######## design 1 ########
Figure 1. A small window of the routed layout (design 1).
The bar under the picture is 10 um long. Window x 54 to 79, y 27 to 52 um. Cells in gray, sequential cells in the stronger gray; small squares are vias.
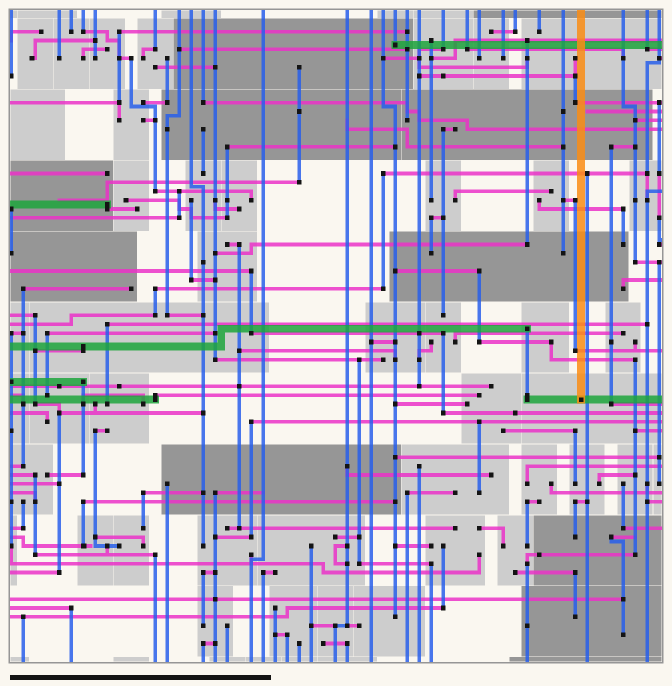
**config.mk**
```make
export PLATFORM = sky130hd
export DESIGN_NAME = div_clk_sched
export DESIGN_NICKNAME = d
export VERILOG_FILES = /design/src/rtl/div_clk_sched.sv
export SDC_FILE = /design/constraint.sdc
export NUM_CORES = 1
export LEC_CHECK = 0
export ABC_AREA = 1
export CAP_MARGIN = 20
export CORE_MARGIN = 4
export CORE_UTILIZATION = 55
export DETAILED_ROUTE_END_ITERATION = 10
export HOLD_SLACK_MARGIN = 0.15
export MAX_ROUTING_LAYER = met4
export PLACE_DENSITY = 0.73
export SYNTH_ARGS = -nofsm -noshare
export SYNTH_HDL_FRONTEND = slang
export SYNTH_SLANG_ARGS = --single-unit
```
**constraint.sdc**
```tcl
create_clock -name iClk_in -period 2.8 [get_ports iClk_in]
set_input_delay 0.42 -clock iClk_in [delete_from_list [all_inputs] [get_ports iClk_in]]
set_output_delay 0.42 -clock iClk_in [all_outputs]
set_load 0.01 [all_outputs]
```
**src/rtl/div_clk_sched.sv**
```systemverilog
// div_clk_sched: NCH-channel 50% duty clock divider with run-time retune over a valid/ready config port; outputs registered.
// New ratios wait for the target channel's half-period boundary (oCfgRdy low meanwhile); `DIV_PRESCALE_EN adds a shared PRE prescaler.
module div_clk_sched #(
   parameter int NCH     = 4,
   parameter int CW      = 16,
   parameter int CHW     = 2,
   parameter int DEF_DIV = 49,
   parameter int PRE     = 10
) (
   input  logic           iClk_in,
   input  logic           iRst,
   input  logic [NCH-1:0] iEn,
   input  logic           iCfgVld,
   output logic           oCfgRdy,
   input  logic [CHW-1:0] iCfgCh,
   input  logic [CW-1:0]  iCfgDiv,
   output logic [NCH-1:0] oDivClk,
   output logic [NCH-1:0] oTick,
   output logic           oPend
);

   typedef enum logic {sIdle, sWait} cfgState_t;

   cfgState_t      state, stateNxt;
   logic [CHW-1:0] pch;
   logic [CW-1:0]  pdiv;
   logic           adv;
   logic           applyNow;
   logic           chInRange;
   logic [NCH-1:0] termHit;
   logic [NCH-1:0] selHit;

   if (NCH < 1 || NCH > 8 || (2**CHW) < NCH || PRE < 2 || PRE > 255) begin : gBadParam
      $error("div_clk_sched: illegal parameter combination");
   end

`ifdef DIV_PRESCALE_EN
   logic [7:0] psc;

   always_ff @(posedge iClk_in or negedge iRst) begin
      if (!iRst)                  psc <= '0;
      else if (psc == 8'(PRE-1))  psc <= '0;
      else                        psc <= psc + 8'd1;
   end

   assign adv = (psc == 8'(PRE-1));
`else
   assign adv = 1'b1;
`endif

   for (genvar ch = 0; ch < NCH; ch++) begin : gCh
      logic [CW-1:0] cnt;
      logic [CW-1:0] div;
      logic          clkQ;
      logic          tickQ;

      // >= rather than == so a ratio lowered under a mid-count never lets cnt run past it
      assign termHit[ch] = (cnt >= div);
      assign selHit[ch]  = (pch == CHW'(ch));
      assign oDivClk[ch] = clkQ;
      assign oTick[ch]   = tickQ;

      always_ff @(posedge iClk_in or negedge iRst) begin
         if (!iRst) begin
            cnt   <= '0;
            div   <= CW'(DEF_DIV);
            clkQ  <= 1'b0;
            tickQ <= 1'b0;
         end else begin
            if (adv) begin
               if (!iEn[ch]) begin
                  cnt   <= '0;
                  clkQ  <= 1'b0;
                  tickQ <= 1'b0;
               end else if (termHit[ch]) begin
                  cnt   <= '0;
                  clkQ  <= ~clkQ;
                  tickQ <= 1'b1;
               end else begin
                  cnt   <= cnt + CW'(1);
                  tickQ <= 1'b0;
               end
            end else begin
               tickQ <= 1'b0;
            end
            if (applyNow && selHit[ch]) div <= pdiv;
         end
      end
   end

   assign chInRange = ({1'b0, iCfgCh} < (CHW+1)'(NCH));

   always_ff @(posedge iClk_in or negedge iRst) begin
      if (!iRst) begin
         state <= sIdle;
         pch   <= '0;
         pdiv  <= '0;
      end else begin
         state <= stateNxt;
         if (state == sIdle && iCfgVld) begin
            pch  <= iCfgCh;
            pdiv <= iCfgDiv;
         end
      end
   end

   always_comb begin
      stateNxt = state;
      oCfgRdy  = 1'b0;
      oPend    = 1'b0;
      applyNow = 1'b0;
      case (state)
         sIdle: begin
            oCfgRdy = 1'b1;
            // out-of-range channel requests are accepted and silently dropped
            if (iCfgVld && chInRange) stateNxt = sWait;
         end
         sWait: begin
            oPend    = 1'b1;
            applyNow = |(selHit & (~iEn | (termHit & {NCH{adv}})));
            if (applyNow) stateNxt = sIdle;
         end
         default: stateNxt = sIdle;
      endcase
   end

endmodule

```
==> reports/metrics.csv <==
metric,value,unit
areaGrowthSynthToFinish,12.9,%
switching_share,0.378,
cp-endpoint,gCh[1].div[14],
yosysWarnings,0,
hpwl,12200,um
num_rows,45,
critPathKind,flop to flop,
ys_types,37,
async_reset_ff_frac,1.00,
fp.dieH,133,um
wl_per_cell,13.9,um
ys_sh_mux,0.0210,
vias_per_cell,5.13,
finalClockSkew,8.74,ps
drt_iter0_markers,338,
setup_slack,340,ps
post_cts.repair.setup_buffers,0,
p_leak,4.80,nW
cts_hold_buf,1,
area_dominant_class,registers,
cp-start-kind,flop,
reg2reg_to,gCh[1].div[14],
synth.most_common_cell,nand2_1,
grt_most_used_layer,met2,
tightest_slew,855,ps
fin_cells,1256,
critical_path.max_fanout,50,
status,"complete, no violations",
Notes on Figure 1 above:
| layer | color |
|---|---|
| metal 1 | magenta |
| metal 3 | green |
| metal 4 | orange |
| metal 2 | blue |
netlist names of flops here include: gCh.div (8)
cells with their middle in the window: 48
most frequent: nand2_1 (19), nand4_1 (10), dfrtp_1 (6)
sequential cells in the window: 8


######## design 2 ########
`config.mk`:
```
export PLATFORM = sky130hd
export DESIGN_NAME = dma_channel
export DESIGN_NICKNAME = d
export VERILOG_FILES = /design/src/rtl/dma_pkg.sv /design/src/rtl/dma_channel.sv
export SDC_FILE = /design/constraint.sdc
export NUM_CORES = 1
export LEC_CHECK = 0
export CAP_MARGIN = 20
export CORE_MARGIN = 2
export CORE_UTILIZATION = 43
export CTS_CLUSTER_SIZE = 14
export DETAILED_ROUTE_END_ITERATION = 8
export GPL_TIMING_DRIVEN = 0
export PLACE_DENSITY = 0.74
export SLEW_MARGIN = 20
export SYNTH_ARGS = -nofsm -noshare
export SYNTH_HDL_FRONTEND = slang
export SYNTH_SLANG_ARGS = --single-unit
```
`constraint.sdc`:
```
create_clock -name clk -period 2.4 [get_ports clk]
set_input_delay 0.36 -clock clk [delete_from_list [all_inputs] [get_ports clk]]
set_output_delay 0.36 -clock clk [all_outputs]
set_load 0.005 [all_outputs]
```
`src/rtl/dma_pkg.sv`:
```
// Shared definitions for the single-channel DMA engine.
// Holds the controller state encoding and its width so other blocks
// (monitors, debug taps) can decode the state without duplicating it.
package dma_pkg;

    localparam int DMA_STATE_W = 3;

    typedef enum logic [DMA_STATE_W-1:0] {
        ST_IDLE = 3'd0,
        ST_REQ  = 3'd1,
        ST_RD   = 3'd2,
        ST_WR   = 3'd3,
        ST_REL  = 3'd4,
        ST_FIN  = 3'd5
    } dma_state_e;

endpackage

```
`src/rtl/dma_channel.sv`:
```
// Single-channel DMA: copies xfer_len words src->dst, one read then one write per word.
// Latency: busy/dma_req one cycle after start; 2 cycles per word with zero wait states.
// Backpressure: bus_ready stalls an access in place; losing bus_grant mid-access drops
// the strobe and re-requests, retrying the same access. Bus released every BURST_MAX words.
//
// Ports:
//   clk, rst                      clock, async active-high reset
//   start, src_addr, dst_addr,
//   xfer_len                      CPU control; sampled only in IDLE
//   busy, done                    status; done is a one-cycle pulse
//   dma_req, bus_grant            arbiter handshake
//   bus_addr, bus_rd, bus_wr,
//   bus_wdata, bus_rdata,
//   bus_ready                     requester-side bus; outputs decode registered state only
module dma_channel
    import dma_pkg::*;
#(
    parameter int ADDR_W    = 16,
    parameter int DATA_W    = 8,
    parameter int LEN_W     = 8,
    parameter int BURST_MAX = 4
) (
    input  logic              clk,
    input  logic              rst,
    input  logic              start,
    input  logic [ADDR_W-1:0] src_addr,
    input  logic [ADDR_W-1:0] dst_addr,
    input  logic [LEN_W-1:0]  xfer_len,
    output logic              busy,
    output logic              done,
    output logic              dma_req,
    input  logic              bus_grant,
    output logic [ADDR_W-1:0] bus_addr,
    output logic              bus_rd,
    output logic              bus_wr,
    output logic [DATA_W-1:0] bus_wdata,
    input  logic [DATA_W-1:0] bus_rdata,
    input  logic              bus_ready
);

    // Burst counter must be able to hold BURST_MAX itself.
    localparam int BURST_W = (BURST_MAX < 2) ? 1 : $clog2(BURST_MAX + 1);
    // Value of burst_q when the write now completing is the last of the tenure.
    localparam logic [BURST_W-1:0] BURST_LAST = BURST_W'(BURST_MAX - 1);

    dma_state_e          state_q, state_d;
    logic [ADDR_W-1:0]   src_q,   src_d;
    logic [ADDR_W-1:0]   dst_q,   dst_d;
    logic [LEN_W-1:0]    rem_q,   rem_d;
    logic [BURST_W-1:0]  burst_q, burst_d;
    logic [DATA_W-1:0]   buf_q,   buf_d;
    logic                phase_q, phase_d;

    // ------------------------------------------------------------------
    // State and datapath registers
    // ------------------------------------------------------------------
    always_ff @(posedge clk or posedge rst) begin
        if (rst) begin
            state_q <= ST_IDLE;
            src_q   <= '0;
            dst_q   <= '0;
            rem_q   <= '0;
            burst_q <= '0;
            buf_q   <= '0;
            phase_q <= 1'b0;
        end else begin
            state_q <= state_d;
            src_q   <= src_d;
            dst_q   <= dst_d;
            rem_q   <= rem_d;
            burst_q <= burst_d;
            buf_q   <= buf_d;
            phase_q <= phase_d;
        end
    end

    // ------------------------------------------------------------------
    // Next-state and datapath update
    // ------------------------------------------------------------------
    always_comb begin
        state_d = state_q;
        src_d   = src_q;
        dst_d   = dst_q;
        rem_d   = rem_q;
        burst_d = burst_q;
        buf_d   = buf_q;
        phase_d = phase_q;

        unique case (state_q)
            ST_IDLE: begin
                if (start) begin
                    if (xfer_len != '0) begin
                        src_d   = src_addr;
                        dst_d   = dst_addr;
                        rem_d   = xfer_len;
                        burst_d = '0;
                        phase_d = 1'b0;
                        state_d = ST_REQ;
                    end else begin
                        // Empty transfer: report completion without touching the bus.
                        state_d = ST_FIN;
                    end
                end
            end

            ST_REQ: begin
                // phase_q resumes an interrupted word at the access it stopped on.
                if (bus_grant) begin
                    state_d = phase_q ? ST_WR : ST_RD;
                end
            end

            ST_RD: begin
                // A completing access wins over a simultaneous grant loss.
                if (bus_ready) begin
                    buf_d   = bus_rdata;
                    src_d   = src_q + ADDR_W'(1);
                    phase_d = 1'b1;
                    state_d = ST_WR;
                end else if (!bus_grant) begin
                    state_d = ST_REQ;
                end
            end

            ST_WR: begin
                if (bus_ready) begin
                    dst_d   = dst_q + ADDR_W'(1);
                    rem_d   = rem_q - LEN_W'(1);
                    burst_d = burst_q + BURST_W'(1);
                    phase_d = 1'b0;
                    if (rem_q == LEN_W'(1)) begin
                        state_d = ST_FIN;
                    end else if (burst_q == BURST_LAST) begin
                        state_d = ST_REL;
                    end else begin
                        state_d = ST_RD;
                    end
                end else if (!bus_grant) begin
                    state_d = ST_REQ;
                end
            end

            ST_REL: begin
                // One idle cycle with dma_req low lets the arbiter hand the bus over.
                burst_d = '0;
                state_d = ST_REQ;
            end

            ST_FIN: begin
                state_d = ST_IDLE;
            end

            default: begin
                state_d = ST_IDLE;
            end
        endcase
    end

    // ------------------------------------------------------------------
    // Output decode: depends on registered state only, so there is no
    // combinational path from bus_grant/bus_ready to any output.
    // ------------------------------------------------------------------
    always_comb begin
        busy      = (state_q != ST_IDLE);
        done      = 1'b0;
        dma_req   = 1'b0;
        bus_rd    = 1'b0;
        bus_wr    = 1'b0;
        bus_addr  = '0;
        bus_wdata = '0;

        unique case (state_q)
            ST_REQ: begin
                dma_req = 1'b1;
            end
            ST_RD: begin
                dma_req  = 1'b1;
                bus_rd   = 1'b1;
                bus_addr = src_q;
            end
            ST_WR: begin
                dma_req   = 1'b1;
                bus_wr    = 1'b1;
                bus_addr  = dst_q;
                bus_wdata = buf_q;
            end
            ST_FIN: begin
                done = 1'b1;
            end
            default: begin
                // IDLE and REL drive every bus output low.
            end
        endcase
    end

endmodule

```
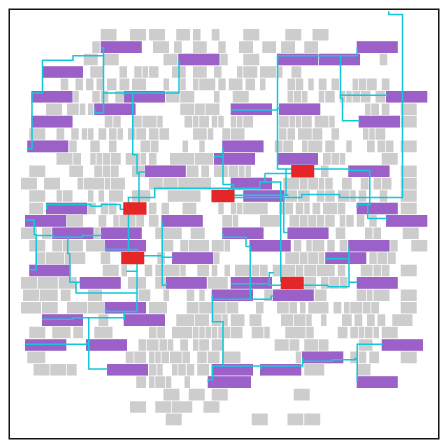
Figure 2: design 2, clock network drawn from the DEF.
[clock drivers] red | count: 5
[clock wires] cyan | length: 782 um
[flip-flops] purple | count: 55
flops lie: widely spread
routed clock nets: 6
Clk pwr share: 0.103
Clock Skew: 8.75 ps
clk pwr: 0.000570 W

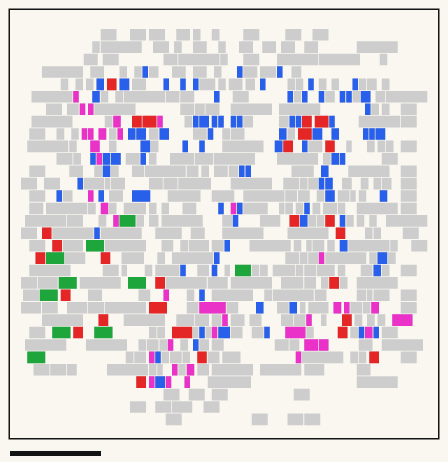
Figure 3: design 2, selected gate families.
The bar under the picture is 20 um long.
| family | color | cells | most used |
|---|---|---|---|
| and/or cells | red | 27 | and2_1 |
| nand cells | blue | 87 | nand2_1 |
| nor cells | magenta | 37 | nor2_1 |
| mux cells | green | 10 | mux2_2 |
Comb/total area: 0.404
most numerous logic cell after layout: clkdlybuf4s50_1
Non-Filler Instances: 612

==> reports/metrics.csv <==
metric,value,unit
p_total,0.00554,W
ys.flops,55,
vias_per_cell,5.91,
cts_root_buf,clkbuf_8,
ys_sh_adder,0.0216,
vias,3619,
top_logic_kind,AND-OR/OR-AND gates,
chip_area,8800,um^2
groute.layer.met1.usage,0.354,
setup_violations,0,
synth_area,3470,um^2
clk_latency,320,ps
crit_required,2040,ps
cp_data_arrival_time,1960,ps
comb-power,0.00309,W
top_layer_used,met4,
wl_met1,4690,um
reg.largest.list,"dst_q x16, src_q x16",
ys_chip_area,3470,um^2
final_core_util,0.594,
comb_area,1870,um^2
grt_start_max_net_pins,56,
ys_cells,411,
clock_path_buffers,2,
status,"complete, no violations",
drt_iter0_markers,275,
signal_buffers,119,
relSlewSlack,0.523,
ant_nets,0,
cts_sinks,55,
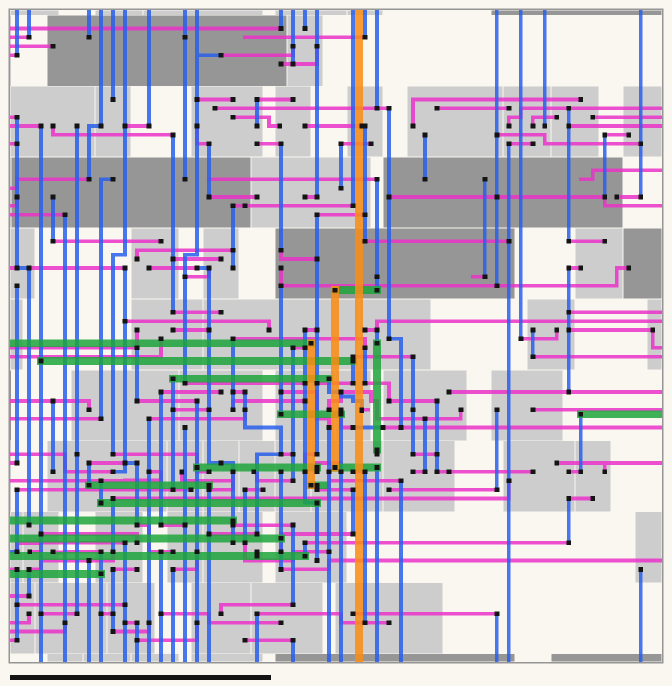
Figure 4: design 2, a small window of the routed layout.
The bar under the picture is 10 um long. Window x 34 to 59, y 16 to 41 um. Cells in gray, sequential cells in the stronger gray; small squares are vias.
| layer | color |
|---|---|
| metal 2 | blue |
| metal 4 | orange |
| metal 1 | magenta |
| metal 3 | green |
netlist names of flops here include: burst_q (3), dst_q (1)
sequential cells in the window: 4
cells with their middle in the window: 48
most frequent: nand2_1 (7), buf_4 (6)


######## design 3 ########
**src/rtl/spi_pkg.sv**
```systemverilog
// spi_pkg: SPI mode constants, CPOL/CPHA decode helpers and frame FSM states.
package spi_pkg;
   localparam logic [1:0] SPI_MODE0 = 2'd0;
   localparam logic [1:0] SPI_MODE1 = 2'd1;
   localparam logic [1:0] SPI_MODE2 = 2'd2;
   localparam logic [1:0] SPI_MODE3 = 2'd3;
   typedef enum logic {IDLE, FRAME} frame_state_t;
   function automatic logic spi_cpol(input logic [1:0] mode);
      return mode[1];
   endfunction
   function automatic logic spi_cpha(input logic [1:0] mode);
      return mode[0];
   endfunction
endpackage

```
**src/rtl/axis_if.sv**
```systemverilog
// axis_if: minimal AXI-Stream channel (data, valid, ready).
interface axis_if #(parameter int DW = 8);
   logic [DW-1:0] tdata;
   logic tvalid;
   logic tready;
   modport master(output tdata, output tvalid, input tready);
   modport slave(input tdata, input tvalid, output tready);
endinterface

```
**src/rtl/sync_fifo.sv**
```systemverilog
// sync_fifo: single-clock FIFO; a push on a full FIFO is taken when a pop happens in the same cycle.
module sync_fifo #(
   parameter int WIDTH = 8,
   parameter int DEPTH = 16
) (
   input logic spi_clk,
   input logic arstn_i,
   input logic push,
   input logic [WIDTH-1:0] din,
   input logic pop,
   output logic [WIDTH-1:0] dout,
   output logic [$clog2(DEPTH):0] level,
   output logic full,
   output logic empty
);
   localparam int AW = $clog2(DEPTH);
   logic [WIDTH-1:0] mem [DEPTH];
   logic [AW-1:0] wp, rp;
   logic wr, rd;
   assign rd = pop && !empty;
   assign wr = push && (!full || rd);
   assign full = level == (AW+1)'(DEPTH);
   assign empty = level == '0;
   assign dout = mem[rp];
   always_ff @(posedge spi_clk or negedge arstn_i)
      if (!arstn_i) begin
         wp <= '0;
         rp <= '0;
         level <= '0;
      end else begin
         if (wr) wp <= wp + AW'(1);
         if (rd) rp <= rp + AW'(1);
         level <= level + (AW+1)'(wr) - (AW+1)'(rd);
      end
   always_ff @(posedge spi_clk)
      if (wr) mem[wp] <= din;
endmodule

```
**src/rtl/axis_spi_slave_os.sv**
```systemverilog
// axis_spi_slave_os: oversampling SPI slave bridging SPI frames to AXI-Stream TX/RX FIFOs.
// SPI pins are synchronised into spi_clk and sck is edge-detected, never used as a clock.
module axis_spi_slave_os
   import spi_pkg::*;
#(
   parameter int SPI_MODE = 0,
   parameter int DATA_WIDTH = 8,
   parameter int FIFO_DEPTH = 16,
   parameter int SYNC_STAGES = 2,
   parameter bit MSB_FIRST = 1'b1,
   parameter logic [DATA_WIDTH-1:0] FILL_WORD = '0
) (
   input logic spi_clk,
   input logic arstn_i,
   input logic spi_sck_i,
   input logic spi_cs_n_i,
   input logic spi_mosi_i,
   output logic spi_miso_o,
   output logic spi_miso_oe_o,
   axis_if.slave s_axis,
   axis_if.master m_axis,
   input logic clr_i,
   output logic [$clog2(FIFO_DEPTH):0] tx_level_o,
   output logic [$clog2(FIFO_DEPTH):0] rx_level_o,
   output logic tx_underrun_o,
   output logic rx_overrun_o,
   output logic busy_o
);
   localparam logic CPOL = spi_cpol(2'(SPI_MODE));
   localparam logic CPHA = spi_cpha(2'(SPI_MODE));
   localparam int CW = $clog2(DATA_WIDTH);
   logic [SYNC_STAGES-1:0] sck_q, cs_q, mosi_q, vld_q;
   logic sck_s, cs_s, mosi_s, sck_d, cs_d, armed;
   logic lead, trail, sample_edge, shift_edge, cs_fall;
   frame_state_t state, state_n;
   logic load, smp, shf, done, from_fifo, tx_pop, rx_pop;
   logic tx_full, tx_empty, rx_full, rx_empty;
   logic [CW-1:0] bit_cnt;
   logic [DATA_WIDTH-1:0] tx_shift, rx_shift, rx_next, tx_head;
   // armed needs a genuinely sampled CS high, so a frame live at reset release is ignored
   always_ff @(posedge spi_clk or negedge arstn_i)
      if (!arstn_i) begin
         sck_q <= {SYNC_STAGES{CPOL}};
         cs_q <= '1;
         mosi_q <= '0;
         vld_q <= '0;
         sck_d <= CPOL;
         cs_d <= 1'b1;
         armed <= 1'b0;
      end else begin
         sck_q <= {sck_q[SYNC_STAGES-2:0], spi_sck_i};
         cs_q <= {cs_q[SYNC_STAGES-2:0], spi_cs_n_i};
         mosi_q <= {mosi_q[SYNC_STAGES-2:0], spi_mosi_i};
         vld_q <= {vld_q[SYNC_STAGES-2:0], 1'b1};
         sck_d <= sck_s;
         cs_d <= cs_s;
         armed <= armed || (vld_q[SYNC_STAGES-1] && cs_s);
      end
   assign sck_s = sck_q[SYNC_STAGES-1];
   assign cs_s = cs_q[SYNC_STAGES-1];
   assign mosi_s = mosi_q[SYNC_STAGES-1];
   assign lead = sck_d == CPOL && sck_s != CPOL;
   assign trail = sck_d != CPOL && sck_s == CPOL;
   assign sample_edge = CPHA ? trail : lead;
   assign shift_edge = CPHA ? lead : trail;
   assign cs_fall = armed && cs_d && !cs_s;
   assign rx_next = MSB_FIRST ? {rx_shift[DATA_WIDTH-2:0], mosi_s} : {mosi_s, rx_shift[DATA_WIDTH-1:1]};
   always_comb begin
      state_n = state;
      load = 1'b0;
      smp = 1'b0;
      shf = 1'b0;
      done = 1'b0;
      case (state)
         IDLE: begin
            state_n = cs_fall ? FRAME : IDLE;
            load = cs_fall;
         end
         FRAME: begin
            state_n = cs_s ? IDLE : FRAME;
            smp = !cs_s && sample_edge;
            shf = !cs_s && shift_edge && bit_cnt != '0;
            done = smp && bit_cnt == CW'(DATA_WIDTH - 1);
            load = done;
         end
      endcase
   end
   assign tx_pop = smp && bit_cnt == '0 && from_fifo;
   assign rx_pop = m_axis.tvalid && m_axis.tready;
   always_ff @(posedge spi_clk or negedge arstn_i)
      if (!arstn_i) begin
         state <= IDLE;
         bit_cnt <= '0;
         tx_shift <= '0;
         rx_shift <= '0;
         from_fifo <= 1'b0;
         tx_underrun_o <= 1'b0;
         rx_overrun_o <= 1'b0;
      end else begin
         state <= state_n;
         if (load || state_n == IDLE) bit_cnt <= '0;
         else if (smp) bit_cnt <= bit_cnt + CW'(1);
         if (load) begin
            tx_shift <= tx_empty ? FILL_WORD : tx_head;
            from_fifo <= !tx_empty;
         end else if (shf) tx_shift <= MSB_FIRST ? tx_shift << 1 : tx_shift >> 1;
         if (smp) rx_shift <= rx_next;
         tx_underrun_o <= (load && tx_empty) || (tx_underrun_o && !clr_i);
         rx_overrun_o <= (done && rx_full && !rx_pop) || (rx_overrun_o && !clr_i);
      end
   assign busy_o = state == FRAME;
   assign spi_miso_oe_o = state == FRAME;
   assign spi_miso_o = state == FRAME && (MSB_FIRST ? tx_shift[DATA_WIDTH-1] : tx_shift[0]);
   assign s_axis.tready = arstn_i && !tx_full;
   assign m_axis.tvalid = !rx_empty;
   sync_fifo #(.WIDTH(DATA_WIDTH), .DEPTH(FIFO_DEPTH)) u_tx_fifo (
      .spi_clk,
      .arstn_i,
      .push(s_axis.tvalid && s_axis.tready),
      .din(s_axis.tdata),
      .pop(tx_pop),
      .dout(tx_head),
      .level(tx_level_o),
      .full(tx_full),
      .empty(tx_empty)
   );
   sync_fifo #(.WIDTH(DATA_WIDTH), .DEPTH(FIFO_DEPTH)) u_rx_fifo (
      .spi_clk,
      .arstn_i,
      .push(done),
      .din(rx_next),
      .pop(rx_pop),
      .dout(m_axis.tdata),
      .level(rx_level_o),
      .full(rx_full),
      .empty(rx_empty)
   );
endmodule

```
**src/flat_wrapper.sv**
```systemverilog
// flat-port wrapper written by rule: the top's interface ports become plain ports
module axis_spi_slave_os_flat import spi_pkg::*;
#(
   parameter int SPI_MODE = 0,
   parameter int DATA_WIDTH = 8,
   parameter int FIFO_DEPTH = 16,
   parameter int SYNC_STAGES = 2,
   parameter bit MSB_FIRST = 1'b1,
   parameter logic [DATA_WIDTH-1:0] FILL_WORD = '0
)
  (spi_clk, arstn_i, spi_sck_i, spi_cs_n_i, spi_mosi_i, spi_miso_o, spi_miso_oe_o, clr_i, tx_level_o, rx_level_o, tx_underrun_o, rx_overrun_o, busy_o, s_axis_tdata, s_axis_tvalid, s_axis_tready, m_axis_tdata, m_axis_tvalid, m_axis_tready);
  axis_if #(.DW(8)) s_axis_i ();
  axis_if #(.DW(8)) m_axis_i ();
  input logic spi_clk;
  input logic arstn_i;
  input logic spi_sck_i;
  input logic spi_cs_n_i;
  input logic spi_mosi_i;
  output logic spi_miso_o;
  output logic spi_miso_oe_o;
  input logic clr_i;
  output logic [$clog2(FIFO_DEPTH):0] tx_level_o;
  output logic [$clog2(FIFO_DEPTH):0] rx_level_o;
  output logic tx_underrun_o;
  output logic rx_overrun_o;
  output logic busy_o;
  input wire logic [$bits(s_axis_i.tdata)-1:0] s_axis_tdata;
  input wire logic [$bits(s_axis_i.tvalid)-1:0] s_axis_tvalid;
  output wire logic [$bits(s_axis_i.tready)-1:0] s_axis_tready;
  output wire logic [$bits(m_axis_i.tdata)-1:0] m_axis_tdata;
  output wire logic [$bits(m_axis_i.tvalid)-1:0] m_axis_tvalid;
  input wire logic [$bits(m_axis_i.tready)-1:0] m_axis_tready;
  assign s_axis_i.tdata = s_axis_tdata;
  assign s_axis_i.tvalid = s_axis_tvalid;
  assign s_axis_tready = s_axis_i.tready;
  assign m_axis_tdata = m_axis_i.tdata;
  assign m_axis_tvalid = m_axis_i.tvalid;
  assign m_axis_i.tready = m_axis_tready;
  axis_spi_slave_os #(.SPI_MODE(SPI_MODE), .DATA_WIDTH(DATA_WIDTH), .FIFO_DEPTH(FIFO_DEPTH), .SYNC_STAGES(SYNC_STAGES), .MSB_FIRST(MSB_FIRST), .FILL_WORD(FILL_WORD)) u_core (.spi_clk(spi_clk), .arstn_i(arstn_i), .spi_sck_i(spi_sck_i), .spi_cs_n_i(spi_cs_n_i), .spi_mosi_i(spi_mosi_i), .spi_miso_o(spi_miso_o), .spi_miso_oe_o(spi_miso_oe_o), .s_axis(s_axis_i), .m_axis(m_axis_i), .clr_i(clr_i), .tx_level_o(tx_level_o), .rx_level_o(rx_level_o), .tx_underrun_o(tx_underrun_o), .rx_overrun_o(rx_overrun_o), .busy_o(busy_o));
endmodule
```
**config.mk**
```make
export PLATFORM = sky130hd
export DESIGN_NAME = axis_spi_slave_os_flat
export DESIGN_NICKNAME = d
export VERILOG_FILES = /design/src/rtl/spi_pkg.sv /design/src/rtl/axis_if.sv /design/src/rtl/sync_fifo.sv /design/src/rtl/axis_spi_slave_os.sv /design/src/flat_wrapper.sv
export SDC_FILE = /design/constraint.sdc
export NUM_CORES = 1
export LEC_CHECK = 0
export CORE_ASPECT_RATIO = 1.2
export CORE_UTILIZATION = 45
export CTS_CLUSTER_DIAMETER = 150
export DETAILED_ROUTE_END_ITERATION = 6
export SYNTH_ARGS = -nofsm -noshare
export SYNTH_HDL_FRONTEND = slang
export SYNTH_SLANG_ARGS = --single-unit
```
**constraint.sdc**
```tcl
create_clock -name spi_clk -period 7.4 [get_ports spi_clk]
set_clock_uncertainty 0.2 [all_clocks]
set_input_delay 1.11 -clock spi_clk [delete_from_list [all_inputs] [get_ports spi_clk]]
set_output_delay 1.11 -clock spi_clk [all_outputs]
set_load 0.03 [all_outputs]
```
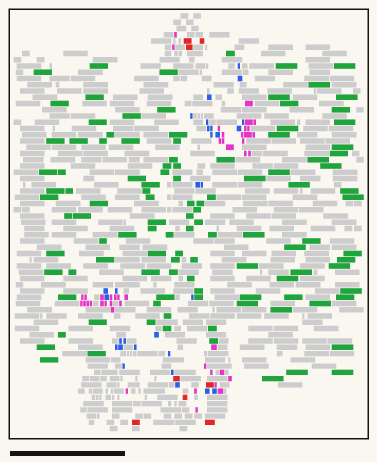
Figure 5: design 3, selected gate families.
The bar under the picture is 50 um long.
| family | color | cells | most used |
|---|---|---|---|
| mux cells | green | 112 | mux4_2 |
| nor cells | magenta | 44 | nor2_1 |
| nand cells | blue | 29 | nand2_1 |
| and/or cells | red | 8 | or4b_1 |

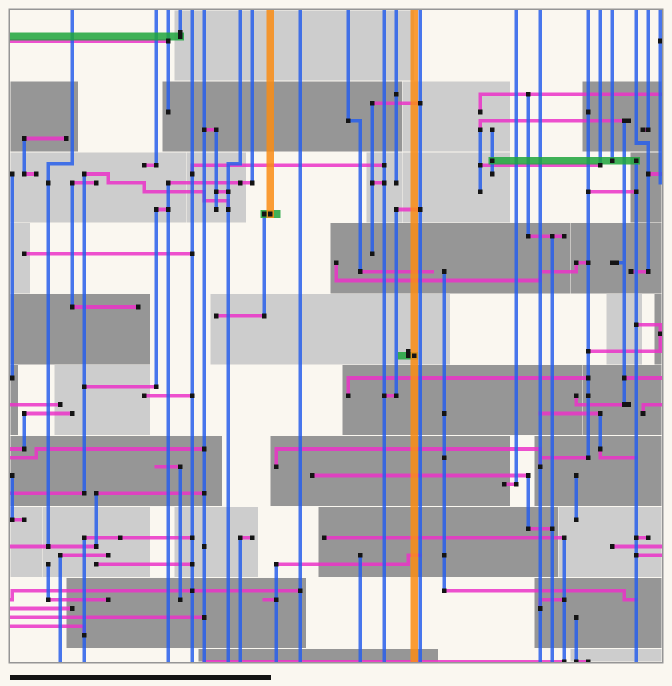
Figure 6: design 3, a small window of the routed layout.
The bar under the picture is 10 um long. Window x 65 to 90, y 43 to 68 um. Cells in gray, sequential cells in the stronger gray; small squares are vias.
| layer | color |
|---|---|
| metal 2 | blue |
| metal 4 | orange |
| metal 3 | green |
| metal 1 | magenta |
most frequent: dfrtp_1 (8), mux2_2 (3), clkbuf_16 (2)
cells with their middle in the window: 21
sequential cells in the window: 9
netlist names of flops here include: u_core.rx_shift (4), u_core.mosi_q (2), u_core.u_tx_fifo.rp (2)

==> reports/metrics.csv <==
metric,value,unit
pwr-share-comb,0.231,
area_leaders,"edfxtp_1, dfrtp_1, mux4_2",
tightest_slew,1150,ps
async_reset_ff_frac,0.187,
fp.dieW,156,um
drt_iter0_markers,395,
yosys.area.top_type,edfxtp_1,
tool_warnings,35,
simple_gate_area_frac,0.0313,
rr_worst_depth,13,
wl_per_cell,22.1,um
drv_slew,0,
cp-start-kind,flop,
fin_area,14500,um^2
powerDensity,336,nW/um^2
ys_sh_mux,0.169,
seq_cell_power,0.00225,W
power_leader,sequential cells,
wl_met3,808,um
cp-endpoint,m_axis_tdata[5],
powerClk,0.00149,W
hold_violations,0,
status,"complete, no violations",
comb-power,0.00112,W

######## design 4 ########
Figure 7. A small window of the routed layout (design 4).
The bar under the picture is 10 um long. Window x 104 to 129, y 57 to 82 um. Cells in gray, sequential cells in the stronger gray; small squares are vias.
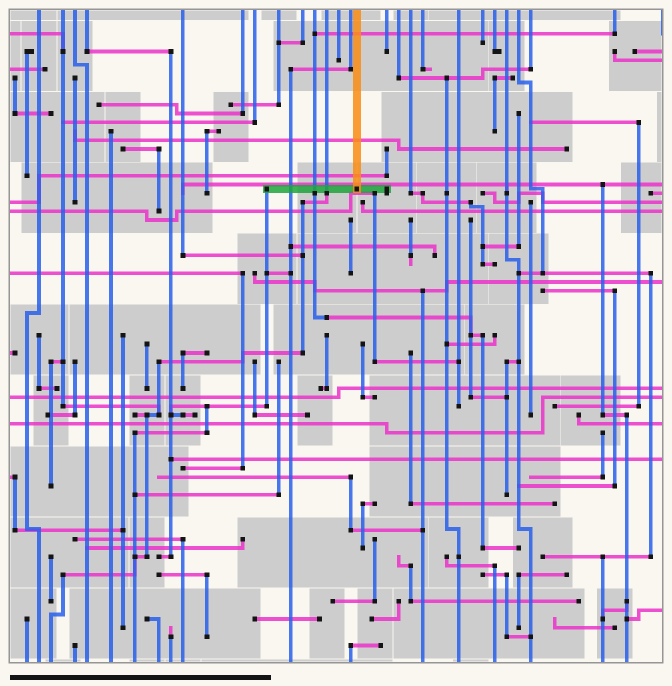
Figure 8. Clock network drawn from the DEF (design 4).
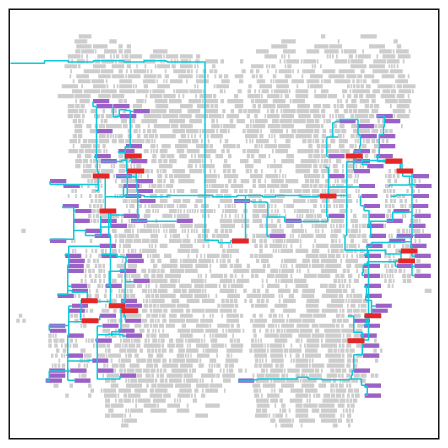
Figure 9. Selected gate families (design 4).
The bar under the picture is 50 um long.
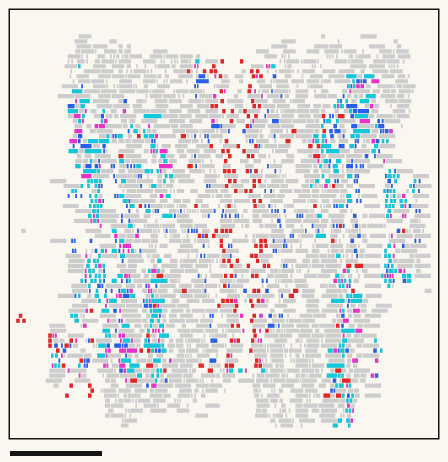
### config.mk
export PLATFORM = sky130hd
export DESIGN_NAME = dense_layer_engine
export DESIGN_NICKNAME = d
export VERILOG_FILES = /design/src/rtl/dense_layer_engine.sv
export SDC_FILE = /design/constraint.sdc
export NUM_CORES = 1
export LEC_CHECK = 0
export CAP_MARGIN = 20
export CORE_MARGIN = 3
export CORE_UTILIZATION = 40
export CTS_CLUSTER_SIZE = 8
export DETAILED_ROUTE_END_ITERATION = 8
export DONT_BUFFER_PORTS = 1
export GPL_TIMING_DRIVEN = 0
export HOLD_SLACK_MARGIN = 0.08
export SYNTH_ARGS = -nofsm -noshare
export SYNTH_HDL_FRONTEND = slang
export SYNTH_SLANG_ARGS = --single-unit
### constraint.sdc
create_clock -name clk -period 4.83 [get_ports clk]
set_clock_uncertainty 0.2 [all_clocks]
set_input_delay 1.2075 -clock clk [delete_from_list [all_inputs] [get_ports clk]]
set_output_delay 1.2075 -clock clk [all_outputs]
set_load 0.02 [all_outputs]
### src/rtl/dense_layer_engine.sv
// Fully-connected layer engine: NUM_NEURONS saturating MAC lanes share one
// pixel stream, then requantise/activate. Define DENSE_BIAS_EN for per-lane bias.
module dense_layer_engine #(
  parameter int DATA_WIDTH  = 8,
  parameter int ACC_WIDTH   = 20,
  parameter int NUM_NEURONS = 4,
  parameter int NUM_INPUTS  = 16,
  parameter int ADDR_WIDTH  = 8,
  parameter int SHIFT       = 4
) (
  input  logic                              clk,
  input  logic                              reset_n,
  input  logic                              start,
  input  logic                              in_valid,
  output logic                              in_ready,
  input  logic signed [DATA_WIDTH-1:0]      input_pixel,
  output logic [ADDR_WIDTH-1:0]             weight_addr,
  input  logic [NUM_NEURONS*DATA_WIDTH-1:0] weights,
`ifdef DENSE_BIAS_EN
  input  logic [NUM_NEURONS*DATA_WIDTH-1:0] bias,
`endif
  input  logic [1:0]                        activation_type,
  output logic                              out_valid,
  input  logic                              out_ready,
  output logic [NUM_NEURONS*DATA_WIDTH-1:0] out_data,
  output logic                              busy,
  output logic                              done
);

  localparam int DW = DATA_WIDTH;
  localparam int CW = ADDR_WIDTH + 1;
  localparam int LW = NUM_NEURONS * DW;

  localparam logic signed [ACC_WIDTH:0] AMAX =
    {2'b00, {(ACC_WIDTH-1){1'b1}}};
  localparam logic signed [ACC_WIDTH:0] AMIN =
    {2'b11, {(ACC_WIDTH-1){1'b0}}};
  localparam logic signed [ACC_WIDTH-1:0] DMAX =
    {{(ACC_WIDTH-DW+1){1'b0}}, {(DW-1){1'b1}}};
  localparam logic signed [ACC_WIDTH-1:0] DMIN =
    {{(ACC_WIDTH-DW+1){1'b1}}, {(DW-1){1'b0}}};

  typedef enum logic [1:0] {
    IDLE, ACCUM, ACT, OUT
  } state_e;

  state_e state_q, state_d;

  logic signed [ACC_WIDTH-1:0] acc_q  [NUM_NEURONS];
  logic signed [ACC_WIDTH-1:0] acc_d  [NUM_NEURONS];
  logic signed [ACC_WIDTH-1:0] init_d [NUM_NEURONS];
  logic [CW-1:0]               count_q;
  logic [LW-1:0]               out_q;
  logic [LW-1:0]               act_d;
  logic                        accept;
  logic                        last;

  function automatic logic signed [ACC_WIDTH-1:0] sat_acc(
    input logic signed [ACC_WIDTH:0] v
  );
    if (v > AMAX)      sat_acc = AMAX[ACC_WIDTH-1:0];
    else if (v < AMIN) sat_acc = AMIN[ACC_WIDTH-1:0];
    else               sat_acc = v[ACC_WIDTH-1:0];
  endfunction

  function automatic logic signed [DW-1:0] sat_data(
    input logic signed [ACC_WIDTH-1:0] v
  );
    if (v > DMAX)      sat_data = DMAX[DW-1:0];
    else if (v < DMIN) sat_data = DMIN[DW-1:0];
    else               sat_data = v[DW-1:0];
  endfunction

  assign accept      = in_valid && in_ready;
  assign last        = accept && (count_q == CW'(NUM_INPUTS - 1));
  assign in_ready    = (state_q == ACCUM);
  assign out_valid   = (state_q == OUT);
  assign busy        = (state_q != IDLE);
  assign done        = (state_q == OUT) && out_ready;
  assign out_data    = out_q;
  assign weight_addr = (state_q == ACCUM) ?
                       count_q[ADDR_WIDTH-1:0] : '0;

  for (genvar k = 0; k < NUM_NEURONS; k++) begin : g_lane
    logic signed [DW-1:0]        w_k;
    logic signed [2*DW-1:0]      prod;
    logic signed [ACC_WIDTH:0]   sum;
    logic signed [ACC_WIDTH-1:0] shifted;
    logic signed [DW-1:0]        q;
    logic signed [DW-1:0]        a;

    assign w_k     = weights[k*DW +: DW];
    assign prod    = input_pixel * w_k;
    assign sum     = (ACC_WIDTH+1)'(acc_q[k]) + (ACC_WIDTH+1)'(prod);
    assign acc_d[k] = sat_acc(sum);
`ifdef DENSE_BIAS_EN
    assign init_d[k] =
      ACC_WIDTH'($signed(bias[k*DW +: DW])) <<< SHIFT;
`else
    assign init_d[k] = '0;
`endif
    assign shifted = acc_q[k] >>> SHIFT;
    assign q       = sat_data(shifted);

    // Activation applied to the requantised lane value
    always_comb begin
      a = q;
      case (activation_type)
        2'b01:   if (q < 0) a = '0;
        2'b10:   if (q < 0) a = q >>> 3;
        default: a = q;
      endcase
    end

    assign act_d[k*DW +: DW] = a;
  end

  // State register
  always_ff @(posedge clk or negedge reset_n) begin
    if (!reset_n) state_q <= IDLE;
    else          state_q <= state_d;
  end

  // Next-state: start restarts from any state
  always_comb begin
    state_d = state_q;
    case (state_q)
      IDLE:  if (start) state_d = ACCUM;
      ACCUM: if (start) state_d = ACCUM;
             else if (last) state_d = ACT;
      ACT:   if (start) state_d = ACCUM;
             else state_d = OUT;
      OUT:   if (start) state_d = ACCUM;
             else if (out_ready) state_d = IDLE;
      default: state_d = IDLE;
    endcase
  end

  // Accumulators, pixel count and output register
  always_ff @(posedge clk or negedge reset_n) begin
    if (!reset_n) begin
      for (int k = 0; k < NUM_NEURONS; k++) acc_q[k] <= '0;
      count_q <= '0;
      out_q   <= '0;
    end else begin
      if (start) begin
        for (int k = 0; k < NUM_NEURONS; k++) acc_q[k] <= init_d[k];
        count_q <= '0;
      end else if (accept) begin
        for (int k = 0; k < NUM_NEURONS; k++) acc_q[k] <= acc_d[k];
        count_q <= count_q + 1'b1;
      end
      if (state_q == ACT && !start) out_q <= act_d;
    end
  end

endmodule

==> reports/metrics.csv <==
metric,value,unit
status,"complete, but fails checks",
violations,negative setup slack,
setup_violations,80,
reg2reg_to,acc_q[30],
setup_slack,-1320,ps
place_ws,-2460,ps
cts_root_buf,clkbuf_16,
fp.dieW,233,um
ys_cells,2194,
hpwl,44800,um
signal_buffers,193,
hold_violations,0,
cts_sinks,123,
chip_area,54400,um^2
end_kind,flop,
groute.layer.met1.usage,0.273,
xor_share,0.0341,
max_freq,162,MHz
simple_gate_area_frac,0.145,
flops,123,
period_used_share,1.27,
rr_startpoint,acc_q[26],
yosysWarnings,0,
## Picture notes: Figure 7
| layer | color |
|---|---|
| metal 3 | green |
| metal 2 | blue |
| metal 4 | orange |
| metal 1 | magenta |
sequential cells in the window: 0
cells with their middle in the window: 38
most frequent: fa_1 (12), and2_1 (8), inv_1 (6)

## Picture notes: Figure 8
[clock wires] cyan | length: 2120 um
[flip-flops] purple | count: 123
[clock drivers] red | count: 17
routed clock nets: 18

## Picture notes: Figure 9
| family | color | cells | most used |
|---|---|---|---|
| and/or cells | red | 174 | and2_1 |
| nor cells | magenta | 152 | nor2_1 |
| aoi and oai cells | cyan | 283 | o21ai_0 |
| nand cells | blue | 294 | nand2_1 |
Non-Filler Instances: 3029
Comb/total area: 0.694
most numerous logic cell after layout: inv_1


######## design 5 ########
Figure 10. Wire density map (design 5).
22 x 27 tiles, from black (low) to pale yellow (high), scaled to the fullest tile. Values are wire area over tile area, all layers added.
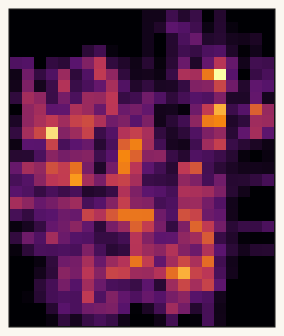
Figure 11. A small window of the routed layout (design 5).
The bar under the picture is 10 um long. Window x 43 to 68, y 28 to 53 um. Cells in gray, sequential cells in the stronger gray; small squares are vias.
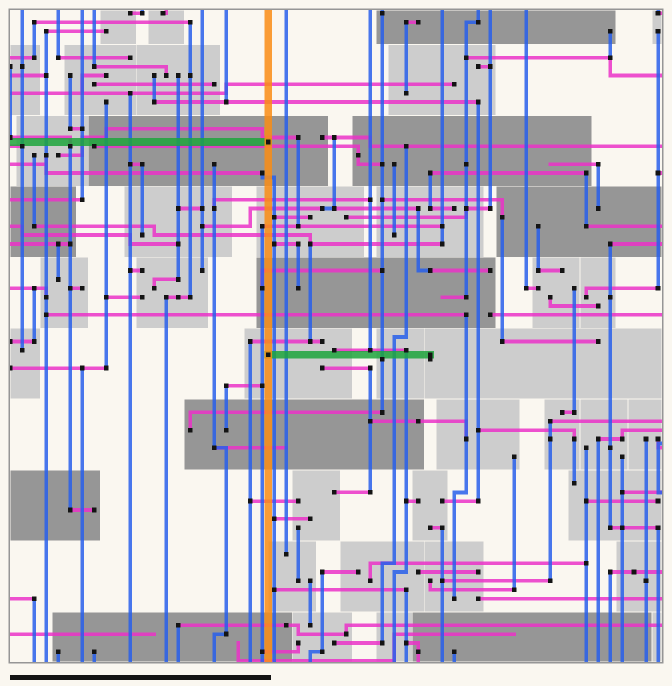
--- src/rtl/bsram_load_ctrl_pkg.sv ---
// Shared types and constants for the host-driven BSRAM program loader.
// Optional feature macro: LOAD_CHECKSUM_EN (adds a trailing XOR checksum byte).
package bsram_load_pkg;

    typedef enum logic [3:0] {
        IDLE,
        LEN_LO,
        LEN_HI,
        DATA_LO,
        DATA_HI,
        WRITE,
        CHK,
        DONE,
        ERR
    } load_state_t;

    // Byte that starts a load from IDLE or ERR.
    localparam byte DEFAULT_SYNC_BYTE = 8'hA5;

    // States in which the inter-byte watchdog runs.
    function automatic logic is_timed_state(input load_state_t s);
        return (s == LEN_LO) || (s == LEN_HI) || (s == DATA_LO) ||
               (s == DATA_HI) || (s == CHK);
    endfunction

endpackage

--- src/rtl/bsram_load_ctrl_if.sv ---
// Signal bundle between the loader, the UART receiver, the CPU fetch path and the BSRAM.
// master = the loader itself, slave = everything around it.
interface bsram_load_ctrl_if #(
    parameter int ADDR_W = 11,
    parameter int DATA_W = 16
);
    logic [7:0]        rx_data;
    logic              rx_valid;
    logic [ADDR_W-1:0] cpu_addr;
    logic              mem_ce;
    logic              mem_wre;
    logic [ADDR_W-1:0] mem_ad;
    logic [DATA_W-1:0] mem_din;
    logic              cpu_hold;
    logic              cpu_restart;
    logic              busy;
    logic              load_err;
    logic [ADDR_W:0]   words_loaded;

    modport master (
        input  rx_data, rx_valid, cpu_addr,
        output mem_ce, mem_wre, mem_ad, mem_din,
               cpu_hold, cpu_restart, busy, load_err, words_loaded
    );

    modport slave (
        output rx_data, rx_valid, cpu_addr,
        input  mem_ce, mem_wre, mem_ad, mem_din,
               cpu_hold, cpu_restart, busy, load_err, words_loaded
    );
endinterface

--- src/rtl/bsram_load_ctrl_timeout.sv ---
// Inter-byte watchdog: counts enabled cycles since the last clear and flags
// when the count reaches TIMEOUT_CYCLES-1.
module load_timeout #(
    parameter int TIMEOUT_CYCLES = 27000000
) (
    input  logic clk,
    input  logic rst_n,
    input  logic clr,
    input  logic en,
    output logic expired
);
    localparam int CNT_W = (TIMEOUT_CYCLES > 1) ? $clog2(TIMEOUT_CYCLES) : 1;
    localparam logic [CNT_W-1:0] LAST = CNT_W'(TIMEOUT_CYCLES - 1);

    logic [CNT_W-1:0] cnt_q;

    // Count while enabled, saturating at the terminal value; clear wins.
    // NOTE: clocked state uses non-blocking (<=) so all flops update from pre-edge values.
    always_ff @(posedge clk or negedge rst_n) begin
        if (!rst_n) begin
            cnt_q <= '0;
        end else if (clr) begin
            cnt_q <= '0;
        end else if (en && !expired) begin
            cnt_q <= cnt_q + 1'b1;
        end
    end

    assign expired = (cnt_q == LAST);

endmodule

--- src/rtl/bsram_load_ctrl.sv ---
// Owner of the single-port program BSRAM. Passes CPU fetch addresses through
// until a sync byte arrives, then holds the CPU, writes a length-prefixed
// program of 16-bit words, pulses cpu_restart and hands the port back.
// Optional feature macro: LOAD_CHECKSUM_EN (CHK state, XOR of all data bytes).
module bsram_load_ctrl
    import bsram_load_pkg::*;
#(
    parameter int         ADDR_W         = 11,
    parameter int         DATA_W         = 16,
    parameter logic [7:0] SYNC_BYTE      = DEFAULT_SYNC_BYTE,
    parameter int         TIMEOUT_CYCLES = 27000000
) (
    input logic               clk,
    input logic               rst_n,
    bsram_load_ctrl_if.master bus
);
    // Largest accepted length: one full memory image.
    localparam logic [16:0] MAX_LEN = 17'(2 ** ADDR_W);

`ifdef LOAD_CHECKSUM_EN
    localparam load_state_t END_STATE = CHK;
`else
    localparam load_state_t END_STATE = DONE;
`endif

    load_state_t       state_q, state_d;
    logic [15:0]       len_q;
    logic [7:0]        lo_q;
    logic [DATA_W-1:0] din_q;
    logic [ADDR_W-1:0] load_addr_q;
    logic [ADDR_W:0]   words_q;
    logic              ce_q, wre_q, hold_q, restart_q, busy_q, err_q;
    logic              tmo_expired;
    logic              sync_seen;
    logic              last_word;
    logic [15:0]       len_rx;
`ifdef LOAD_CHECKSUM_EN
    logic [7:0]        csum_q;
`endif

    assign sync_seen = bus.rx_valid && (bus.rx_data == SYNC_BYTE);
    assign len_rx    = {bus.rx_data, len_q[7:0]};
    assign last_word = (17'(words_q) + 17'd1) == {1'b0, len_q};

    load_timeout #(.TIMEOUT_CYCLES(TIMEOUT_CYCLES)) u_timeout (
        .clk     (clk),
        .rst_n   (rst_n),
        .clr     (bus.rx_valid || !is_timed_state(state_q)),
        .en      (is_timed_state(state_q)),
        .expired (tmo_expired)
    );

    // Next-state logic; an accepted byte takes priority over a same-cycle timeout.
    always_comb begin
        // NOTE: default first so every path assigns state_d and no latch is inferred.
        state_d = state_q;
        case (state_q)
            IDLE, ERR: if (sync_seen) state_d = LEN_LO;
            LEN_LO: begin
                if (bus.rx_valid)     state_d = LEN_HI;
                else if (tmo_expired) state_d = ERR;
            end
            LEN_HI: begin
                if (bus.rx_valid) begin
                    if (len_rx == 16'd0)                state_d = END_STATE;
                    else if ({1'b0, len_rx} > MAX_LEN) state_d = ERR;
                    else                                state_d = DATA_LO;
                end else if (tmo_expired) begin
                    state_d = ERR;
                end
            end
            DATA_LO: begin
                if (bus.rx_valid)     state_d = DATA_HI;
                else if (tmo_expired) state_d = ERR;
            end
            DATA_HI: begin
                if (bus.rx_valid)     state_d = WRITE;
                else if (tmo_expired) state_d = ERR;
            end
            WRITE: state_d = last_word ? END_STATE : DATA_LO;
`ifdef LOAD_CHECKSUM_EN
            CHK: begin
                if (bus.rx_valid)     state_d = (bus.rx_data == csum_q) ? DONE : ERR;
                else if (tmo_expired) state_d = ERR;
            end
`endif
            DONE:    state_d = IDLE;
            default: state_d = IDLE;
        endcase
    end

    // State register and registered control outputs, all decoded from the next state.
    always_ff @(posedge clk or negedge rst_n) begin
        if (!rst_n) begin
            state_q   <= IDLE;
            ce_q      <= 1'b0;
            wre_q     <= 1'b0;
            hold_q    <= 1'b0;
            restart_q <= 1'b0;
            busy_q    <= 1'b0;
            err_q     <= 1'b0;
        end else begin
            state_q   <= state_d;
            ce_q      <= 1'b1;
            wre_q     <= (state_d == WRITE);
            hold_q    <= (state_d != IDLE);
            restart_q <= (state_d == DONE);
            busy_q    <= (state_d != IDLE) && (state_d != ERR);
            err_q     <= (state_d == ERR);
        end
    end

    // Length, data word assembly, write address and word count.
    always_ff @(posedge clk or negedge rst_n) begin
        if (!rst_n) begin
            len_q       <= '0;
            lo_q        <= '0;
            din_q       <= '0;
            load_addr_q <= '0;
            words_q     <= '0;
        end else begin
            case (state_q)
                IDLE, ERR: begin
                    if (sync_seen) begin
                        words_q     <= '0;
                        load_addr_q <= '0;
                    end
                end
                LEN_LO:  if (bus.rx_valid) len_q[7:0]  <= bus.rx_data;
                LEN_HI:  if (bus.rx_valid) len_q[15:8] <= bus.rx_data;
                DATA_LO: if (bus.rx_valid) lo_q        <= bus.rx_data;
                DATA_HI: if (bus.rx_valid) din_q       <= DATA_W'({bus.rx_data, lo_q});
                WRITE: begin
                    words_q <= words_q + 1'b1;
                    // The final word leaves the address in range; it is never reused.
                    if (!last_word) load_addr_q <= load_addr_q + 1'b1;
                end
                default: ;
            endcase
        end
    end

`ifdef LOAD_CHECKSUM_EN
    // Running XOR of every data byte of the current load.
    always_ff @(posedge clk or negedge rst_n) begin
        if (!rst_n) begin
            csum_q <= '0;
        end else if (((state_q == IDLE) || (state_q == ERR)) && sync_seen) begin
            csum_q <= '0;
        end else if (((state_q == DATA_LO) || (state_q == DATA_HI)) && bus.rx_valid) begin
            csum_q <= csum_q ^ bus.rx_data;
        end
    end
`endif

    assign bus.mem_ce       = ce_q;
    assign bus.mem_wre      = wre_q;
    assign bus.mem_ad       = hold_q ? load_addr_q : bus.cpu_addr;
    assign bus.mem_din      = din_q;
    assign bus.cpu_hold     = hold_q;
    assign bus.cpu_restart  = restart_q;
    assign bus.busy         = busy_q;
    assign bus.load_err     = err_q;
    assign bus.words_loaded = words_q;

endmodule

--- src/flat_wrapper.sv ---
// flat-port wrapper written by rule: the top's interface ports become plain ports
module bsram_load_ctrl_flat import bsram_load_pkg::*;
#(
    parameter int         ADDR_W         = 11,
    parameter int         DATA_W         = 16,
    parameter logic [7:0] SYNC_BYTE      = DEFAULT_SYNC_BYTE,
    parameter int         TIMEOUT_CYCLES = 27000000
)
  (clk, rst_n, bus_rx_data, bus_rx_valid, bus_cpu_addr, bus_mem_ce, bus_mem_wre, bus_mem_ad, bus_mem_din, bus_cpu_hold, bus_cpu_restart, bus_busy, bus_load_err, bus_words_loaded);
  bsram_load_ctrl_if #(.ADDR_W(ADDR_W), .DATA_W(DATA_W)) bus_i ();
  input logic clk;
  input logic rst_n;
  input wire logic [$bits(bus_i.rx_data)-1:0] bus_rx_data;
  input wire logic [$bits(bus_i.rx_valid)-1:0] bus_rx_valid;
  input wire logic [$bits(bus_i.cpu_addr)-1:0] bus_cpu_addr;
  output wire logic [$bits(bus_i.mem_ce)-1:0] bus_mem_ce;
  output wire logic [$bits(bus_i.mem_wre)-1:0] bus_mem_wre;
  output wire logic [$bits(bus_i.mem_ad)-1:0] bus_mem_ad;
  output wire logic [$bits(bus_i.mem_din)-1:0] bus_mem_din;
  output wire logic [$bits(bus_i.cpu_hold)-1:0] bus_cpu_hold;
  output wire logic [$bits(bus_i.cpu_restart)-1:0] bus_cpu_restart;
  output wire logic [$bits(bus_i.busy)-1:0] bus_busy;
  output wire logic [$bits(bus_i.load_err)-1:0] bus_load_err;
  output wire logic [$bits(bus_i.words_loaded)-1:0] bus_words_loaded;
  assign bus_i.rx_data = bus_rx_data;
  assign bus_i.rx_valid = bus_rx_valid;
  assign bus_i.cpu_addr = bus_cpu_addr;
  assign bus_mem_ce = bus_i.mem_ce;
  assign bus_mem_wre = bus_i.mem_wre;
  assign bus_mem_ad = bus_i.mem_ad;
  assign bus_mem_din = bus_i.mem_din;
  assign bus_cpu_hold = bus_i.cpu_hold;
  assign bus_cpu_restart = bus_i.cpu_restart;
  assign bus_busy = bus_i.busy;
  assign bus_load_err = bus_i.load_err;
  assign bus_words_loaded = bus_i.words_loaded;
  bsram_load_ctrl #(.ADDR_W(ADDR_W), .DATA_W(DATA_W), .SYNC_BYTE(SYNC_BYTE), .TIMEOUT_CYCLES(TIMEOUT_CYCLES)) u_core (.clk(clk), .rst_n(rst_n), .bus(bus_i));
endmodule
--- config.mk ---
export PLATFORM = sky130hd
export DESIGN_NAME = bsram_load_ctrl_flat
export DESIGN_NICKNAME = d
export VERILOG_FILES = /design/src/rtl/bsram_load_ctrl_pkg.sv /design/src/rtl/bsram_load_ctrl_if.sv /design/src/rtl/bsram_load_ctrl_timeout.sv /design/src/rtl/bsram_load_ctrl.sv /design/src/flat_wrapper.sv
export SDC_FILE = /design/constraint.sdc
export NUM_CORES = 1
export LEC_CHECK = 0
export CORE_ASPECT_RATIO = 1.2
export CORE_UTILIZATION = 35
export DETAILED_ROUTE_END_ITERATION = 7
export GPL_TIMING_DRIVEN = 0
export MAX_ROUTING_LAYER = met4
export RECOVER_POWER = 50
export SLEW_MARGIN = 20
export SYNTH_ARGS = -nofsm -noshare
export SYNTH_HDL_FRONTEND = slang
export SYNTH_SLANG_ARGS = --single-unit
--- constraint.sdc ---
create_clock -name clk -period 4.55 [get_ports clk]
set_clock_uncertainty 0.15 [all_clocks]
set_input_delay 0.91 -clock clk [delete_from_list [all_inputs] [get_ports clk]]
set_output_delay 0.91 -clock clk [all_outputs]
set_load 0.005 [all_outputs]
==> reports/metrics.csv <==
metric,value,unit
violations,"design-rule violations, max-capacitance violations, max-slew violations",
path_clk_slew,60,ps
maxCapViolations,2,
drc,4,
wl_per_cell,15.7,um
drv_slew,57,
totalWireLength,11700,um
switching_share,0.346,
grtUsageMet2,0.292,
setup_slack,808,ps
ys_cells,494,
num-multi-input-gates,366,
max_freq,267,MHz
critical_path.max_fanout,10,
grt_usage,0.173,
status,"complete, but fails checks",
period_used_share,0.822,
top_area_frac,0.484,
ctsResizeCount,0,
grt_pass1_vias,4036,
sh_comb_area,0.395,
vias_per_cell,5.31,
cts_sinks,98,
fp_util,0.364,
cts_tree,yes,
synth.most_common_cell,dfrtp_1,
## Picture notes: Figure 10
tiles over half the peak: 9.6%
mean over tiles: 0.12
nearly empty tiles: 19%
fullest tile: 0.54

## Picture notes: Figure 11
| layer | color |
|---|---|
| metal 2 | blue |
| metal 4 | orange |
| metal 3 | green |
| metal 1 | magenta |
netlist names of flops here include: u_core.len_q (6), u_core.bus.words_loaded (1)
sequential cells in the window: 7
cells with their middle in the window: 33
most frequent: dfrtp_1 (7), mux2_2 (5), nand2_1 (3)


######## design 6 ########
File: src/rtl/fp_fma_result_buffer_if.sv
// fp_fma_result_buffer_if: issue/result/consumer handshake bundle for the FMA result buffer
//   Issue_i      upstream issues one operation into the FMA stage
//   IssueAllow_o upstream may issue next cycle without risking result loss
//   Valid_i      FMA result present (no backpressure)
//   Res_i        FMA result word
//   Status_i     FMA status for Res_i
//   Valid_o      head entry valid
//   Ready_i      consumer accepts head entry
//   Res_o        head entry result
//   Status_o     head entry status
// Suffixes are from the buffer's point of view; master is the surrounding pipeline, slave the buffer.
interface fp_fma_result_buffer_if #(
    parameter int STAT_WIDTH = 5
);
    logic                  Issue_i;
    logic                  IssueAllow_o;
    logic                  Valid_i;
    logic [31:0]           Res_i;
    logic [STAT_WIDTH-1:0] Status_i;
    logic                  Valid_o;
    logic                  Ready_i;
    logic [31:0]           Res_o;
    logic [STAT_WIDTH-1:0] Status_o;

    modport master (
        output Issue_i, Valid_i, Res_i, Status_i, Ready_i,
        input  IssueAllow_o, Valid_o, Res_o, Status_o
    );

    modport slave (
        input  Issue_i, Valid_i, Res_i, Status_i, Ready_i,
        output IssueAllow_o, Valid_o, Res_o, Status_o
    );
endinterface

File: src/rtl/fp_fma_result_buffer.sv
// fp_fma_result_buffer: first-word fall-through FIFO catching FMA results, with in-flight credit accounting
//   clk_i       rising-edge clock
//   rst_ni      asynchronous active-low reset
//   bus         fp_fma_result_buffer_if.slave (issue, result push, head pop handshakes)
//   FlagsClr_i  clears the sticky exception flags
//   Ovf_o       sticky overflow error (dropped result or in-flight counter saturation)
//   Flags_o     sticky OR of pushed status words
// Optional feature: define FP_RESBUF_STICKY_FLAGS_EN to build the sticky flag register;
// otherwise Flags_o is tied to 0 and FlagsClr_i is ignored.
module fp_fma_result_buffer #(
    parameter int DEPTH      = 4,
    parameter int STAT_WIDTH = 5
) (
    input  logic                  clk_i,
    input  logic                  rst_ni,
    fp_fma_result_buffer_if.slave bus,
    input  logic                  FlagsClr_i,
    output logic                  Ovf_o,
    output logic [STAT_WIDTH-1:0] Flags_o
);
    localparam int AW = $clog2(DEPTH);
    localparam int CW = $clog2(DEPTH + 1);
    localparam logic [CW-1:0] FULL = CW'(DEPTH);

    logic [31:0]           res_q  [DEPTH];
    logic [STAT_WIDTH-1:0] stat_q [DEPTH];
    logic [AW-1:0]         wptr_q, wptr_d, rptr_q, rptr_d;
    logic [CW-1:0]         cnt_q, cnt_d, inflt_q, inflt_d;
    logic [CW:0]           occ_sum;
    logic                  ovf_q, ovf_d;
    logic                  full, push, pop, inc, dec, inflt_err;

    always_comb begin
        full         = cnt_q == FULL;
        bus.Valid_o  = cnt_q != '0;
        bus.Res_o    = res_q[rptr_q];
        bus.Status_o = stat_q[rptr_q];
        pop          = bus.Valid_o && bus.Ready_i;
        push         = bus.Valid_i && (!full || pop);
        wptr_d       = push ? wptr_q + 1'b1 : wptr_q;
        rptr_d       = pop ? rptr_q + 1'b1 : rptr_q;
        cnt_d        = cnt_q + CW'(push) - CW'(pop);
        // An issue and a returning result in the same cycle cancel out
        inc          = bus.Issue_i && !bus.Valid_i;
        dec          = bus.Valid_i && !bus.Issue_i;
        inflt_err    = (inc && inflt_q == FULL) || (dec && inflt_q == '0);
        inflt_d      = inflt_err ? inflt_q : inc ? inflt_q + 1'b1 : dec ? inflt_q - 1'b1 : inflt_q;
        ovf_d        = ovf_q || inflt_err || (bus.Valid_i && !push);
        // Registered occupancy only, so a pop this cycle frees credit next cycle
        occ_sum      = {1'b0, cnt_q} + {1'b0, inflt_q};
        bus.IssueAllow_o = occ_sum < {1'b0, FULL};
        Ovf_o        = ovf_q;
    end

    always_ff @(posedge clk_i or negedge rst_ni) begin
        if (!rst_ni) begin
            wptr_q  <= '0;
            rptr_q  <= '0;
            cnt_q   <= '0;
            inflt_q <= '0;
            ovf_q   <= 1'b0;
        end else begin
            wptr_q  <= wptr_d;
            rptr_q  <= rptr_d;
            cnt_q   <= cnt_d;
            inflt_q <= inflt_d;
            ovf_q   <= ovf_d;
        end
    end

    // Storage is not reset; contents are only observed while Valid_o is high
    always_ff @(posedge clk_i) begin
        if (push) begin
            res_q[wptr_q]  <= bus.Res_i;
            stat_q[wptr_q] <= bus.Status_i;
        end
    end

`ifdef FP_RESBUF_STICKY_FLAGS_EN
    logic [STAT_WIDTH-1:0] flags_q, flags_d, flags_base;

    // Clear wins over history but not over a same-cycle push
    always_comb begin
        flags_base = FlagsClr_i ? '0 : flags_q;
        flags_d    = push ? flags_base | bus.Status_i : flags_base;
    end

    always_ff @(posedge clk_i or negedge rst_ni) begin
        if (!rst_ni) flags_q <= '0;
        else         flags_q <= flags_d;
    end

    assign Flags_o = flags_q;
`else
    logic unused_flags_clr;

    assign unused_flags_clr = FlagsClr_i;
    assign Flags_o          = '0;
`endif
endmodule

File: src/flat_wrapper.sv
// flat-port wrapper written by rule: the top's interface ports become plain ports
module fp_fma_result_buffer_flat 
#(
    parameter int DEPTH      = 4,
    parameter int STAT_WIDTH = 5
)
  (clk_i, rst_ni, FlagsClr_i, Ovf_o, Flags_o, bus_Issue_i, bus_Valid_i, bus_Res_i, bus_Status_i, bus_Ready_i, bus_IssueAllow_o, bus_Valid_o, bus_Res_o, bus_Status_o);
  fp_fma_result_buffer_if #(.STAT_WIDTH(STAT_WIDTH)) bus_i ();
  input  logic clk_i;
  input  logic rst_ni;
  input  logic FlagsClr_i;
  output logic Ovf_o;
  output logic [STAT_WIDTH-1:0] Flags_o;
  input wire logic [$bits(bus_i.Issue_i)-1:0] bus_Issue_i;
  input wire logic [$bits(bus_i.Valid_i)-1:0] bus_Valid_i;
  input wire logic [$bits(bus_i.Res_i)-1:0] bus_Res_i;
  input wire logic [$bits(bus_i.Status_i)-1:0] bus_Status_i;
  input wire logic [$bits(bus_i.Ready_i)-1:0] bus_Ready_i;
  output wire logic [$bits(bus_i.IssueAllow_o)-1:0] bus_IssueAllow_o;
  output wire logic [$bits(bus_i.Valid_o)-1:0] bus_Valid_o;
  output wire logic [$bits(bus_i.Res_o)-1:0] bus_Res_o;
  output wire logic [$bits(bus_i.Status_o)-1:0] bus_Status_o;
  assign bus_i.Issue_i = bus_Issue_i;
  assign bus_i.Valid_i = bus_Valid_i;
  assign bus_i.Res_i = bus_Res_i;
  assign bus_i.Status_i = bus_Status_i;
  assign bus_i.Ready_i = bus_Ready_i;
  assign bus_IssueAllow_o = bus_i.IssueAllow_o;
  assign bus_Valid_o = bus_i.Valid_o;
  assign bus_Res_o = bus_i.Res_o;
  assign bus_Status_o = bus_i.Status_o;
  fp_fma_result_buffer #(.DEPTH(DEPTH), .STAT_WIDTH(STAT_WIDTH)) u_core (.clk_i(clk_i), .rst_ni(rst_ni), .bus(bus_i), .FlagsClr_i(FlagsClr_i), .Ovf_o(Ovf_o), .Flags_o(Flags_o));
endmodule
File: config.mk
export PLATFORM = sky130hd
export DESIGN_NAME = fp_fma_result_buffer_flat
export DESIGN_NICKNAME = d
export VERILOG_FILES = /design/src/rtl/fp_fma_result_buffer_if.sv /design/src/rtl/fp_fma_result_buffer.sv /design/src/flat_wrapper.sv
export SDC_FILE = /design/constraint.sdc
export NUM_CORES = 1
export LEC_CHECK = 0
export ABC_AREA = 1
export CAP_MARGIN = 30
export CORE_ASPECT_RATIO = 1.1
export CORE_UTILIZATION = 50
export DETAILED_ROUTE_END_ITERATION = 10
export PLACE_DENSITY = 0.74
export SYNTH_ARGS = -nofsm -noshare
export SYNTH_HDL_FRONTEND = slang
export SYNTH_SLANG_ARGS = --single-unit
export TNS_END_PERCENT = 30
File: constraint.sdc
create_clock -name clk_i -period 3.1 [get_ports clk_i]
set_input_delay 0.465 -clock clk_i [delete_from_list [all_inputs] [get_ports clk_i]]
set_output_delay 0.465 -clock clk_i [all_outputs]
set_load 0.05 [all_outputs]
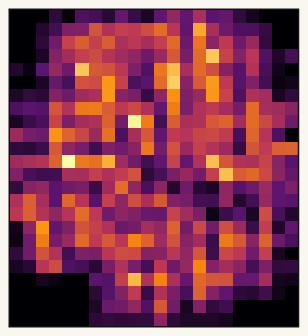
Figure 12: design 6, wire density map.
22 x 24 tiles, from black (low) to pale yellow (high), scaled to the fullest tile. Values are wire area over tile area, all layers added.
mean over tiles: 0.14
tiles over half the peak: 26%
densest ninth of the die: north
fullest tile: 0.42

==> reports/metrics.csv <==
metric,value,unit
status,"complete, but fails checks",
violations,design-rule violations,
period_minus_slack,2780,ps
ys_chip_area,6550,um^2
ys_cells,454,
edf_count,148,
placedCellCount,679,
antenna_found_initial,0,
slowest_stage,clkdlybuf4s50_1,
p_seq_frac,0.321,
comb_area,1570,um^2
worst_path_dominant_cell_family,buffers and inverters,
largest_reg_flops,128,
pwr-share-comb,0.451,
post_cts.repair.setup_buffers,0,
drt_iter0_markers,307,
drc,6,
reg2reg_to,u_core.cnt_q[1],
cp-start-kind,flop,
area_leaders,"edfxtp_1, o21ai_0, dfrtp_1",
nonClockInverterCount,24,
wl_met3,558,um
top_register,u_core.res_q,
pwr-share-clk,0.229,
totalWireLength,12600,um
tool_warnings,31,
rr_startpoint,u_core.cnt_q[1],

######## design 7 ########
Figure 13. Wire density map (design 7).
14 x 14 tiles, from black (low) to pale yellow (high), scaled to the fullest tile. Values are wire area over tile area, all layers added.
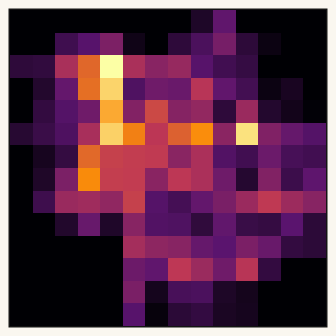
Figure 14. A small window of the routed layout (design 7).
The bar under the picture is 10 um long. Window x 24 to 49, y 9 to 34 um. Cells in gray, sequential cells in the stronger gray; small squares are vias.
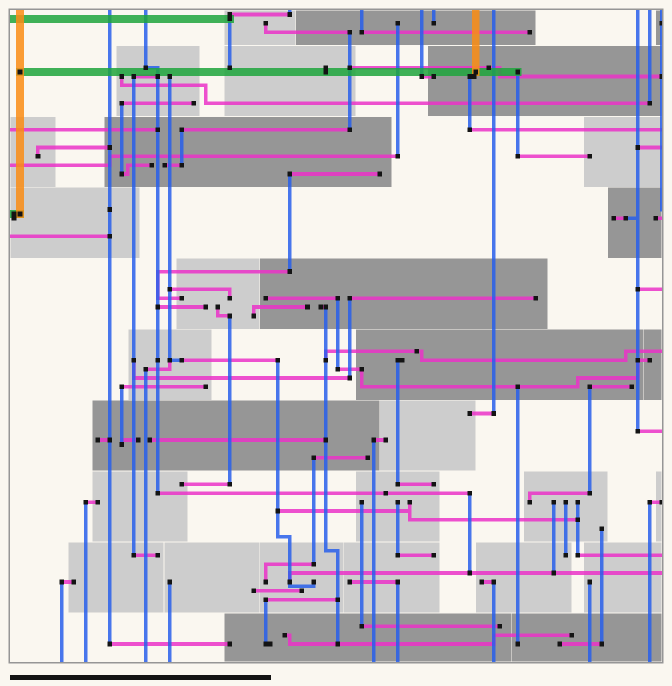
File: src/rtl/spi_master_tx_if.sv
// Host-side bundle for the SPI master transmitter: word handshake plus the serial pins.
// The slave modport is the transmitter itself; master is the block that feeds it words.
interface spi_master_tx_if #(
  parameter int DATA_W = 16
);
  logic [DATA_W-1:0] tx_data;
  logic              tx_valid;
  logic              tx_ready;
  logic              busy;
  logic              done;
  logic              cs_n;
  logic              sclk;
  logic              sdo;

  modport master (
    output tx_data, tx_valid,
    input  tx_ready, busy, done, cs_n, sclk, sdo
  );

  modport slave (
    input  tx_data, tx_valid,
    output tx_ready, busy, done, cs_n, sclk, sdo
  );
endinterface

File: src/rtl/spi_master_tx.sv
// SPI mode-0 master transmitter: takes one word per handshake and shifts it out MSB-first,
// framing it with cs_n setup/hold margins and a minimum inter-frame cs_n-high gap.
module spi_master_tx #(
  parameter int DATA_W   = 16,
  parameter int CLK_DIV  = 4,
  parameter int CS_SETUP = 2,
  parameter int CS_HOLD  = 2,
  parameter int CS_IDLE  = 8
) (
  input logic              clk,
  input logic              rst,
  spi_master_tx_if.slave   bus
);

  localparam int M1      = (CLK_DIV > CS_SETUP) ? CLK_DIV : CS_SETUP;
  localparam int M2      = (CS_HOLD > CS_IDLE) ? CS_HOLD : CS_IDLE;
  localparam int CNT_MAX = (M1 > M2) ? M1 : M2;
  localparam int CNT_W   = $clog2(CNT_MAX + 1);
  localparam int BIT_W   = $clog2(DATA_W);
  // The IDLE cycle that presents tx_ready also keeps cs_n high, so GAP is one shorter.
  localparam int GAP_LEN = (CS_IDLE > 1) ? CS_IDLE - 1 : 1;

  typedef enum logic [2:0] {IDLE, SETUP, SHIFT, HOLD, GAP} state_e;

  state_e            state_q, state_d;
  logic [CNT_W-1:0]  cnt_q, cnt_d;
  logic [BIT_W-1:0]  bit_q, bit_d;
  logic [DATA_W-1:0] shreg_q, shreg_d;
  logic              phase_d;
  logic              cs_n_q, cs_n_d;
  logic              sclk_q, sclk_d;
  logic              sdo_q, sdo_d;
  logic              ready_q, ready_d;
  logic              busy_q, busy_d;
  logic              done_q, done_d;

  always_ff @(posedge clk or posedge rst) begin
    if (rst) begin
      state_q <= IDLE;
      cnt_q   <= '0;
      bit_q   <= '0;
      cs_n_q  <= 1'b1;
      sclk_q  <= 1'b0;
      sdo_q   <= 1'b0;
      ready_q <= 1'b1;
      busy_q  <= 1'b0;
      done_q  <= 1'b0;
    end else begin
      state_q <= state_d;
      cnt_q   <= cnt_d;
      bit_q   <= bit_d;
      cs_n_q  <= cs_n_d;
      sclk_q  <= sclk_d;
      sdo_q   <= sdo_d;
      ready_q <= ready_d;
      busy_q  <= busy_d;
      done_q  <= done_d;
    end
  end

  // The shift register is only read after a handshake has loaded it.
  always_ff @(posedge clk) begin
    shreg_q <= shreg_d;
  end

  always_comb begin
    state_d = state_q;
    cnt_d   = cnt_q;
    bit_d   = bit_q;
    shreg_d = shreg_q;
    phase_d = sclk_q;
    unique case (state_q)
      IDLE: begin
        if (bus.tx_valid && ready_q) begin
          state_d = SETUP;
          cnt_d   = '0;
          shreg_d = bus.tx_data;
        end
      end
      SETUP: begin
        if (cnt_q == CNT_W'(CS_SETUP - 1)) begin
          state_d = SHIFT;
          cnt_d   = '0;
          bit_d   = '0;
          phase_d = 1'b0;
        end else begin
          cnt_d = cnt_q + 1'b1;
        end
      end
      SHIFT: begin
        if (cnt_q == CNT_W'(CLK_DIV - 1)) begin
          cnt_d = '0;
          if (!sclk_q) begin
            phase_d = 1'b1;
          end else begin
            phase_d = 1'b0;
            // Last bit stays on sdo through HOLD; otherwise advance with the falling edge.
            if (bit_q == BIT_W'(DATA_W - 1)) begin
              state_d = HOLD;
            end else begin
              bit_d   = bit_q + 1'b1;
              shreg_d = {shreg_q[DATA_W-2:0], 1'b0};
            end
          end
        end else begin
          cnt_d = cnt_q + 1'b1;
        end
      end
      HOLD: begin
        if (cnt_q == CNT_W'(CS_HOLD - 1)) begin
          state_d = GAP;
          cnt_d   = '0;
        end else begin
          cnt_d = cnt_q + 1'b1;
        end
      end
      GAP: begin
        if (cnt_q == CNT_W'(GAP_LEN - 1)) begin
          state_d = IDLE;
          cnt_d   = '0;
        end else begin
          cnt_d = cnt_q + 1'b1;
        end
      end
      default: state_d = IDLE;
    endcase
  end

  always_comb begin
    cs_n_d  = 1'b1;
    sclk_d  = 1'b0;
    sdo_d   = 1'b0;
    ready_d = 1'b0;
    busy_d  = 1'b1;
    done_d  = 1'b0;
    unique case (state_d)
      IDLE: begin
        ready_d = 1'b1;
        busy_d  = 1'b0;
      end
      SETUP, HOLD: begin
        cs_n_d = 1'b0;
        sdo_d  = shreg_d[DATA_W-1];
      end
      SHIFT: begin
        cs_n_d = 1'b0;
        sclk_d = phase_d;
        sdo_d  = shreg_d[DATA_W-1];
      end
      GAP: done_d = (state_q == HOLD);
      default: ;
    endcase
  end

  assign bus.tx_ready = ready_q;
  assign bus.busy     = busy_q;
  assign bus.done     = done_q;
  assign bus.cs_n     = cs_n_q;
  assign bus.sclk     = sclk_q;
  assign bus.sdo      = sdo_q;

endmodule
File: src/flat_wrapper.sv
// flat-port wrapper written by rule: the top's interface ports become plain ports
module spi_master_tx_flat 
#(
  parameter int DATA_W   = 16,
  parameter int CLK_DIV  = 4,
  parameter int CS_SETUP = 2,
  parameter int CS_HOLD  = 2,
  parameter int CS_IDLE  = 8
)
  (clk, rst, bus_tx_data, bus_tx_valid, bus_tx_ready, bus_busy, bus_done, bus_cs_n, bus_sclk, bus_sdo);
  spi_master_tx_if #(.DATA_W(DATA_W)) bus_i ();
  input logic clk;
  input logic rst;
  input wire logic [$bits(bus_i.tx_data)-1:0] bus_tx_data;
  input wire logic [$bits(bus_i.tx_valid)-1:0] bus_tx_valid;
  output wire logic [$bits(bus_i.tx_ready)-1:0] bus_tx_ready;
  output wire logic [$bits(bus_i.busy)-1:0] bus_busy;
  output wire logic [$bits(bus_i.done)-1:0] bus_done;
  output wire logic [$bits(bus_i.cs_n)-1:0] bus_cs_n;
  output wire logic [$bits(bus_i.sclk)-1:0] bus_sclk;
  output wire logic [$bits(bus_i.sdo)-1:0] bus_sdo;
  assign bus_i.tx_data = bus_tx_data;
  assign bus_i.tx_valid = bus_tx_valid;
  assign bus_tx_ready = bus_i.tx_ready;
  assign bus_busy = bus_i.busy;
  assign bus_done = bus_i.done;
  assign bus_cs_n = bus_i.cs_n;
  assign bus_sclk = bus_i.sclk;
  assign bus_sdo = bus_i.sdo;
  spi_master_tx #(.DATA_W(DATA_W), .CLK_DIV(CLK_DIV), .CS_SETUP(CS_SETUP), .CS_HOLD(CS_HOLD), .CS_IDLE(CS_IDLE)) u_core (.clk(clk), .rst(rst), .bus(bus_i));
endmodule
File: config.mk
export PLATFORM = sky130hd
export DESIGN_NAME = spi_master_tx_flat
export DESIGN_NICKNAME = d
export VERILOG_FILES = /design/src/rtl/spi_master_tx_if.sv /design/src/rtl/spi_master_tx.sv /design/src/flat_wrapper.sv
export SDC_FILE = /design/constraint.sdc
export NUM_CORES = 1
export LEC_CHECK = 0
export ABC_CLOCK_PERIOD_IN_PS = 3400
export CORE_MARGIN = 4
export CORE_UTILIZATION = 39
export DETAILED_ROUTE_END_ITERATION = 10
export SLEW_MARGIN = 20
export SYNTH_ARGS = -nofsm -noshare
export SYNTH_HDL_FRONTEND = slang
export SYNTH_SLANG_ARGS = --single-unit
File: constraint.sdc
create_clock -name clk -period 3.4 [get_ports clk]
set_input_delay 0.68 -clock clk [delete_from_list [all_inputs] [get_ports clk]]
set_output_delay 0.68 -clock clk [all_outputs]
set_load 0.005 [all_outputs]
==> reports/metrics.csv <==
metric,value,unit
status,"complete, no violations",
drc,0,
cts_hold_buf,0,
vdd_drop_max,0.166,mV
clock_path_buffers,2,
pwr-share-comb,0.036,
rr_startpoint,u_core.cnt_q[1],
tightest_slew,767,ps
seq_cell_power,0.000414,W
ys_top_cells_by_count,"a22o_1, dfrtp_1, edfxtp_1",
fin_area,1950,um^2
vias_per_cell,5.32,
cp-endpoint,u_core.bus.sdo,
fp_nets,155,
dr.pass1.iters,4,
area_leaders,"edfxtp_1, dfrtp_1, a22o_1",
ys.flops,33,
p_leak,0.851,nW
cts_tree,yes,
p_sw,0.000144,W
largest_reg_flops,16,
yosys.area.top_type,edfxtp_1,
grt_pass1_vias,1146,
max_freq,450,MHz
buffer_area_frac,0.127,
routabilityCongestion,0.820,
fp.dieW,72.0,um
Notes on Figure 13 above:
tiles over half the peak: 10%
emptiest ninth of the die: south-west
fullest tile: 0.43
densest ninth of the die: center
mean over tiles: 0.094
Post-Route WL: 3090 um
GRT Total Usage: 0.136
Via Count: 1111
WL/cell: 14.8 um

Notes on Figure 14 above:
| layer | color |
|---|---|
| metal 2 | blue |
| metal 3 | green |
| metal 1 | magenta |
| metal 4 | orange |
cells with their middle in the window: 24
netlist names of flops here include: u_core.shreg_q (7)
most frequent: clkdlybuf4s50_1 (7), edfxtp_1 (7), a22o_1 (6)
sequential cells in the window: 7


######## design 8 ########
Figure 15. Clock network drawn from the DEF (design 8).
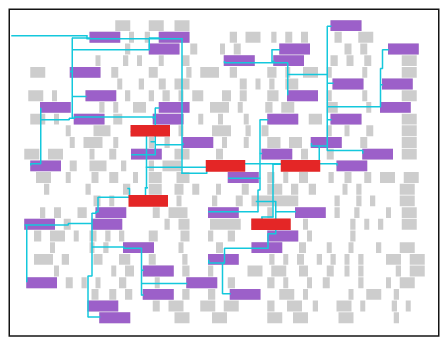
Figure 16. Selected gate families (design 8).
The bar under the picture is 20 um long.
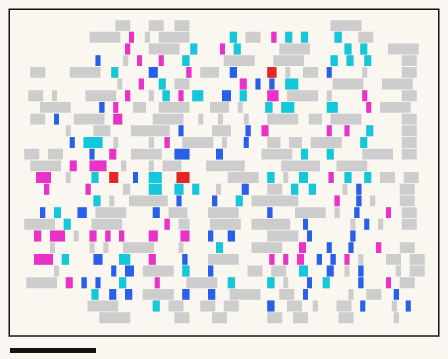
## src/rtl/spectrogram_writer.sv

```systemverilog
// Spectrogram RAM writer: takes one FFT magnitude frame per ring slot,
// log-compresses each stored bin and writes it into the banked display RAM.
// After a frame is committed the oldest-slot index advances so the display
// scrolls its history by one column.
module spectrogram_writer #(
  parameter int unsigned FFT_SIZE       = 256,
  parameter int unsigned DATA_WIDTH     = 4,
  parameter int unsigned MAG_WIDTH      = 16,
  parameter int unsigned NO_FFTS        = 50,
  parameter int unsigned NO_BANKS       = 2,
  parameter int unsigned RAM_ADDR_WIDTH = 12,
  localparam int unsigned IDX_WIDTH     = $clog2(NO_FFTS)
) (
  input  logic                      i_clk,
  input  logic                      i_reset,
  input  logic                      i_in_valid,
  output logic                      o_in_ready,
  input  logic [MAG_WIDTH-1:0]      i_in_mag,
  input  logic                      i_in_first,
  input  logic                      i_in_last,
  output logic [NO_BANKS-1:0]       o_bank_wr,
  output logic [RAM_ADDR_WIDTH-1:0] o_addr_wr,
  output logic [DATA_WIDTH-1:0]     o_data_wr,
  output logic [IDX_WIDTH-1:0]      o_oldest_fft_idx,
  output logic                      o_frame_done
);

  // Only the lower half of the spectrum is stored.
  localparam int unsigned HALF_BINS      = FFT_SIZE / 2;
  localparam int unsigned SLOTS_PER_BANK = (2 ** RAM_ADDR_WIDTH) / HALF_BINS;
  // One extra bit so the bin counter can park at FFT_SIZE instead of wrapping.
  localparam int unsigned BIN_WIDTH      = $clog2(FFT_SIZE) + 1;
  localparam int unsigned DATA_MAX       = (2 ** DATA_WIDTH) - 1;

  localparam logic [BIN_WIDTH-1:0] HALF_B    = BIN_WIDTH'(HALF_BINS);
  localparam logic [BIN_WIDTH-1:0] FULL_B    = BIN_WIDTH'(FFT_SIZE);
  localparam logic [BIN_WIDTH-1:0] ONE_B     = BIN_WIDTH'(1);
  localparam logic [IDX_WIDTH-1:0] LAST_SLOT = IDX_WIDTH'(NO_FFTS - 1);
  localparam logic [IDX_WIDTH-1:0] ONE_SLOT  = IDX_WIDTH'(1);

  typedef enum logic [1:0] {
    S_IDLE   = 2'd0,
    S_WRITE  = 2'd1,
    S_COMMIT = 2'd2
  } state_t;

  state_t                      r_state;
  state_t                      w_state_nxt;

  logic                        r_in_ready;
  logic [BIN_WIDTH-1:0]        r_bin;
  logic [IDX_WIDTH-1:0]        r_wr_slot;
  logic [IDX_WIDTH-1:0]        r_oldest;
  logic                        r_commit_q;
  logic                        r_frame_done;
  logic [NO_BANKS-1:0]         r_bank_wr;
  logic [RAM_ADDR_WIDTH-1:0]   r_addr_wr;
  logic [DATA_WIDTH-1:0]       r_data_wr;

  logic                        w_accept;
  logic                        w_wr_en;
  logic [BIN_WIDTH-1:0]        w_wr_bin;
  logic [BIN_WIDTH-1:0]        w_bin_nxt;
  logic                        w_commit;
  logic [31:0]                 w_bank_sel;
  logic [31:0]                 w_slot_base;
  logic [NO_BANKS-1:0]         w_bank_oh;
  logic [RAM_ADDR_WIDTH-1:0]   w_addr;
  logic [DATA_WIDTH-1:0]       w_data;

  // floor(log2(m)) via leading-one position, clamped to the pixel range; 0 maps to 0.
  function automatic logic [DATA_WIDTH-1:0] log2_sat(input logic [MAG_WIDTH-1:0] m);
    int unsigned pos;
    pos = 0;
    for (int unsigned i = 0; i < MAG_WIDTH; i++) begin
      if (m[i]) begin
        pos = i;
      end
    end
    if (pos > DATA_MAX) begin
      pos = DATA_MAX;
    end
    return DATA_WIDTH'(pos);
  endfunction

  assign w_accept    = i_in_valid & r_in_ready;
  assign w_bank_sel  = 32'(r_wr_slot) / SLOTS_PER_BANK;
  assign w_slot_base = (32'(r_wr_slot) % SLOTS_PER_BANK) * HALF_BINS;
  assign w_bank_oh   = NO_BANKS'(1) << w_bank_sel;
  assign w_addr      = RAM_ADDR_WIDTH'(w_slot_base + 32'(w_wr_bin));
  assign w_data      = log2_sat(i_in_mag);

  // State register.
  always_ff @(posedge i_clk) begin
    if (i_reset) begin
      r_state <= S_IDLE;
    end else begin
      r_state <= w_state_nxt;
    end
  end

  // Next-state logic: a frame opens on in_first and closes on in_last.
  always_comb begin
    w_state_nxt = r_state;
    case (r_state)
      S_IDLE: begin
        if (w_accept && i_in_first) begin
          w_state_nxt = i_in_last ? S_COMMIT : S_WRITE;
        end
      end
      S_WRITE: begin
        if (w_accept && i_in_last) begin
          w_state_nxt = S_COMMIT;
        end
      end
      S_COMMIT: begin
        w_state_nxt = S_IDLE;
      end
      default: begin
        w_state_nxt = S_IDLE;
      end
    endcase
  end

  // Per-state controls: which bin to write, how the bin counter moves, commit strobe.
  always_comb begin
    w_wr_en   = 1'b0;
    w_wr_bin  = '0;
    w_bin_nxt = r_bin;
    w_commit  = 1'b0;
    case (r_state)
      S_IDLE: begin
        if (w_accept && i_in_first) begin
          w_wr_en   = 1'b1;
          w_wr_bin  = '0;
          w_bin_nxt = ONE_B;
        end
      end
      S_WRITE: begin
        if (w_accept) begin
          if (i_in_first) begin
            // Resync: restart the same slot from bin 0.
            w_wr_en   = 1'b1;
            w_wr_bin  = '0;
            w_bin_nxt = ONE_B;
          end else begin
            w_wr_en   = (r_bin < HALF_B);
            w_wr_bin  = r_bin;
            w_bin_nxt = (r_bin < FULL_B) ? (r_bin + ONE_B) : r_bin;
          end
        end
      end
      S_COMMIT: begin
        w_commit = 1'b1;
      end
      default: begin
        w_commit = 1'b0;
      end
    endcase
  end

  // Handshake, bin counter and registered RAM write port.
  always_ff @(posedge i_clk) begin
    if (i_reset) begin
      r_in_ready <= 1'b0;
      r_bin      <= '0;
      r_bank_wr  <= '0;
      r_addr_wr  <= '0;
      r_data_wr  <= '0;
    end else begin
      r_in_ready <= (w_state_nxt != S_COMMIT);
      r_bin      <= w_bin_nxt;
      r_bank_wr  <= w_wr_en ? w_bank_oh : '0;
      if (w_wr_en) begin
        r_addr_wr <= w_addr;
        r_data_wr <= w_data;
      end
    end
  end

  // Slot ring advance, then publish the new oldest slot with a frame_done pulse.
  always_ff @(posedge i_clk) begin
    if (i_reset) begin
      r_wr_slot    <= '0;
      r_commit_q   <= 1'b0;
      r_oldest     <= '0;
      r_frame_done <= 1'b0;
    end else begin
      if (w_commit) begin
        r_wr_slot <= (r_wr_slot == LAST_SLOT) ? '0 : (r_wr_slot + ONE_SLOT);
      end
      r_commit_q   <= w_commit;
      r_frame_done <= r_commit_q;
      if (r_commit_q) begin
        r_oldest <= r_wr_slot;
      end
    end
  end

  assign o_in_ready       = r_in_ready;
  assign o_bank_wr        = r_bank_wr;
  assign o_addr_wr        = r_addr_wr;
  assign o_data_wr        = r_data_wr;
  assign o_oldest_fft_idx = r_oldest;
  assign o_frame_done     = r_frame_done;

endmodule

```

## config.mk

```make
export PLATFORM = sky130hd
export DESIGN_NAME = spectrogram_writer
export DESIGN_NICKNAME = d
export VERILOG_FILES = /design/src/rtl/spectrogram_writer.sv
export SDC_FILE = /design/constraint.sdc
export NUM_CORES = 1
export LEC_CHECK = 0
export ABC_AREA = 1
export CELL_PAD_IN_SITES_DETAIL_PLACEMENT = 2
export CELL_PAD_IN_SITES_GLOBAL_PLACEMENT = 2
export CORE_ASPECT_RATIO = 0.75
export CORE_MARGIN = 2
export CORE_UTILIZATION = 29
export CTS_BUF_LIST = sky130_fd_sc_hd__clkbuf_16
export DETAILED_ROUTE_END_ITERATION = 16
export PLACE_DENSITY_LB_ADDON = 0.1
export SLEW_MARGIN = 40
export SYNTH_ARGS = -nofsm -noshare
export SYNTH_HDL_FRONTEND = slang
export SYNTH_SLANG_ARGS = --single-unit
```

## constraint.sdc

```tcl
create_clock -name i_clk -period 6.8 [get_ports i_clk]
set_clock_uncertainty 0.15 [all_clocks]
set_input_delay 0.68 -clock i_clk [delete_from_list [all_inputs] [get_ports i_clk]]
set_output_delay 0.68 -clock i_clk [all_outputs]
set_load 0.02 [all_outputs]
```

==> reports/metrics.csv <==
metric,value,unit
rr_startpoint,r_state[0],
end_kind,flop,
flops,44,
top_area_frac,0.443,
rsz0062_at_grt,false,
cp_data_arrival_time,2920,ps
comb_area,931,um^2
status,"complete, no violations",
use_met3,0.0330,
fin_area,2680,um^2
wl_per_cell,14.6,um
internal_power,0.000456,W
grt_pass1_wl,9430,um
synth.avg_cell_area,7.59,um^2
wl_met1,2980,um
About Figure 15:
[flip-flops] purple | count: 44
[clock drivers] red | count: 5
[clock wires] cyan | length: 597 um
flops lie: widely spread
routed clock nets: 6
clk pwr: 0.000267 W
Latency at later pin: 280 ps

About Figure 16:
| family | color | cells | most used |
|---|---|---|---|
| and/or cells | red | 3 | or2_1 |
| aoi and oai cells | cyan | 52 | o21ai_0 |
| nand cells | blue | 57 | nand2_1 |
| nor cells | magenta | 48 | nor2_1 |


######## design 9 ########
Figure 17. Placed standard cells (design 9).
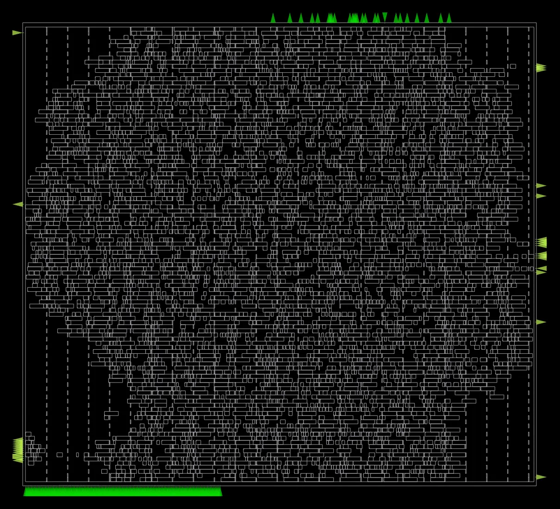
<file path="src/rtl/enqueue_agent.sv">
// Per-packet admission control into five output queues: masks congested queues,
// drives buffer write / PIFO insert enables and keeps per-(src,dst) drop counters.
module enqueue_agent #(
  parameter int unsigned NUM_Q   = 5,
  parameter int unsigned TUSER_W = 128,
  parameter int unsigned CNT_W   = 32
) (
  input  logic               axis_aclk,
  input  logic               axis_resetn,
  input  logic               s_axis_tvalid,
  output logic               s_axis_tready,
  input  logic [TUSER_W-1:0] s_axis_tuser,
  input  logic               s_axis_tlast,
  input  logic [NUM_Q-1:0]   s_axis_buffer_almost_full,
  input  logic [NUM_Q-1:0]   s_axis_pifo_full,
  output logic [NUM_Q-1:0]   m_axis_ctl_pifo_in_en,
  output logic [NUM_Q-1:0]   m_axis_ctl_buffer_wr_en,
  input  logic [7:0]         s_axi_addr,
  input  logic               s_axi_req_valid,
  output logic [CNT_W-1:0]   m_axi_data,
  output logic               m_axi_resp_valid
);

  localparam int unsigned SRC_W  = 3;
  localparam int unsigned PHYS_Q = 4;

  logic               beat;
  logic               first;
  logic               drop_bit;
  logic               in_pkt;
  logic [NUM_Q-1:0]   req;
  logic [NUM_Q-1:0]   congested;
  logic [NUM_Q-1:0]   admit;
  logic [NUM_Q-1:0]   cong_drop;
  logic [NUM_Q-1:0]   mask_r;
  logic [NUM_Q-1:0]   beat_mask;
  logic               src_valid;
  logic [SRC_W-1:0]   src_idx;
  logic [CNT_W-1:0]   cnt [NUM_Q][NUM_Q];
  logic [CNT_W-1:0]   rd_val;
  logic               unused_tuser;

  assign unused_tuser = ^{s_axis_tuser[TUSER_W-1:33], s_axis_tuser[15:0]};

  // The block never back-pressures; ready only drops while reset is held.
  assign s_axis_tready = ~axis_resetn;
  assign beat          = s_axis_tvalid & s_axis_tready;
  assign first         = beat & ~in_pkt;
  assign drop_bit      = s_axis_tuser[32];

  // Even dst bits select physical queues; any odd dst bit selects the CPU queue.
  always_comb begin
    req = '0;
    for (int i = 0; i < PHYS_Q; i++) begin
      req[i] = s_axis_tuser[24 + 2*i];
    end
    req[PHYS_Q] = s_axis_tuser[25] | s_axis_tuser[27] | s_axis_tuser[29] | s_axis_tuser[31];
  end

  assign congested = s_axis_buffer_almost_full | s_axis_pifo_full;
  assign admit     = req & ~congested & {NUM_Q{~drop_bit}};
  assign cong_drop = req &  congested & {NUM_Q{~drop_bit}};

  // Lowest set src bit wins: descending scan so the last hit is the lowest.
  always_comb begin
    src_valid = 1'b0;
    src_idx   = '0;
    for (int k = 7; k >= 0; k--) begin
      if (s_axis_tuser[16 + k]) begin
        src_valid = 1'b1;
        src_idx   = (k % 2 == 1) ? SRC_W'(PHYS_Q) : SRC_W'(k / 2);
      end
    end
  end

  assign beat_mask               = beat ? (first ? admit : mask_r) : '0;
  assign m_axis_ctl_buffer_wr_en = beat_mask;
  assign m_axis_ctl_pifo_in_en   = s_axis_tlast ? beat_mask : '0;

  // Packet tracking: mask is frozen on the first beat for the rest of the packet.
  always_ff @(posedge axis_aclk or posedge axis_resetn) begin
    if (axis_resetn) begin
      in_pkt <= 1'b0;
      mask_r <= '0;
    end else begin
      if (first) begin
        mask_r <= admit;
      end
      if (beat) begin
        in_pkt <= first ? ~s_axis_tlast : (in_pkt & ~s_axis_tlast);
      end
    end
  end

  // Saturating congestion-drop counters, updated once per packet.
  always_ff @(posedge axis_aclk or posedge axis_resetn) begin
    if (axis_resetn) begin
      for (int s = 0; s < NUM_Q; s++) begin
        for (int q = 0; q < NUM_Q; q++) begin
          cnt[s][q] <= '0;
        end
      end
    end else if (first && src_valid) begin
      for (int s = 0; s < NUM_Q; s++) begin
        for (int q = 0; q < NUM_Q; q++) begin
          if (src_idx == SRC_W'(s) && cong_drop[q] && cnt[s][q] != '1) begin
            cnt[s][q] <= cnt[s][q] + CNT_W'(1);
          end
        end
      end
    end
  end

  // Out-of-range indices fall through to zero.
  always_comb begin
    rd_val = '0;
    for (int s = 0; s < NUM_Q; s++) begin
      for (int q = 0; q < NUM_Q; q++) begin
        if (s_axi_addr[7:4] == 4'(s) && s_axi_addr[3:0] == 4'(q)) begin
          rd_val = cnt[s][q];
        end
      end
    end
  end

  always_ff @(posedge axis_aclk or posedge axis_resetn) begin
    if (axis_resetn) begin
      m_axi_resp_valid <= 1'b0;
      m_axi_data       <= '0;
    end else begin
      m_axi_resp_valid <= s_axi_req_valid;
      m_axi_data       <= s_axi_req_valid ? rd_val : '0;
    end
  end

endmodule

</file>
<file path="config.mk">
export PLATFORM = sky130hd
export DESIGN_NAME = enqueue_agent
export DESIGN_NICKNAME = d
export VERILOG_FILES = /design/src/rtl/enqueue_agent.sv
export SDC_FILE = /design/constraint.sdc
export NUM_CORES = 2
export LEC_CHECK = 0
export CAP_MARGIN = 20
export CORE_ASPECT_RATIO = 0.9
export CORE_MARGIN = 1.5
export CORE_UTILIZATION = 45
export DETAILED_ROUTE_END_ITERATION = 6
export SETUP_SLACK_MARGIN = 0.05
export SYNTH_ARGS = -nofsm -noshare
export SYNTH_HDL_FRONTEND = slang
export SYNTH_SLANG_ARGS = --single-unit
</file>
<file path="constraint.sdc">
create_clock -name axis_aclk -period 26.3 [get_ports axis_aclk]
set_input_delay 3.945 -clock axis_aclk [delete_from_list [all_inputs] [get_ports axis_aclk]]
set_output_delay 3.945 -clock axis_aclk [all_outputs]
set_load 0.01 [all_outputs]
</file>
==> reports/metrics.csv <==
metric,value,unit
cp-startpoint,axis_resetn,
cts_sinks,839,
comb-power,0.000143,W
fp_nets,4782,
lay_top_count,dfrtp_1,
reg2reg_to,cnt[188],
seq_cell_power,0.00133,W
powerDensity,56.9,nW/um^2
clk_share,0.0652,
ctsResizeCount,0,
top_register,cnt,
crit_required,22350,ps
status,"complete, no violations",
end_kind,primary output,
cts_root_buf,clkbuf_16,
crit_top_cell,clkdlybuf4s50_1,
vias,39610,
ys_seq_share,0.461,
grt_start_max_net_pins,144,
rrSetupSlack,22370,ps
num-multi-input-gates,3480,
vdd_drop_max,0.0451,mV
async_reset_ff_frac,1.00,
top_area_frac,0.461,
drc,0,
grt_pass1_vias,36051,
top_layer_used,met5,
crit_chain,"clkdlybuf4s50_1, clkinvlp_4, buf_4, nand2_1, nor2_1, clkdlybuf4s50_1",
wl_per_cell,29.5,um
ys_sh_aoi,0.107,
## Picture notes: Figure 17
row count: 110
flop count: 839
Non-Filler Instances: 6101
flop share of the area: 0.409


######## design 10 ########
Figure 18. Clock network drawn from the DEF (design 10).
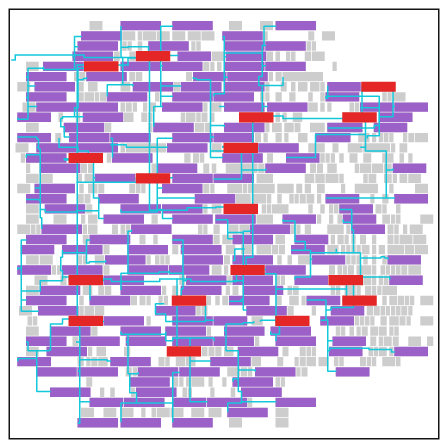
File: src/rtl/reverb_fft_pkg.sv
// Shared widths, defaults and helpers for the reverb FFT framing path.
package reverb_fft_pkg;

    localparam int SAMPLE_W          = 16;
    localparam int WORD_W            = 32;
    localparam int FRAME_LEN_DEFAULT = 512;
    localparam int WORD_BUF_DEPTH    = 4;

    typedef logic signed [SAMPLE_W-1:0] sample_t;

    function automatic int clog2(input int value);
        int result;
        result = 0;
        for (int i = 0; i < 31; i++) begin
            if ((1 << i) < value) begin
                result = i + 1;
            end
        end
        return result;
    endfunction

endpackage

File: src/rtl/reverb_st_word_buffer.sv
// Small register FIFO holding packed sample words ahead of the unpacker.
module reverb_st_word_buffer
    import reverb_fft_pkg::*;
#(
    parameter int DEPTH = WORD_BUF_DEPTH,
    localparam int PTR_W = clog2(DEPTH),
    localparam int CNT_W = clog2(DEPTH + 1)
) (
    input  logic              clock,
    input  logic              reset_n,
    input  logic              clear,
    input  logic              push,
    input  logic [WORD_W-1:0] wr_data,
    input  logic              pop,
    output logic [WORD_W-1:0] rd_data,
    output logic [CNT_W-1:0]  count,
    output logic              empty,
    output logic              drop
);

    logic [WORD_W-1:0] mem [DEPTH];
    logic [PTR_W-1:0]  wr_ptr;
    logic [PTR_W-1:0]  rd_ptr;
    logic              full;
    logic              do_push;
    logic              do_pop;

    assign empty   = (count == '0);
    assign full    = (count == CNT_W'(DEPTH));
    assign do_pop  = pop & ~empty & ~clear;
    // A full buffer still takes a word when the head leaves in the same cycle.
    assign drop    = push & ~clear & full & ~do_pop;
    assign do_push = push & ~clear & ~drop;
    assign rd_data = mem[rd_ptr];

    always_ff @(posedge clock) begin
        if (do_push) begin
            mem[wr_ptr] <= wr_data;
        end
    end

    always_ff @(posedge clock or negedge reset_n) begin
        if (!reset_n) begin
            wr_ptr <= '0;
            rd_ptr <= '0;
            count  <= '0;
        end else if (clear) begin
            wr_ptr <= '0;
            rd_ptr <= '0;
            count  <= '0;
        end else begin
            if (do_push) begin
                wr_ptr <= wr_ptr + PTR_W'(1);
            end
            if (do_pop) begin
                rd_ptr <= rd_ptr + PTR_W'(1);
            end
            case ({do_push, do_pop})
                2'b10:   count <= count + CNT_W'(1);
                2'b01:   count <= count - CNT_W'(1);
                default: count <= count;
            endcase
        end
    end

endmodule

File: src/rtl/reverb_fft_frame_unpacker.sv
// Splits packed 2x16-bit words into single-sample beats and frames them
// into FFT blocks with sop/eop markers.
module reverb_fft_frame_unpacker
    import reverb_fft_pkg::*;
#(
    parameter int FRAME_LEN = FRAME_LEN_DEFAULT,
    parameter int BUF_DEPTH = WORD_BUF_DEPTH
) (
    input  logic                clock,
    input  logic                reset_n,
    input  logic                clear,
    input  logic [WORD_W-1:0]   sink_data,
    input  logic                sink_valid,
    output logic                sink_ready,
    output logic [SAMPLE_W-1:0] src_data,
    output logic                src_valid,
    input  logic                src_ready,
    output logic                src_sop,
    output logic                src_eop,
    output logic                frame_done,
    output logic                overflow
);

    localparam int CNT_W  = clog2(FRAME_LEN);
    localparam int BCNT_W = clog2(BUF_DEPTH + 1);
    localparam logic [CNT_W-1:0]  LAST_IDX  = CNT_W'(FRAME_LEN - 1);
    localparam logic [BCNT_W-1:0] READY_MAX = BCNT_W'(BUF_DEPTH - 2);

    logic [WORD_W-1:0] head;
    logic [BCNT_W-1:0] count;
    logic              empty;
    logic              drop;
    logic              pop;
    logic              load;
    logic              accept;
    logic              half_sel;
    logic              ready_en;
    logic [CNT_W-1:0]  cnt;
    logic [CNT_W-1:0]  cnt_inc;
    logic [CNT_W-1:0]  load_idx;
    sample_t           head_sample;

    reverb_st_word_buffer #(
        .DEPTH (BUF_DEPTH)
    ) u_buf (
        .clock   (clock),
        .reset_n (reset_n),
        .clear   (clear),
        .push    (sink_valid),
        .wr_data (sink_data),
        .pop     (pop),
        .rd_data (head),
        .count   (count),
        .empty   (empty),
        .drop    (drop)
    );

    // Two words of slack cover the word already in flight under ready latency 1.
    assign sink_ready = ready_en & (count <= READY_MAX);

    assign accept      = src_valid & src_ready;
    assign load        = (~src_valid | src_ready) & ~empty & ~clear;
    assign pop         = load & half_sel;
    assign head_sample = half_sel ? sample_t'(head[WORD_W-1:SAMPLE_W])
                                  : sample_t'(head[SAMPLE_W-1:0]);

    assign cnt_inc  = (cnt == LAST_IDX) ? '0 : cnt + CNT_W'(1);
    // cnt indexes the beat sitting in the output register; a beat leaving
    // in the same cycle makes the incoming one its successor.
    assign load_idx = accept ? cnt_inc : cnt;

    always_ff @(posedge clock or negedge reset_n) begin
        if (!reset_n) begin
            ready_en <= 1'b0;
        end else begin
            ready_en <= 1'b1;
        end
    end

    always_ff @(posedge clock or negedge reset_n) begin
        if (!reset_n) begin
            half_sel   <= 1'b0;
            cnt        <= '0;
            src_valid  <= 1'b0;
            src_data   <= '0;
            src_sop    <= 1'b0;
            src_eop    <= 1'b0;
            frame_done <= 1'b0;
            overflow   <= 1'b0;
        end else if (clear) begin
            half_sel   <= 1'b0;
            cnt        <= '0;
            src_valid  <= 1'b0;
            src_sop    <= 1'b0;
            src_eop    <= 1'b0;
            frame_done <= 1'b0;
            overflow   <= 1'b0;
        end else begin
            frame_done <= accept & src_eop;
            if (drop) begin
                overflow <= 1'b1;
            end
            if (accept) begin
                cnt <= cnt_inc;
            end
            if (load) begin
                src_valid <= 1'b1;
                src_data  <= head_sample;
                src_sop   <= (load_idx == '0);
                src_eop   <= (load_idx == LAST_IDX);
                half_sel  <= ~half_sel;
            end else if (~src_valid | src_ready) begin
                src_valid <= 1'b0;
                src_sop   <= 1'b0;
                src_eop   <= 1'b0;
            end
        end
    end

endmodule
File: config.mk
export PLATFORM = sky130hd
export DESIGN_NAME = reverb_fft_frame_unpacker
export DESIGN_NICKNAME = d
export VERILOG_FILES = /design/src/rtl/reverb_fft_pkg.sv /design/src/rtl/reverb_st_word_buffer.sv /design/src/rtl/reverb_fft_frame_unpacker.sv
export SDC_FILE = /design/constraint.sdc
export NUM_CORES = 1
export LEC_CHECK = 0
export ABC_AREA = 1
export CORE_UTILIZATION = 55
export CTS_CLUSTER_DIAMETER = 30
export DETAILED_ROUTE_END_ITERATION = 10
export PLACE_DENSITY = 0.76
export REMOVE_ABC_BUFFERS = 1
export SYNTH_ARGS = -nofsm -noshare
export SYNTH_HDL_FRONTEND = slang
export SYNTH_SLANG_ARGS = --single-unit
File: constraint.sdc
create_clock -name clock -period 3.2 [get_ports clock]
set_clock_uncertainty 0.05 [all_clocks]
set_input_delay 0.48 -clock clock [delete_from_list [all_inputs] [get_ports clock]]
set_output_delay 0.48 -clock clock [all_outputs]
set_load 0.02 [all_outputs]
==> reports/metrics.csv <==
metric,value,unit
grt_pass1_vias,4702,
place_ws,469,ps
post_cts.repair.setup_buffers,0,
synth.most_common_cell,edfxtp_1,
edf_count,128,
vias_per_cell,5.58,
status,"complete, no violations",
relSlewSlack,0.261,
fp_util,0.571,
drt_iter0_markers,485,
cp-endpoint,sink_ready,
register_area,4820,um^2
ios,59,
reg2reg_to,src_sop,
period_used_share,0.716,
hpwl,8800,um
portBuffers,58,
area_leaders,"edfxtp_1, dfrtp_1, nor2_1",
ys_cells,606,
wl_met1,6280,um
final_core_util,0.683,
clock_path_buffers,2,
diodes,0,
cts_root_buf,clkbuf_16,
ys_seq_share,0.694,
About Figure 18:
[flip-flops] purple | count: 167
[clock wires] cyan | length: 1720 um
[clock drivers] red | count: 17
routed clock nets: 18


######## design 11 ########
Figure 19. Placed standard cells (design 11).
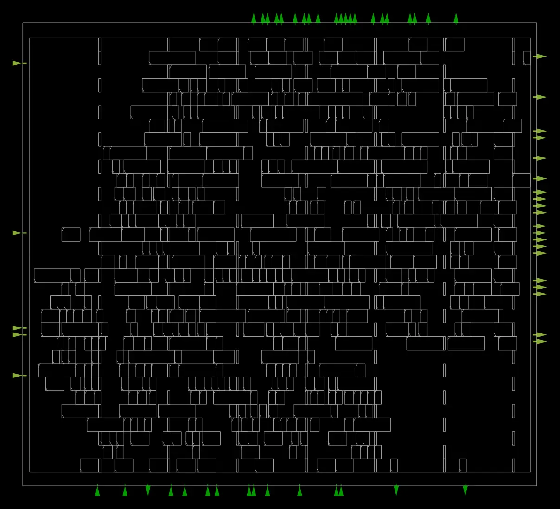
===== src/rtl/out_port_hex_display.sv =====
// Converts three 5-bit CPU output ports to two decimal digits each (subtract-by-ten)
// and drives six registered, active-low seven-segment displays.
module out_port_hex_display #(
  parameter bit BLANK_LZ = 1'b0
) (
  input  logic       clock,
  input  logic       resetn,
  input  logic [4:0] out_port0,
  input  logic [4:0] out_port1,
  input  logic [4:0] out_port2,
  output logic [6:0] hex0,
  output logic [6:0] hex1,
  output logic [6:0] hex2,
  output logic [6:0] hex3,
  output logic [6:0] hex4,
  output logic [6:0] hex5,
  output logic       busy,
  output logic       done
);

  typedef enum logic {IDLE, CONV} state_t;

  localparam logic [6:0] SEG_ZERO   = 7'b1000000;
  localparam logic [6:0] SEG_BLANK  = 7'b1111111;
  localparam logic [6:0] TENS_RESET = BLANK_LZ ? SEG_BLANK : SEG_ZERO;

  state_t          state_q, state_d;
  logic [2:0][4:0] ports;
  logic [2:0][4:0] snap_q, snap_d;
  logic [1:0]      idx_q, idx_d;
  logic [4:0]      w_q, w_d;
  logic [1:0]      tens_q, tens_d;
  logic [2:0][6:0] ones_seg_q, ones_seg_d;
  logic [2:0][6:0] tens_seg_q, tens_seg_d;
  logic            busy_q, busy_d;
  logic            done_q, done_d;
  logic [6:0]      ones_enc, tens_enc;

  function automatic logic [6:0] enc(input logic [3:0] d);
    case (d)
      4'd0:    enc = 7'b1000000;
      4'd1:    enc = 7'b1111001;
      4'd2:    enc = 7'b0100100;
      4'd3:    enc = 7'b0110000;
      4'd4:    enc = 7'b0011001;
      4'd5:    enc = 7'b0010010;
      4'd6:    enc = 7'b0000010;
      4'd7:    enc = 7'b1111000;
      4'd8:    enc = 7'b0000000;
      4'd9:    enc = 7'b0010000;
      default: enc = SEG_BLANK;
    endcase
  endfunction

  assign ports    = {out_port2, out_port1, out_port0};
  assign ones_enc = enc(w_q[3:0]);
  assign tens_enc = (BLANK_LZ && tens_q == 2'd0) ? SEG_BLANK : enc({2'b00, tens_q});

  always_comb begin
    state_d    = state_q;
    snap_d     = snap_q;
    idx_d      = idx_q;
    w_d        = w_q;
    tens_d     = tens_q;
    ones_seg_d = ones_seg_q;
    tens_seg_d = tens_seg_q;
    done_d     = 1'b0;
    case (state_q)
      IDLE: begin
        if (ports != snap_q) begin
          snap_d  = ports;
          w_d     = out_port0;
          tens_d  = 2'd0;
          idx_d   = 2'd0;
          state_d = CONV;
        end
      end
      CONV: begin
        if (w_q >= 5'd10) begin
          w_d    = w_q - 5'd10;
          tens_d = tens_q + 2'd1;
        end else begin
          // w < 10 here, so ones_enc/tens_enc form the finished pair for port idx
          case (idx_q)
            2'd0: begin
              ones_seg_d[0] = ones_enc;
              tens_seg_d[0] = tens_enc;
              idx_d         = 2'd1;
              w_d           = snap_q[1];
              tens_d        = 2'd0;
            end
            2'd1: begin
              ones_seg_d[1] = ones_enc;
              tens_seg_d[1] = tens_enc;
              idx_d         = 2'd2;
              w_d           = snap_q[2];
              tens_d        = 2'd0;
            end
            default: begin
              ones_seg_d[2] = ones_enc;
              tens_seg_d[2] = tens_enc;
              state_d       = IDLE;
              done_d        = 1'b1;
            end
          endcase
        end
      end
      default: state_d = IDLE;
    endcase
    busy_d = (state_d == CONV);
  end

  always_ff @(posedge clock) begin
    if (!resetn) begin
      state_q    <= IDLE;
      snap_q     <= '0;
      idx_q      <= 2'd0;
      w_q        <= 5'd0;
      tens_q     <= 2'd0;
      ones_seg_q <= {3{SEG_ZERO}};
      tens_seg_q <= {3{TENS_RESET}};
      busy_q     <= 1'b0;
      done_q     <= 1'b0;
    end else begin
      state_q    <= state_d;
      snap_q     <= snap_d;
      idx_q      <= idx_d;
      w_q        <= w_d;
      tens_q     <= tens_d;
      ones_seg_q <= ones_seg_d;
      tens_seg_q <= tens_seg_d;
      busy_q     <= busy_d;
      done_q     <= done_d;
    end
  end

  assign hex0 = ones_seg_q[0];
  assign hex1 = tens_seg_q[0];
  assign hex2 = ones_seg_q[1];
  assign hex3 = tens_seg_q[1];
  assign hex4 = ones_seg_q[2];
  assign hex5 = tens_seg_q[2];
  assign busy = busy_q;
  assign done = done_q;

endmodule


===== config.mk =====
export PLATFORM = sky130hd
export DESIGN_NAME = out_port_hex_display
export DESIGN_NICKNAME = d
export VERILOG_FILES = /design/src/rtl/out_port_hex_display.sv
export SDC_FILE = /design/constraint.sdc
export NUM_CORES = 1
export LEC_CHECK = 0
export ABC_AREA = 1
export ABC_CLOCK_PERIOD_IN_PS = 2970
export CAP_MARGIN = 10
export CORE_ASPECT_RATIO = 0.9
export CORE_UTILIZATION = 35
export CTS_BUF_LIST = sky130_fd_sc_hd__clkbuf_16
export CTS_CLUSTER_DIAMETER = 30
export CTS_CLUSTER_SIZE = 24
export DETAILED_ROUTE_END_ITERATION = 10
export PLACE_DENSITY = 0.58
export SYNTH_ARGS = -nofsm -noshare
export SYNTH_HDL_FRONTEND = slang
export SYNTH_SLANG_ARGS = --single-unit

===== constraint.sdc =====
create_clock -name clock -period 2.97 [get_ports clock]
set_clock_uncertainty 0.2 [all_clocks]
set_input_delay 0.297 -clock clock [delete_from_list [all_inputs] [get_ports clock]]
set_output_delay 0.297 -clock clock [all_outputs]
set_load 0.03 [all_outputs]

==> reports/metrics.csv <==
metric,value,unit
nonClockInverterCount,55,
fp.dieH,92.8,um
clk_share,0.0735,
rr_startpoint,w_q[1],
status,"complete, no violations",
grt_start_max_net_pins,37,
cp-start-kind,flop,
most-common-layout-cells,"nand2_1, dfxtp_1, clkdlybuf4s50_1, nor2_1, o21ai_0",
p_total,0.00274,W
pwr-share-comb,0.205,
num-multi-input-gates,303,
fin_nets,528,
lay_top_count,nand2_1,
yosysWarnings,0,
hold_class,flop to flop,
area_dominant_class,logic gates,
grt_most_used_layer,met2,
use_met3,0.0475,
crit_required,2990,ps
ys_sh_adder,0.0390,
totalWireLength,7570,um
min_path_cells,2,
ant_nets,0,
wl_per_cell,12.1,um
rr_worst_depth,15,
crit_buf_inv,2,
p_sw,0.000853,W
drt_iter0_markers,80,
powerClk,0.00109,W
About Figure 19:
tap cells: 119
area of the core: 8730 um^2
flop count: 69
FILL cells: 917
Non-Filler Instances: 625


######## design 12 ########
--- src/rtl/gb_pkg.sv ---
// Shared helpers for the lane gearbox: width math, interleave bit map, slice index
// and parameter legality checks.
package gb_pkg;

   function automatic int unsigned gear(input int unsigned in_w, input int unsigned out_w);
      return in_w / out_w;
   endfunction

   function automatic int unsigned lvl_w(input int unsigned depth);
      return $clog2(depth + 1);
   endfunction

   // Phase register width; kept at 1 bit when GEAR == 1 so the vector never collapses.
   function automatic int unsigned ph_w(input int unsigned g);
      return (g > 1) ? $clog2(g) : 1;
   endfunction

   function automatic bit is_pow2(input int unsigned v);
      return (v != 0) && ((v & (v - 1)) == 0);
   endfunction

   function automatic bit params_ok(input int unsigned lanes, input int unsigned in_w,
                                    input int unsigned out_w, input int unsigned depth,
                                    input int unsigned prefill);
      return (lanes >= 1) && (lanes <= 8) && (out_w >= 1) && (in_w % out_w == 0) &&
             is_pow2(in_w / out_w) && (depth >= 2) && is_pow2(depth) &&
             (prefill >= 1) && (prefill <= depth);
   endfunction

   // Interleave as a bit map: interleaved bit idx takes in_data bit il_src(idx).
   function automatic int unsigned il_src(input int unsigned idx, input int unsigned lanes,
                                          input int unsigned in_w);
      return in_w * (idx % lanes) + (idx / lanes);
   endfunction

   function automatic int unsigned slice_idx(input int unsigned phase, input int unsigned g,
                                             input bit msb_first);
      return msb_first ? (g - 1 - phase) : phase;
   endfunction

endpackage

--- src/rtl/gb_sync_fifo.sv ---
// Single-clock FIFO of interleaved words with show-ahead read and synchronous flush.
module gb_sync_fifo #(
   parameter int unsigned WIDTH = 32,
   parameter int unsigned DEPTH = 8,
   parameter int unsigned LVL_W = 4
) (
   input  logic             clk_s,
   input  logic             reset,
   input  logic             flush,
   input  logic             push,
   input  logic             pop,
   input  logic [WIDTH-1:0] wdata,
   output logic [WIDTH-1:0] rdata,
   output logic             full,
   output logic             empty,
   output logic [LVL_W-1:0] level
);
   localparam int unsigned PTR_W = $clog2(DEPTH);

   logic [WIDTH-1:0] mem [DEPTH];
   logic [PTR_W-1:0] wr_ptr_q, rd_ptr_q;
   logic [LVL_W-1:0] level_q;
   logic             do_push, do_pop;

   assign full    = (level_q == LVL_W'(DEPTH));
   assign empty   = (level_q == '0);
   assign level   = level_q;
   assign rdata   = mem[rd_ptr_q];
   // A pop never frees room for a same-cycle push.
   assign do_push = push && !full && !flush;
   assign do_pop  = pop && !empty && !flush;

   always_ff @(posedge clk_s) begin
      if (do_push) mem[wr_ptr_q] <= wdata;
   end

   always_ff @(posedge clk_s or posedge reset) begin
      if (reset) begin
         wr_ptr_q <= '0;
         rd_ptr_q <= '0;
         level_q  <= '0;
      end else if (flush) begin
         wr_ptr_q <= '0;
         rd_ptr_q <= '0;
         level_q  <= '0;
      end else begin
         if (do_push) wr_ptr_q <= wr_ptr_q + 1'b1;
         if (do_pop)  rd_ptr_q <= rd_ptr_q + 1'b1;
         if (do_push && !do_pop)      level_q <= level_q + 1'b1;
         else if (do_pop && !do_push) level_q <= level_q - 1'b1;
      end
   end

endmodule

--- src/rtl/tx_lane_gearbox.sv ---
// Lane-interleaving transmit gearbox: buffers LANES*IN_W words and emits LANES*OUT_W
// slices per read, with prefill-gated tx_ready and sticky error flags.
module tx_lane_gearbox
   import gb_pkg::*;
#(
   parameter int unsigned LANES           = 4,
   parameter int unsigned IN_W            = 8,
   parameter int unsigned OUT_W           = 4,
   parameter int unsigned DEPTH           = 8,
   parameter int unsigned PREFILL         = 2,
   parameter int unsigned MSB_SLICE_FIRST = 0
) (
   input  logic                          clk_s,
   input  logic                          reset,
   input  logic                          flush,
   input  logic                          hsxx_clk_en,
   input  logic [LANES*IN_W-1:0]         in_data,
   output logic                          in_ready,
   input  logic                          out_rd,
   output logic [LANES*OUT_W-1:0]        out_data,
   output logic                          out_valid,
   output logic                          tx_ready,
   output logic [$clog2(DEPTH+1)-1:0]    level,
   output logic                          overflow,
   output logic                          underflow
);
   localparam int unsigned GEAR  = gear(IN_W, OUT_W);
   localparam int unsigned LVL_W = lvl_w(DEPTH);
   localparam int unsigned PH_W  = ph_w(GEAR);
   localparam int unsigned W_IN  = LANES * IN_W;
   localparam int unsigned W_OUT = LANES * OUT_W;

   if (!params_ok(LANES, IN_W, OUT_W, DEPTH, PREFILL)) begin : g_bad_params
      $error("tx_lane_gearbox: illegal parameter combination");
   end

   logic [W_IN-1:0]  wr_word, head;
   logic [W_OUT-1:0] slices [2**PH_W];
   logic [PH_W-1:0]  phase_q, phase_d, sel;
   logic [LVL_W-1:0] level_nxt;
   logic             full, empty, wr_acc, rd_acc, last, pop;
   logic             tx_ready_q, tx_ready_d, overflow_q, overflow_d, underflow_q, underflow_d;

   for (genvar i = 0; i < W_IN; i++) begin : g_il
      assign wr_word[i] = in_data[il_src(i, LANES, IN_W)];
   end

   for (genvar s = 0; s < 2**PH_W; s++) begin : g_slice
      if (s < GEAR) begin : g_real
         assign slices[s] = head[s*W_OUT +: W_OUT];
      end else begin : g_pad
         assign slices[s] = '0;
      end
   end

   gb_sync_fifo #(
      .WIDTH (W_IN),
      .DEPTH (DEPTH),
      .LVL_W (LVL_W)
   ) u_fifo (
      .clk_s (clk_s),
      .reset (reset),
      .flush (flush),
      .push  (wr_acc),
      .pop   (pop),
      .wdata (wr_word),
      .rdata (head),
      .full  (full),
      .empty (empty),
      .level (level)
   );

   assign in_ready  = !full;
   assign out_valid = !empty;
   assign wr_acc    = hsxx_clk_en && !full && !flush;
   assign rd_acc    = out_rd && !empty && !flush;
   assign last      = (phase_q == PH_W'(GEAR - 1));
   assign pop       = rd_acc && last;
   assign sel       = PH_W'(slice_idx(32'(phase_q), GEAR, MSB_SLICE_FIRST != 0));
   assign out_data  = empty ? '0 : slices[sel];
   assign tx_ready  = tx_ready_q;
   assign overflow  = overflow_q;
   assign underflow = underflow_q;

   always_comb begin
      level_nxt   = level;
      phase_d     = phase_q;
      tx_ready_d  = tx_ready_q;
      overflow_d  = overflow_q;
      underflow_d = underflow_q;
      if (wr_acc && !pop)      level_nxt = level + 1'b1;
      else if (pop && !wr_acc) level_nxt = level - 1'b1;
      if (flush) begin
         phase_d     = '0;
         tx_ready_d  = 1'b0;
         overflow_d  = 1'b0;
         underflow_d = 1'b0;
      end else begin
         if (rd_acc) phase_d = last ? '0 : phase_q + 1'b1;
         if (32'(level_nxt) >= PREFILL) tx_ready_d = 1'b1;
         if (hsxx_clk_en && full) overflow_d = 1'b1;
         if (out_rd && empty && tx_ready_q) underflow_d = 1'b1;
      end
   end

   always_ff @(posedge clk_s or posedge reset) begin
      if (reset) begin
         phase_q     <= '0;
         tx_ready_q  <= 1'b0;
         overflow_q  <= 1'b0;
         underflow_q <= 1'b0;
      end else begin
         phase_q     <= phase_d;
         tx_ready_q  <= tx_ready_d;
         overflow_q  <= overflow_d;
         underflow_q <= underflow_d;
      end
   end

endmodule

--- config.mk ---
export PLATFORM = sky130hd
export DESIGN_NAME = tx_lane_gearbox
export DESIGN_NICKNAME = d
export VERILOG_FILES = /design/src/rtl/gb_pkg.sv /design/src/rtl/gb_sync_fifo.sv /design/src/rtl/tx_lane_gearbox.sv
export SDC_FILE = /design/constraint.sdc
export NUM_CORES = 1
export LEC_CHECK = 0
export CORE_MARGIN = 5
export CORE_UTILIZATION = 64
export DETAILED_ROUTE_END_ITERATION = 12
export MAX_ROUTING_LAYER = met4
export PLACE_DENSITY = 0.85
export REMOVE_ABC_BUFFERS = 1
export SYNTH_ARGS = -nofsm -noshare
export SYNTH_HDL_FRONTEND = slang
export SYNTH_SLANG_ARGS = --single-unit
--- constraint.sdc ---
create_clock -name clk_s -period 11.1 [get_ports clk_s]
set_input_delay 2.22 -clock clk_s [delete_from_list [all_inputs] [get_ports clk_s]]
set_output_delay 2.22 -clock clk_s [all_outputs]
set_load 0.03 [all_outputs]
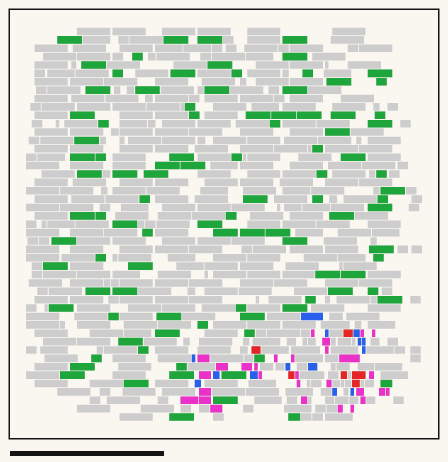
Figure 20: design 12, selected gate families.
The bar under the picture is 50 um long.
| family | color | cells |
|---|---|---|
| nand cells | blue | 14 |
| mux cells | green | 99 |
| and/or cells | red | 6 |
| nor cells | magenta | 29 |

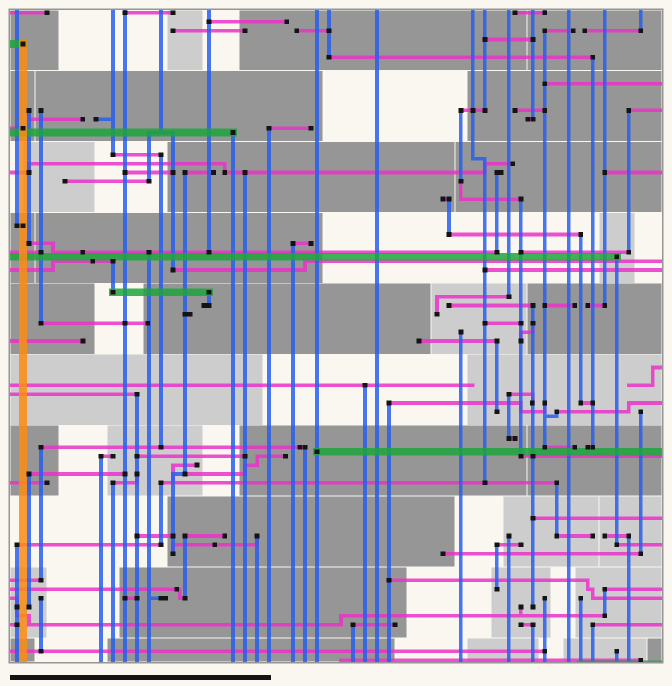
Figure 21: design 12, a small window of the routed layout.
The bar under the picture is 10 um long. Window x 57 to 82, y 29 to 54 um. Cells in gray, sequential cells in the stronger gray; small squares are vias.
| layer | color |
|---|---|
| metal 4 | orange |
| metal 2 | blue |
| metal 3 | green |
| metal 1 | magenta |
sequential cells in the window: 10
most frequent: edfxtp_1 (10), mux2i_1 (3), o22ai_1 (2)
netlist names of flops here include: u_fifo.mem (10)
cells with their middle in the window: 21

==> reports/metrics.csv <==
metric,value,unit
powerDensity,190,nW/um^2
async_reset_ff_frac,0.0519,
switching_share,0.247,
p_total,0.00234,W
wl_met3,1150,um
largest_reg_flops,256,
grt_overflow,0,
rsz0062_at_grt,false,
drc,0,
clk_latency,540,ps
reg2reg_to,u_fifo.mem[0][26],
edf_count,256,
status,"complete, no violations",
fillers,894,
sh_comb_area,0.202,
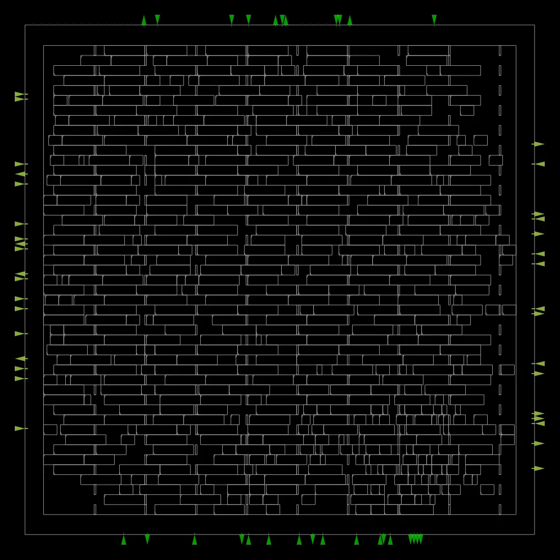
Figure 22: design 12, placed standard cells.
Non-Filler Instances: 805
area of the core: 16500 um^2
utilization after layout: 0.749
row count: 47



==> gallery <==
Wire density map.
image #1
20 x 15 tiles, from black (low) to pale yellow (high), scaled to the fullest tile. Values are wire area over tile area, all layers added.
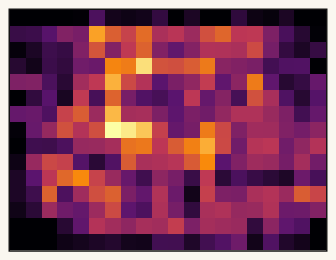
image #2
28 x 28 tiles, from black (low) to pale yellow (high), scaled to the fullest tile. Values are wire area over tile area, all layers added.
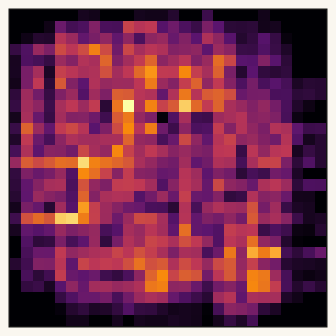
image #3
34 x 30 tiles, from black (low) to pale yellow (high), scaled to the fullest tile. Values are wire area over tile area, all layers added.
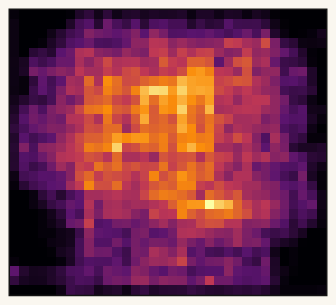
image #4
31 x 37 tiles, from black (low) to pale yellow (high), scaled to the fullest tile. Values are wire area over tile area, all layers added.
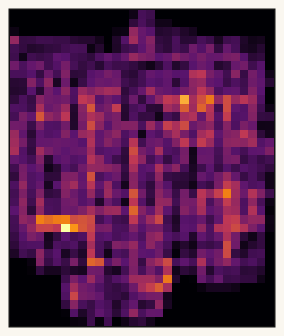
image #5
23 x 23 tiles, from black (low) to pale yellow (high), scaled to the fullest tile. Values are wire area over tile area, all layers added.
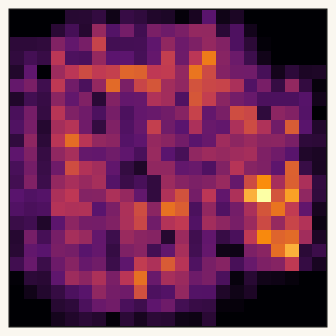
image #6
21 x 19 tiles, from black (low) to pale yellow (high), scaled to the fullest tile. Values are wire area over tile area, all layers added.
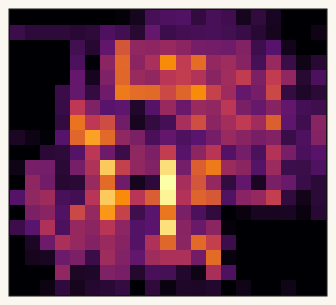
| picture | from |
|---|---|
| image #4 | design 3 |
| image #5 | design 10 |
| image #1 | design 8 |
| image #2 | design 12 |
| image #6 | design 11 |
| image #3 | design 9 |


## Gallery

Wire density map.
panel A
23 x 23 tiles, from black (low) to pale yellow (high), scaled to the fullest tile. Values are wire area over tile area, all layers added.
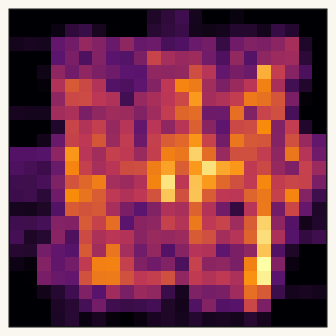
panel B
19 x 19 tiles, from black (low) to pale yellow (high), scaled to the fullest tile. Values are wire area over tile area, all layers added.
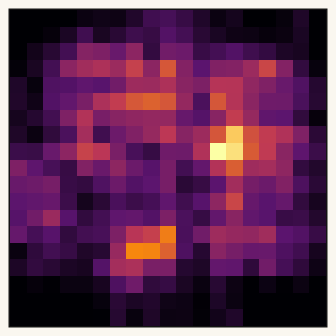
panel C
27 x 27 tiles, from black (low) to pale yellow (high), scaled to the fullest tile. Values are wire area over tile area, all layers added.
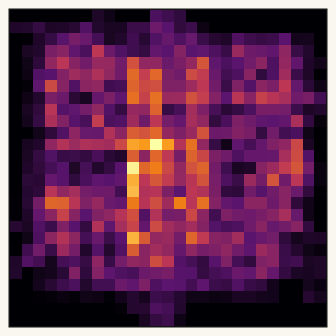
For design 1, see panel C.
For design 2, see panel B.
For design 4, see panel A.

Key to panel A:
fullest tile: 0.52
densest ninth of the die: center
emptiest ninth of the die: north-west

No activity file was given, so power comes from the tool's default toggle rates.
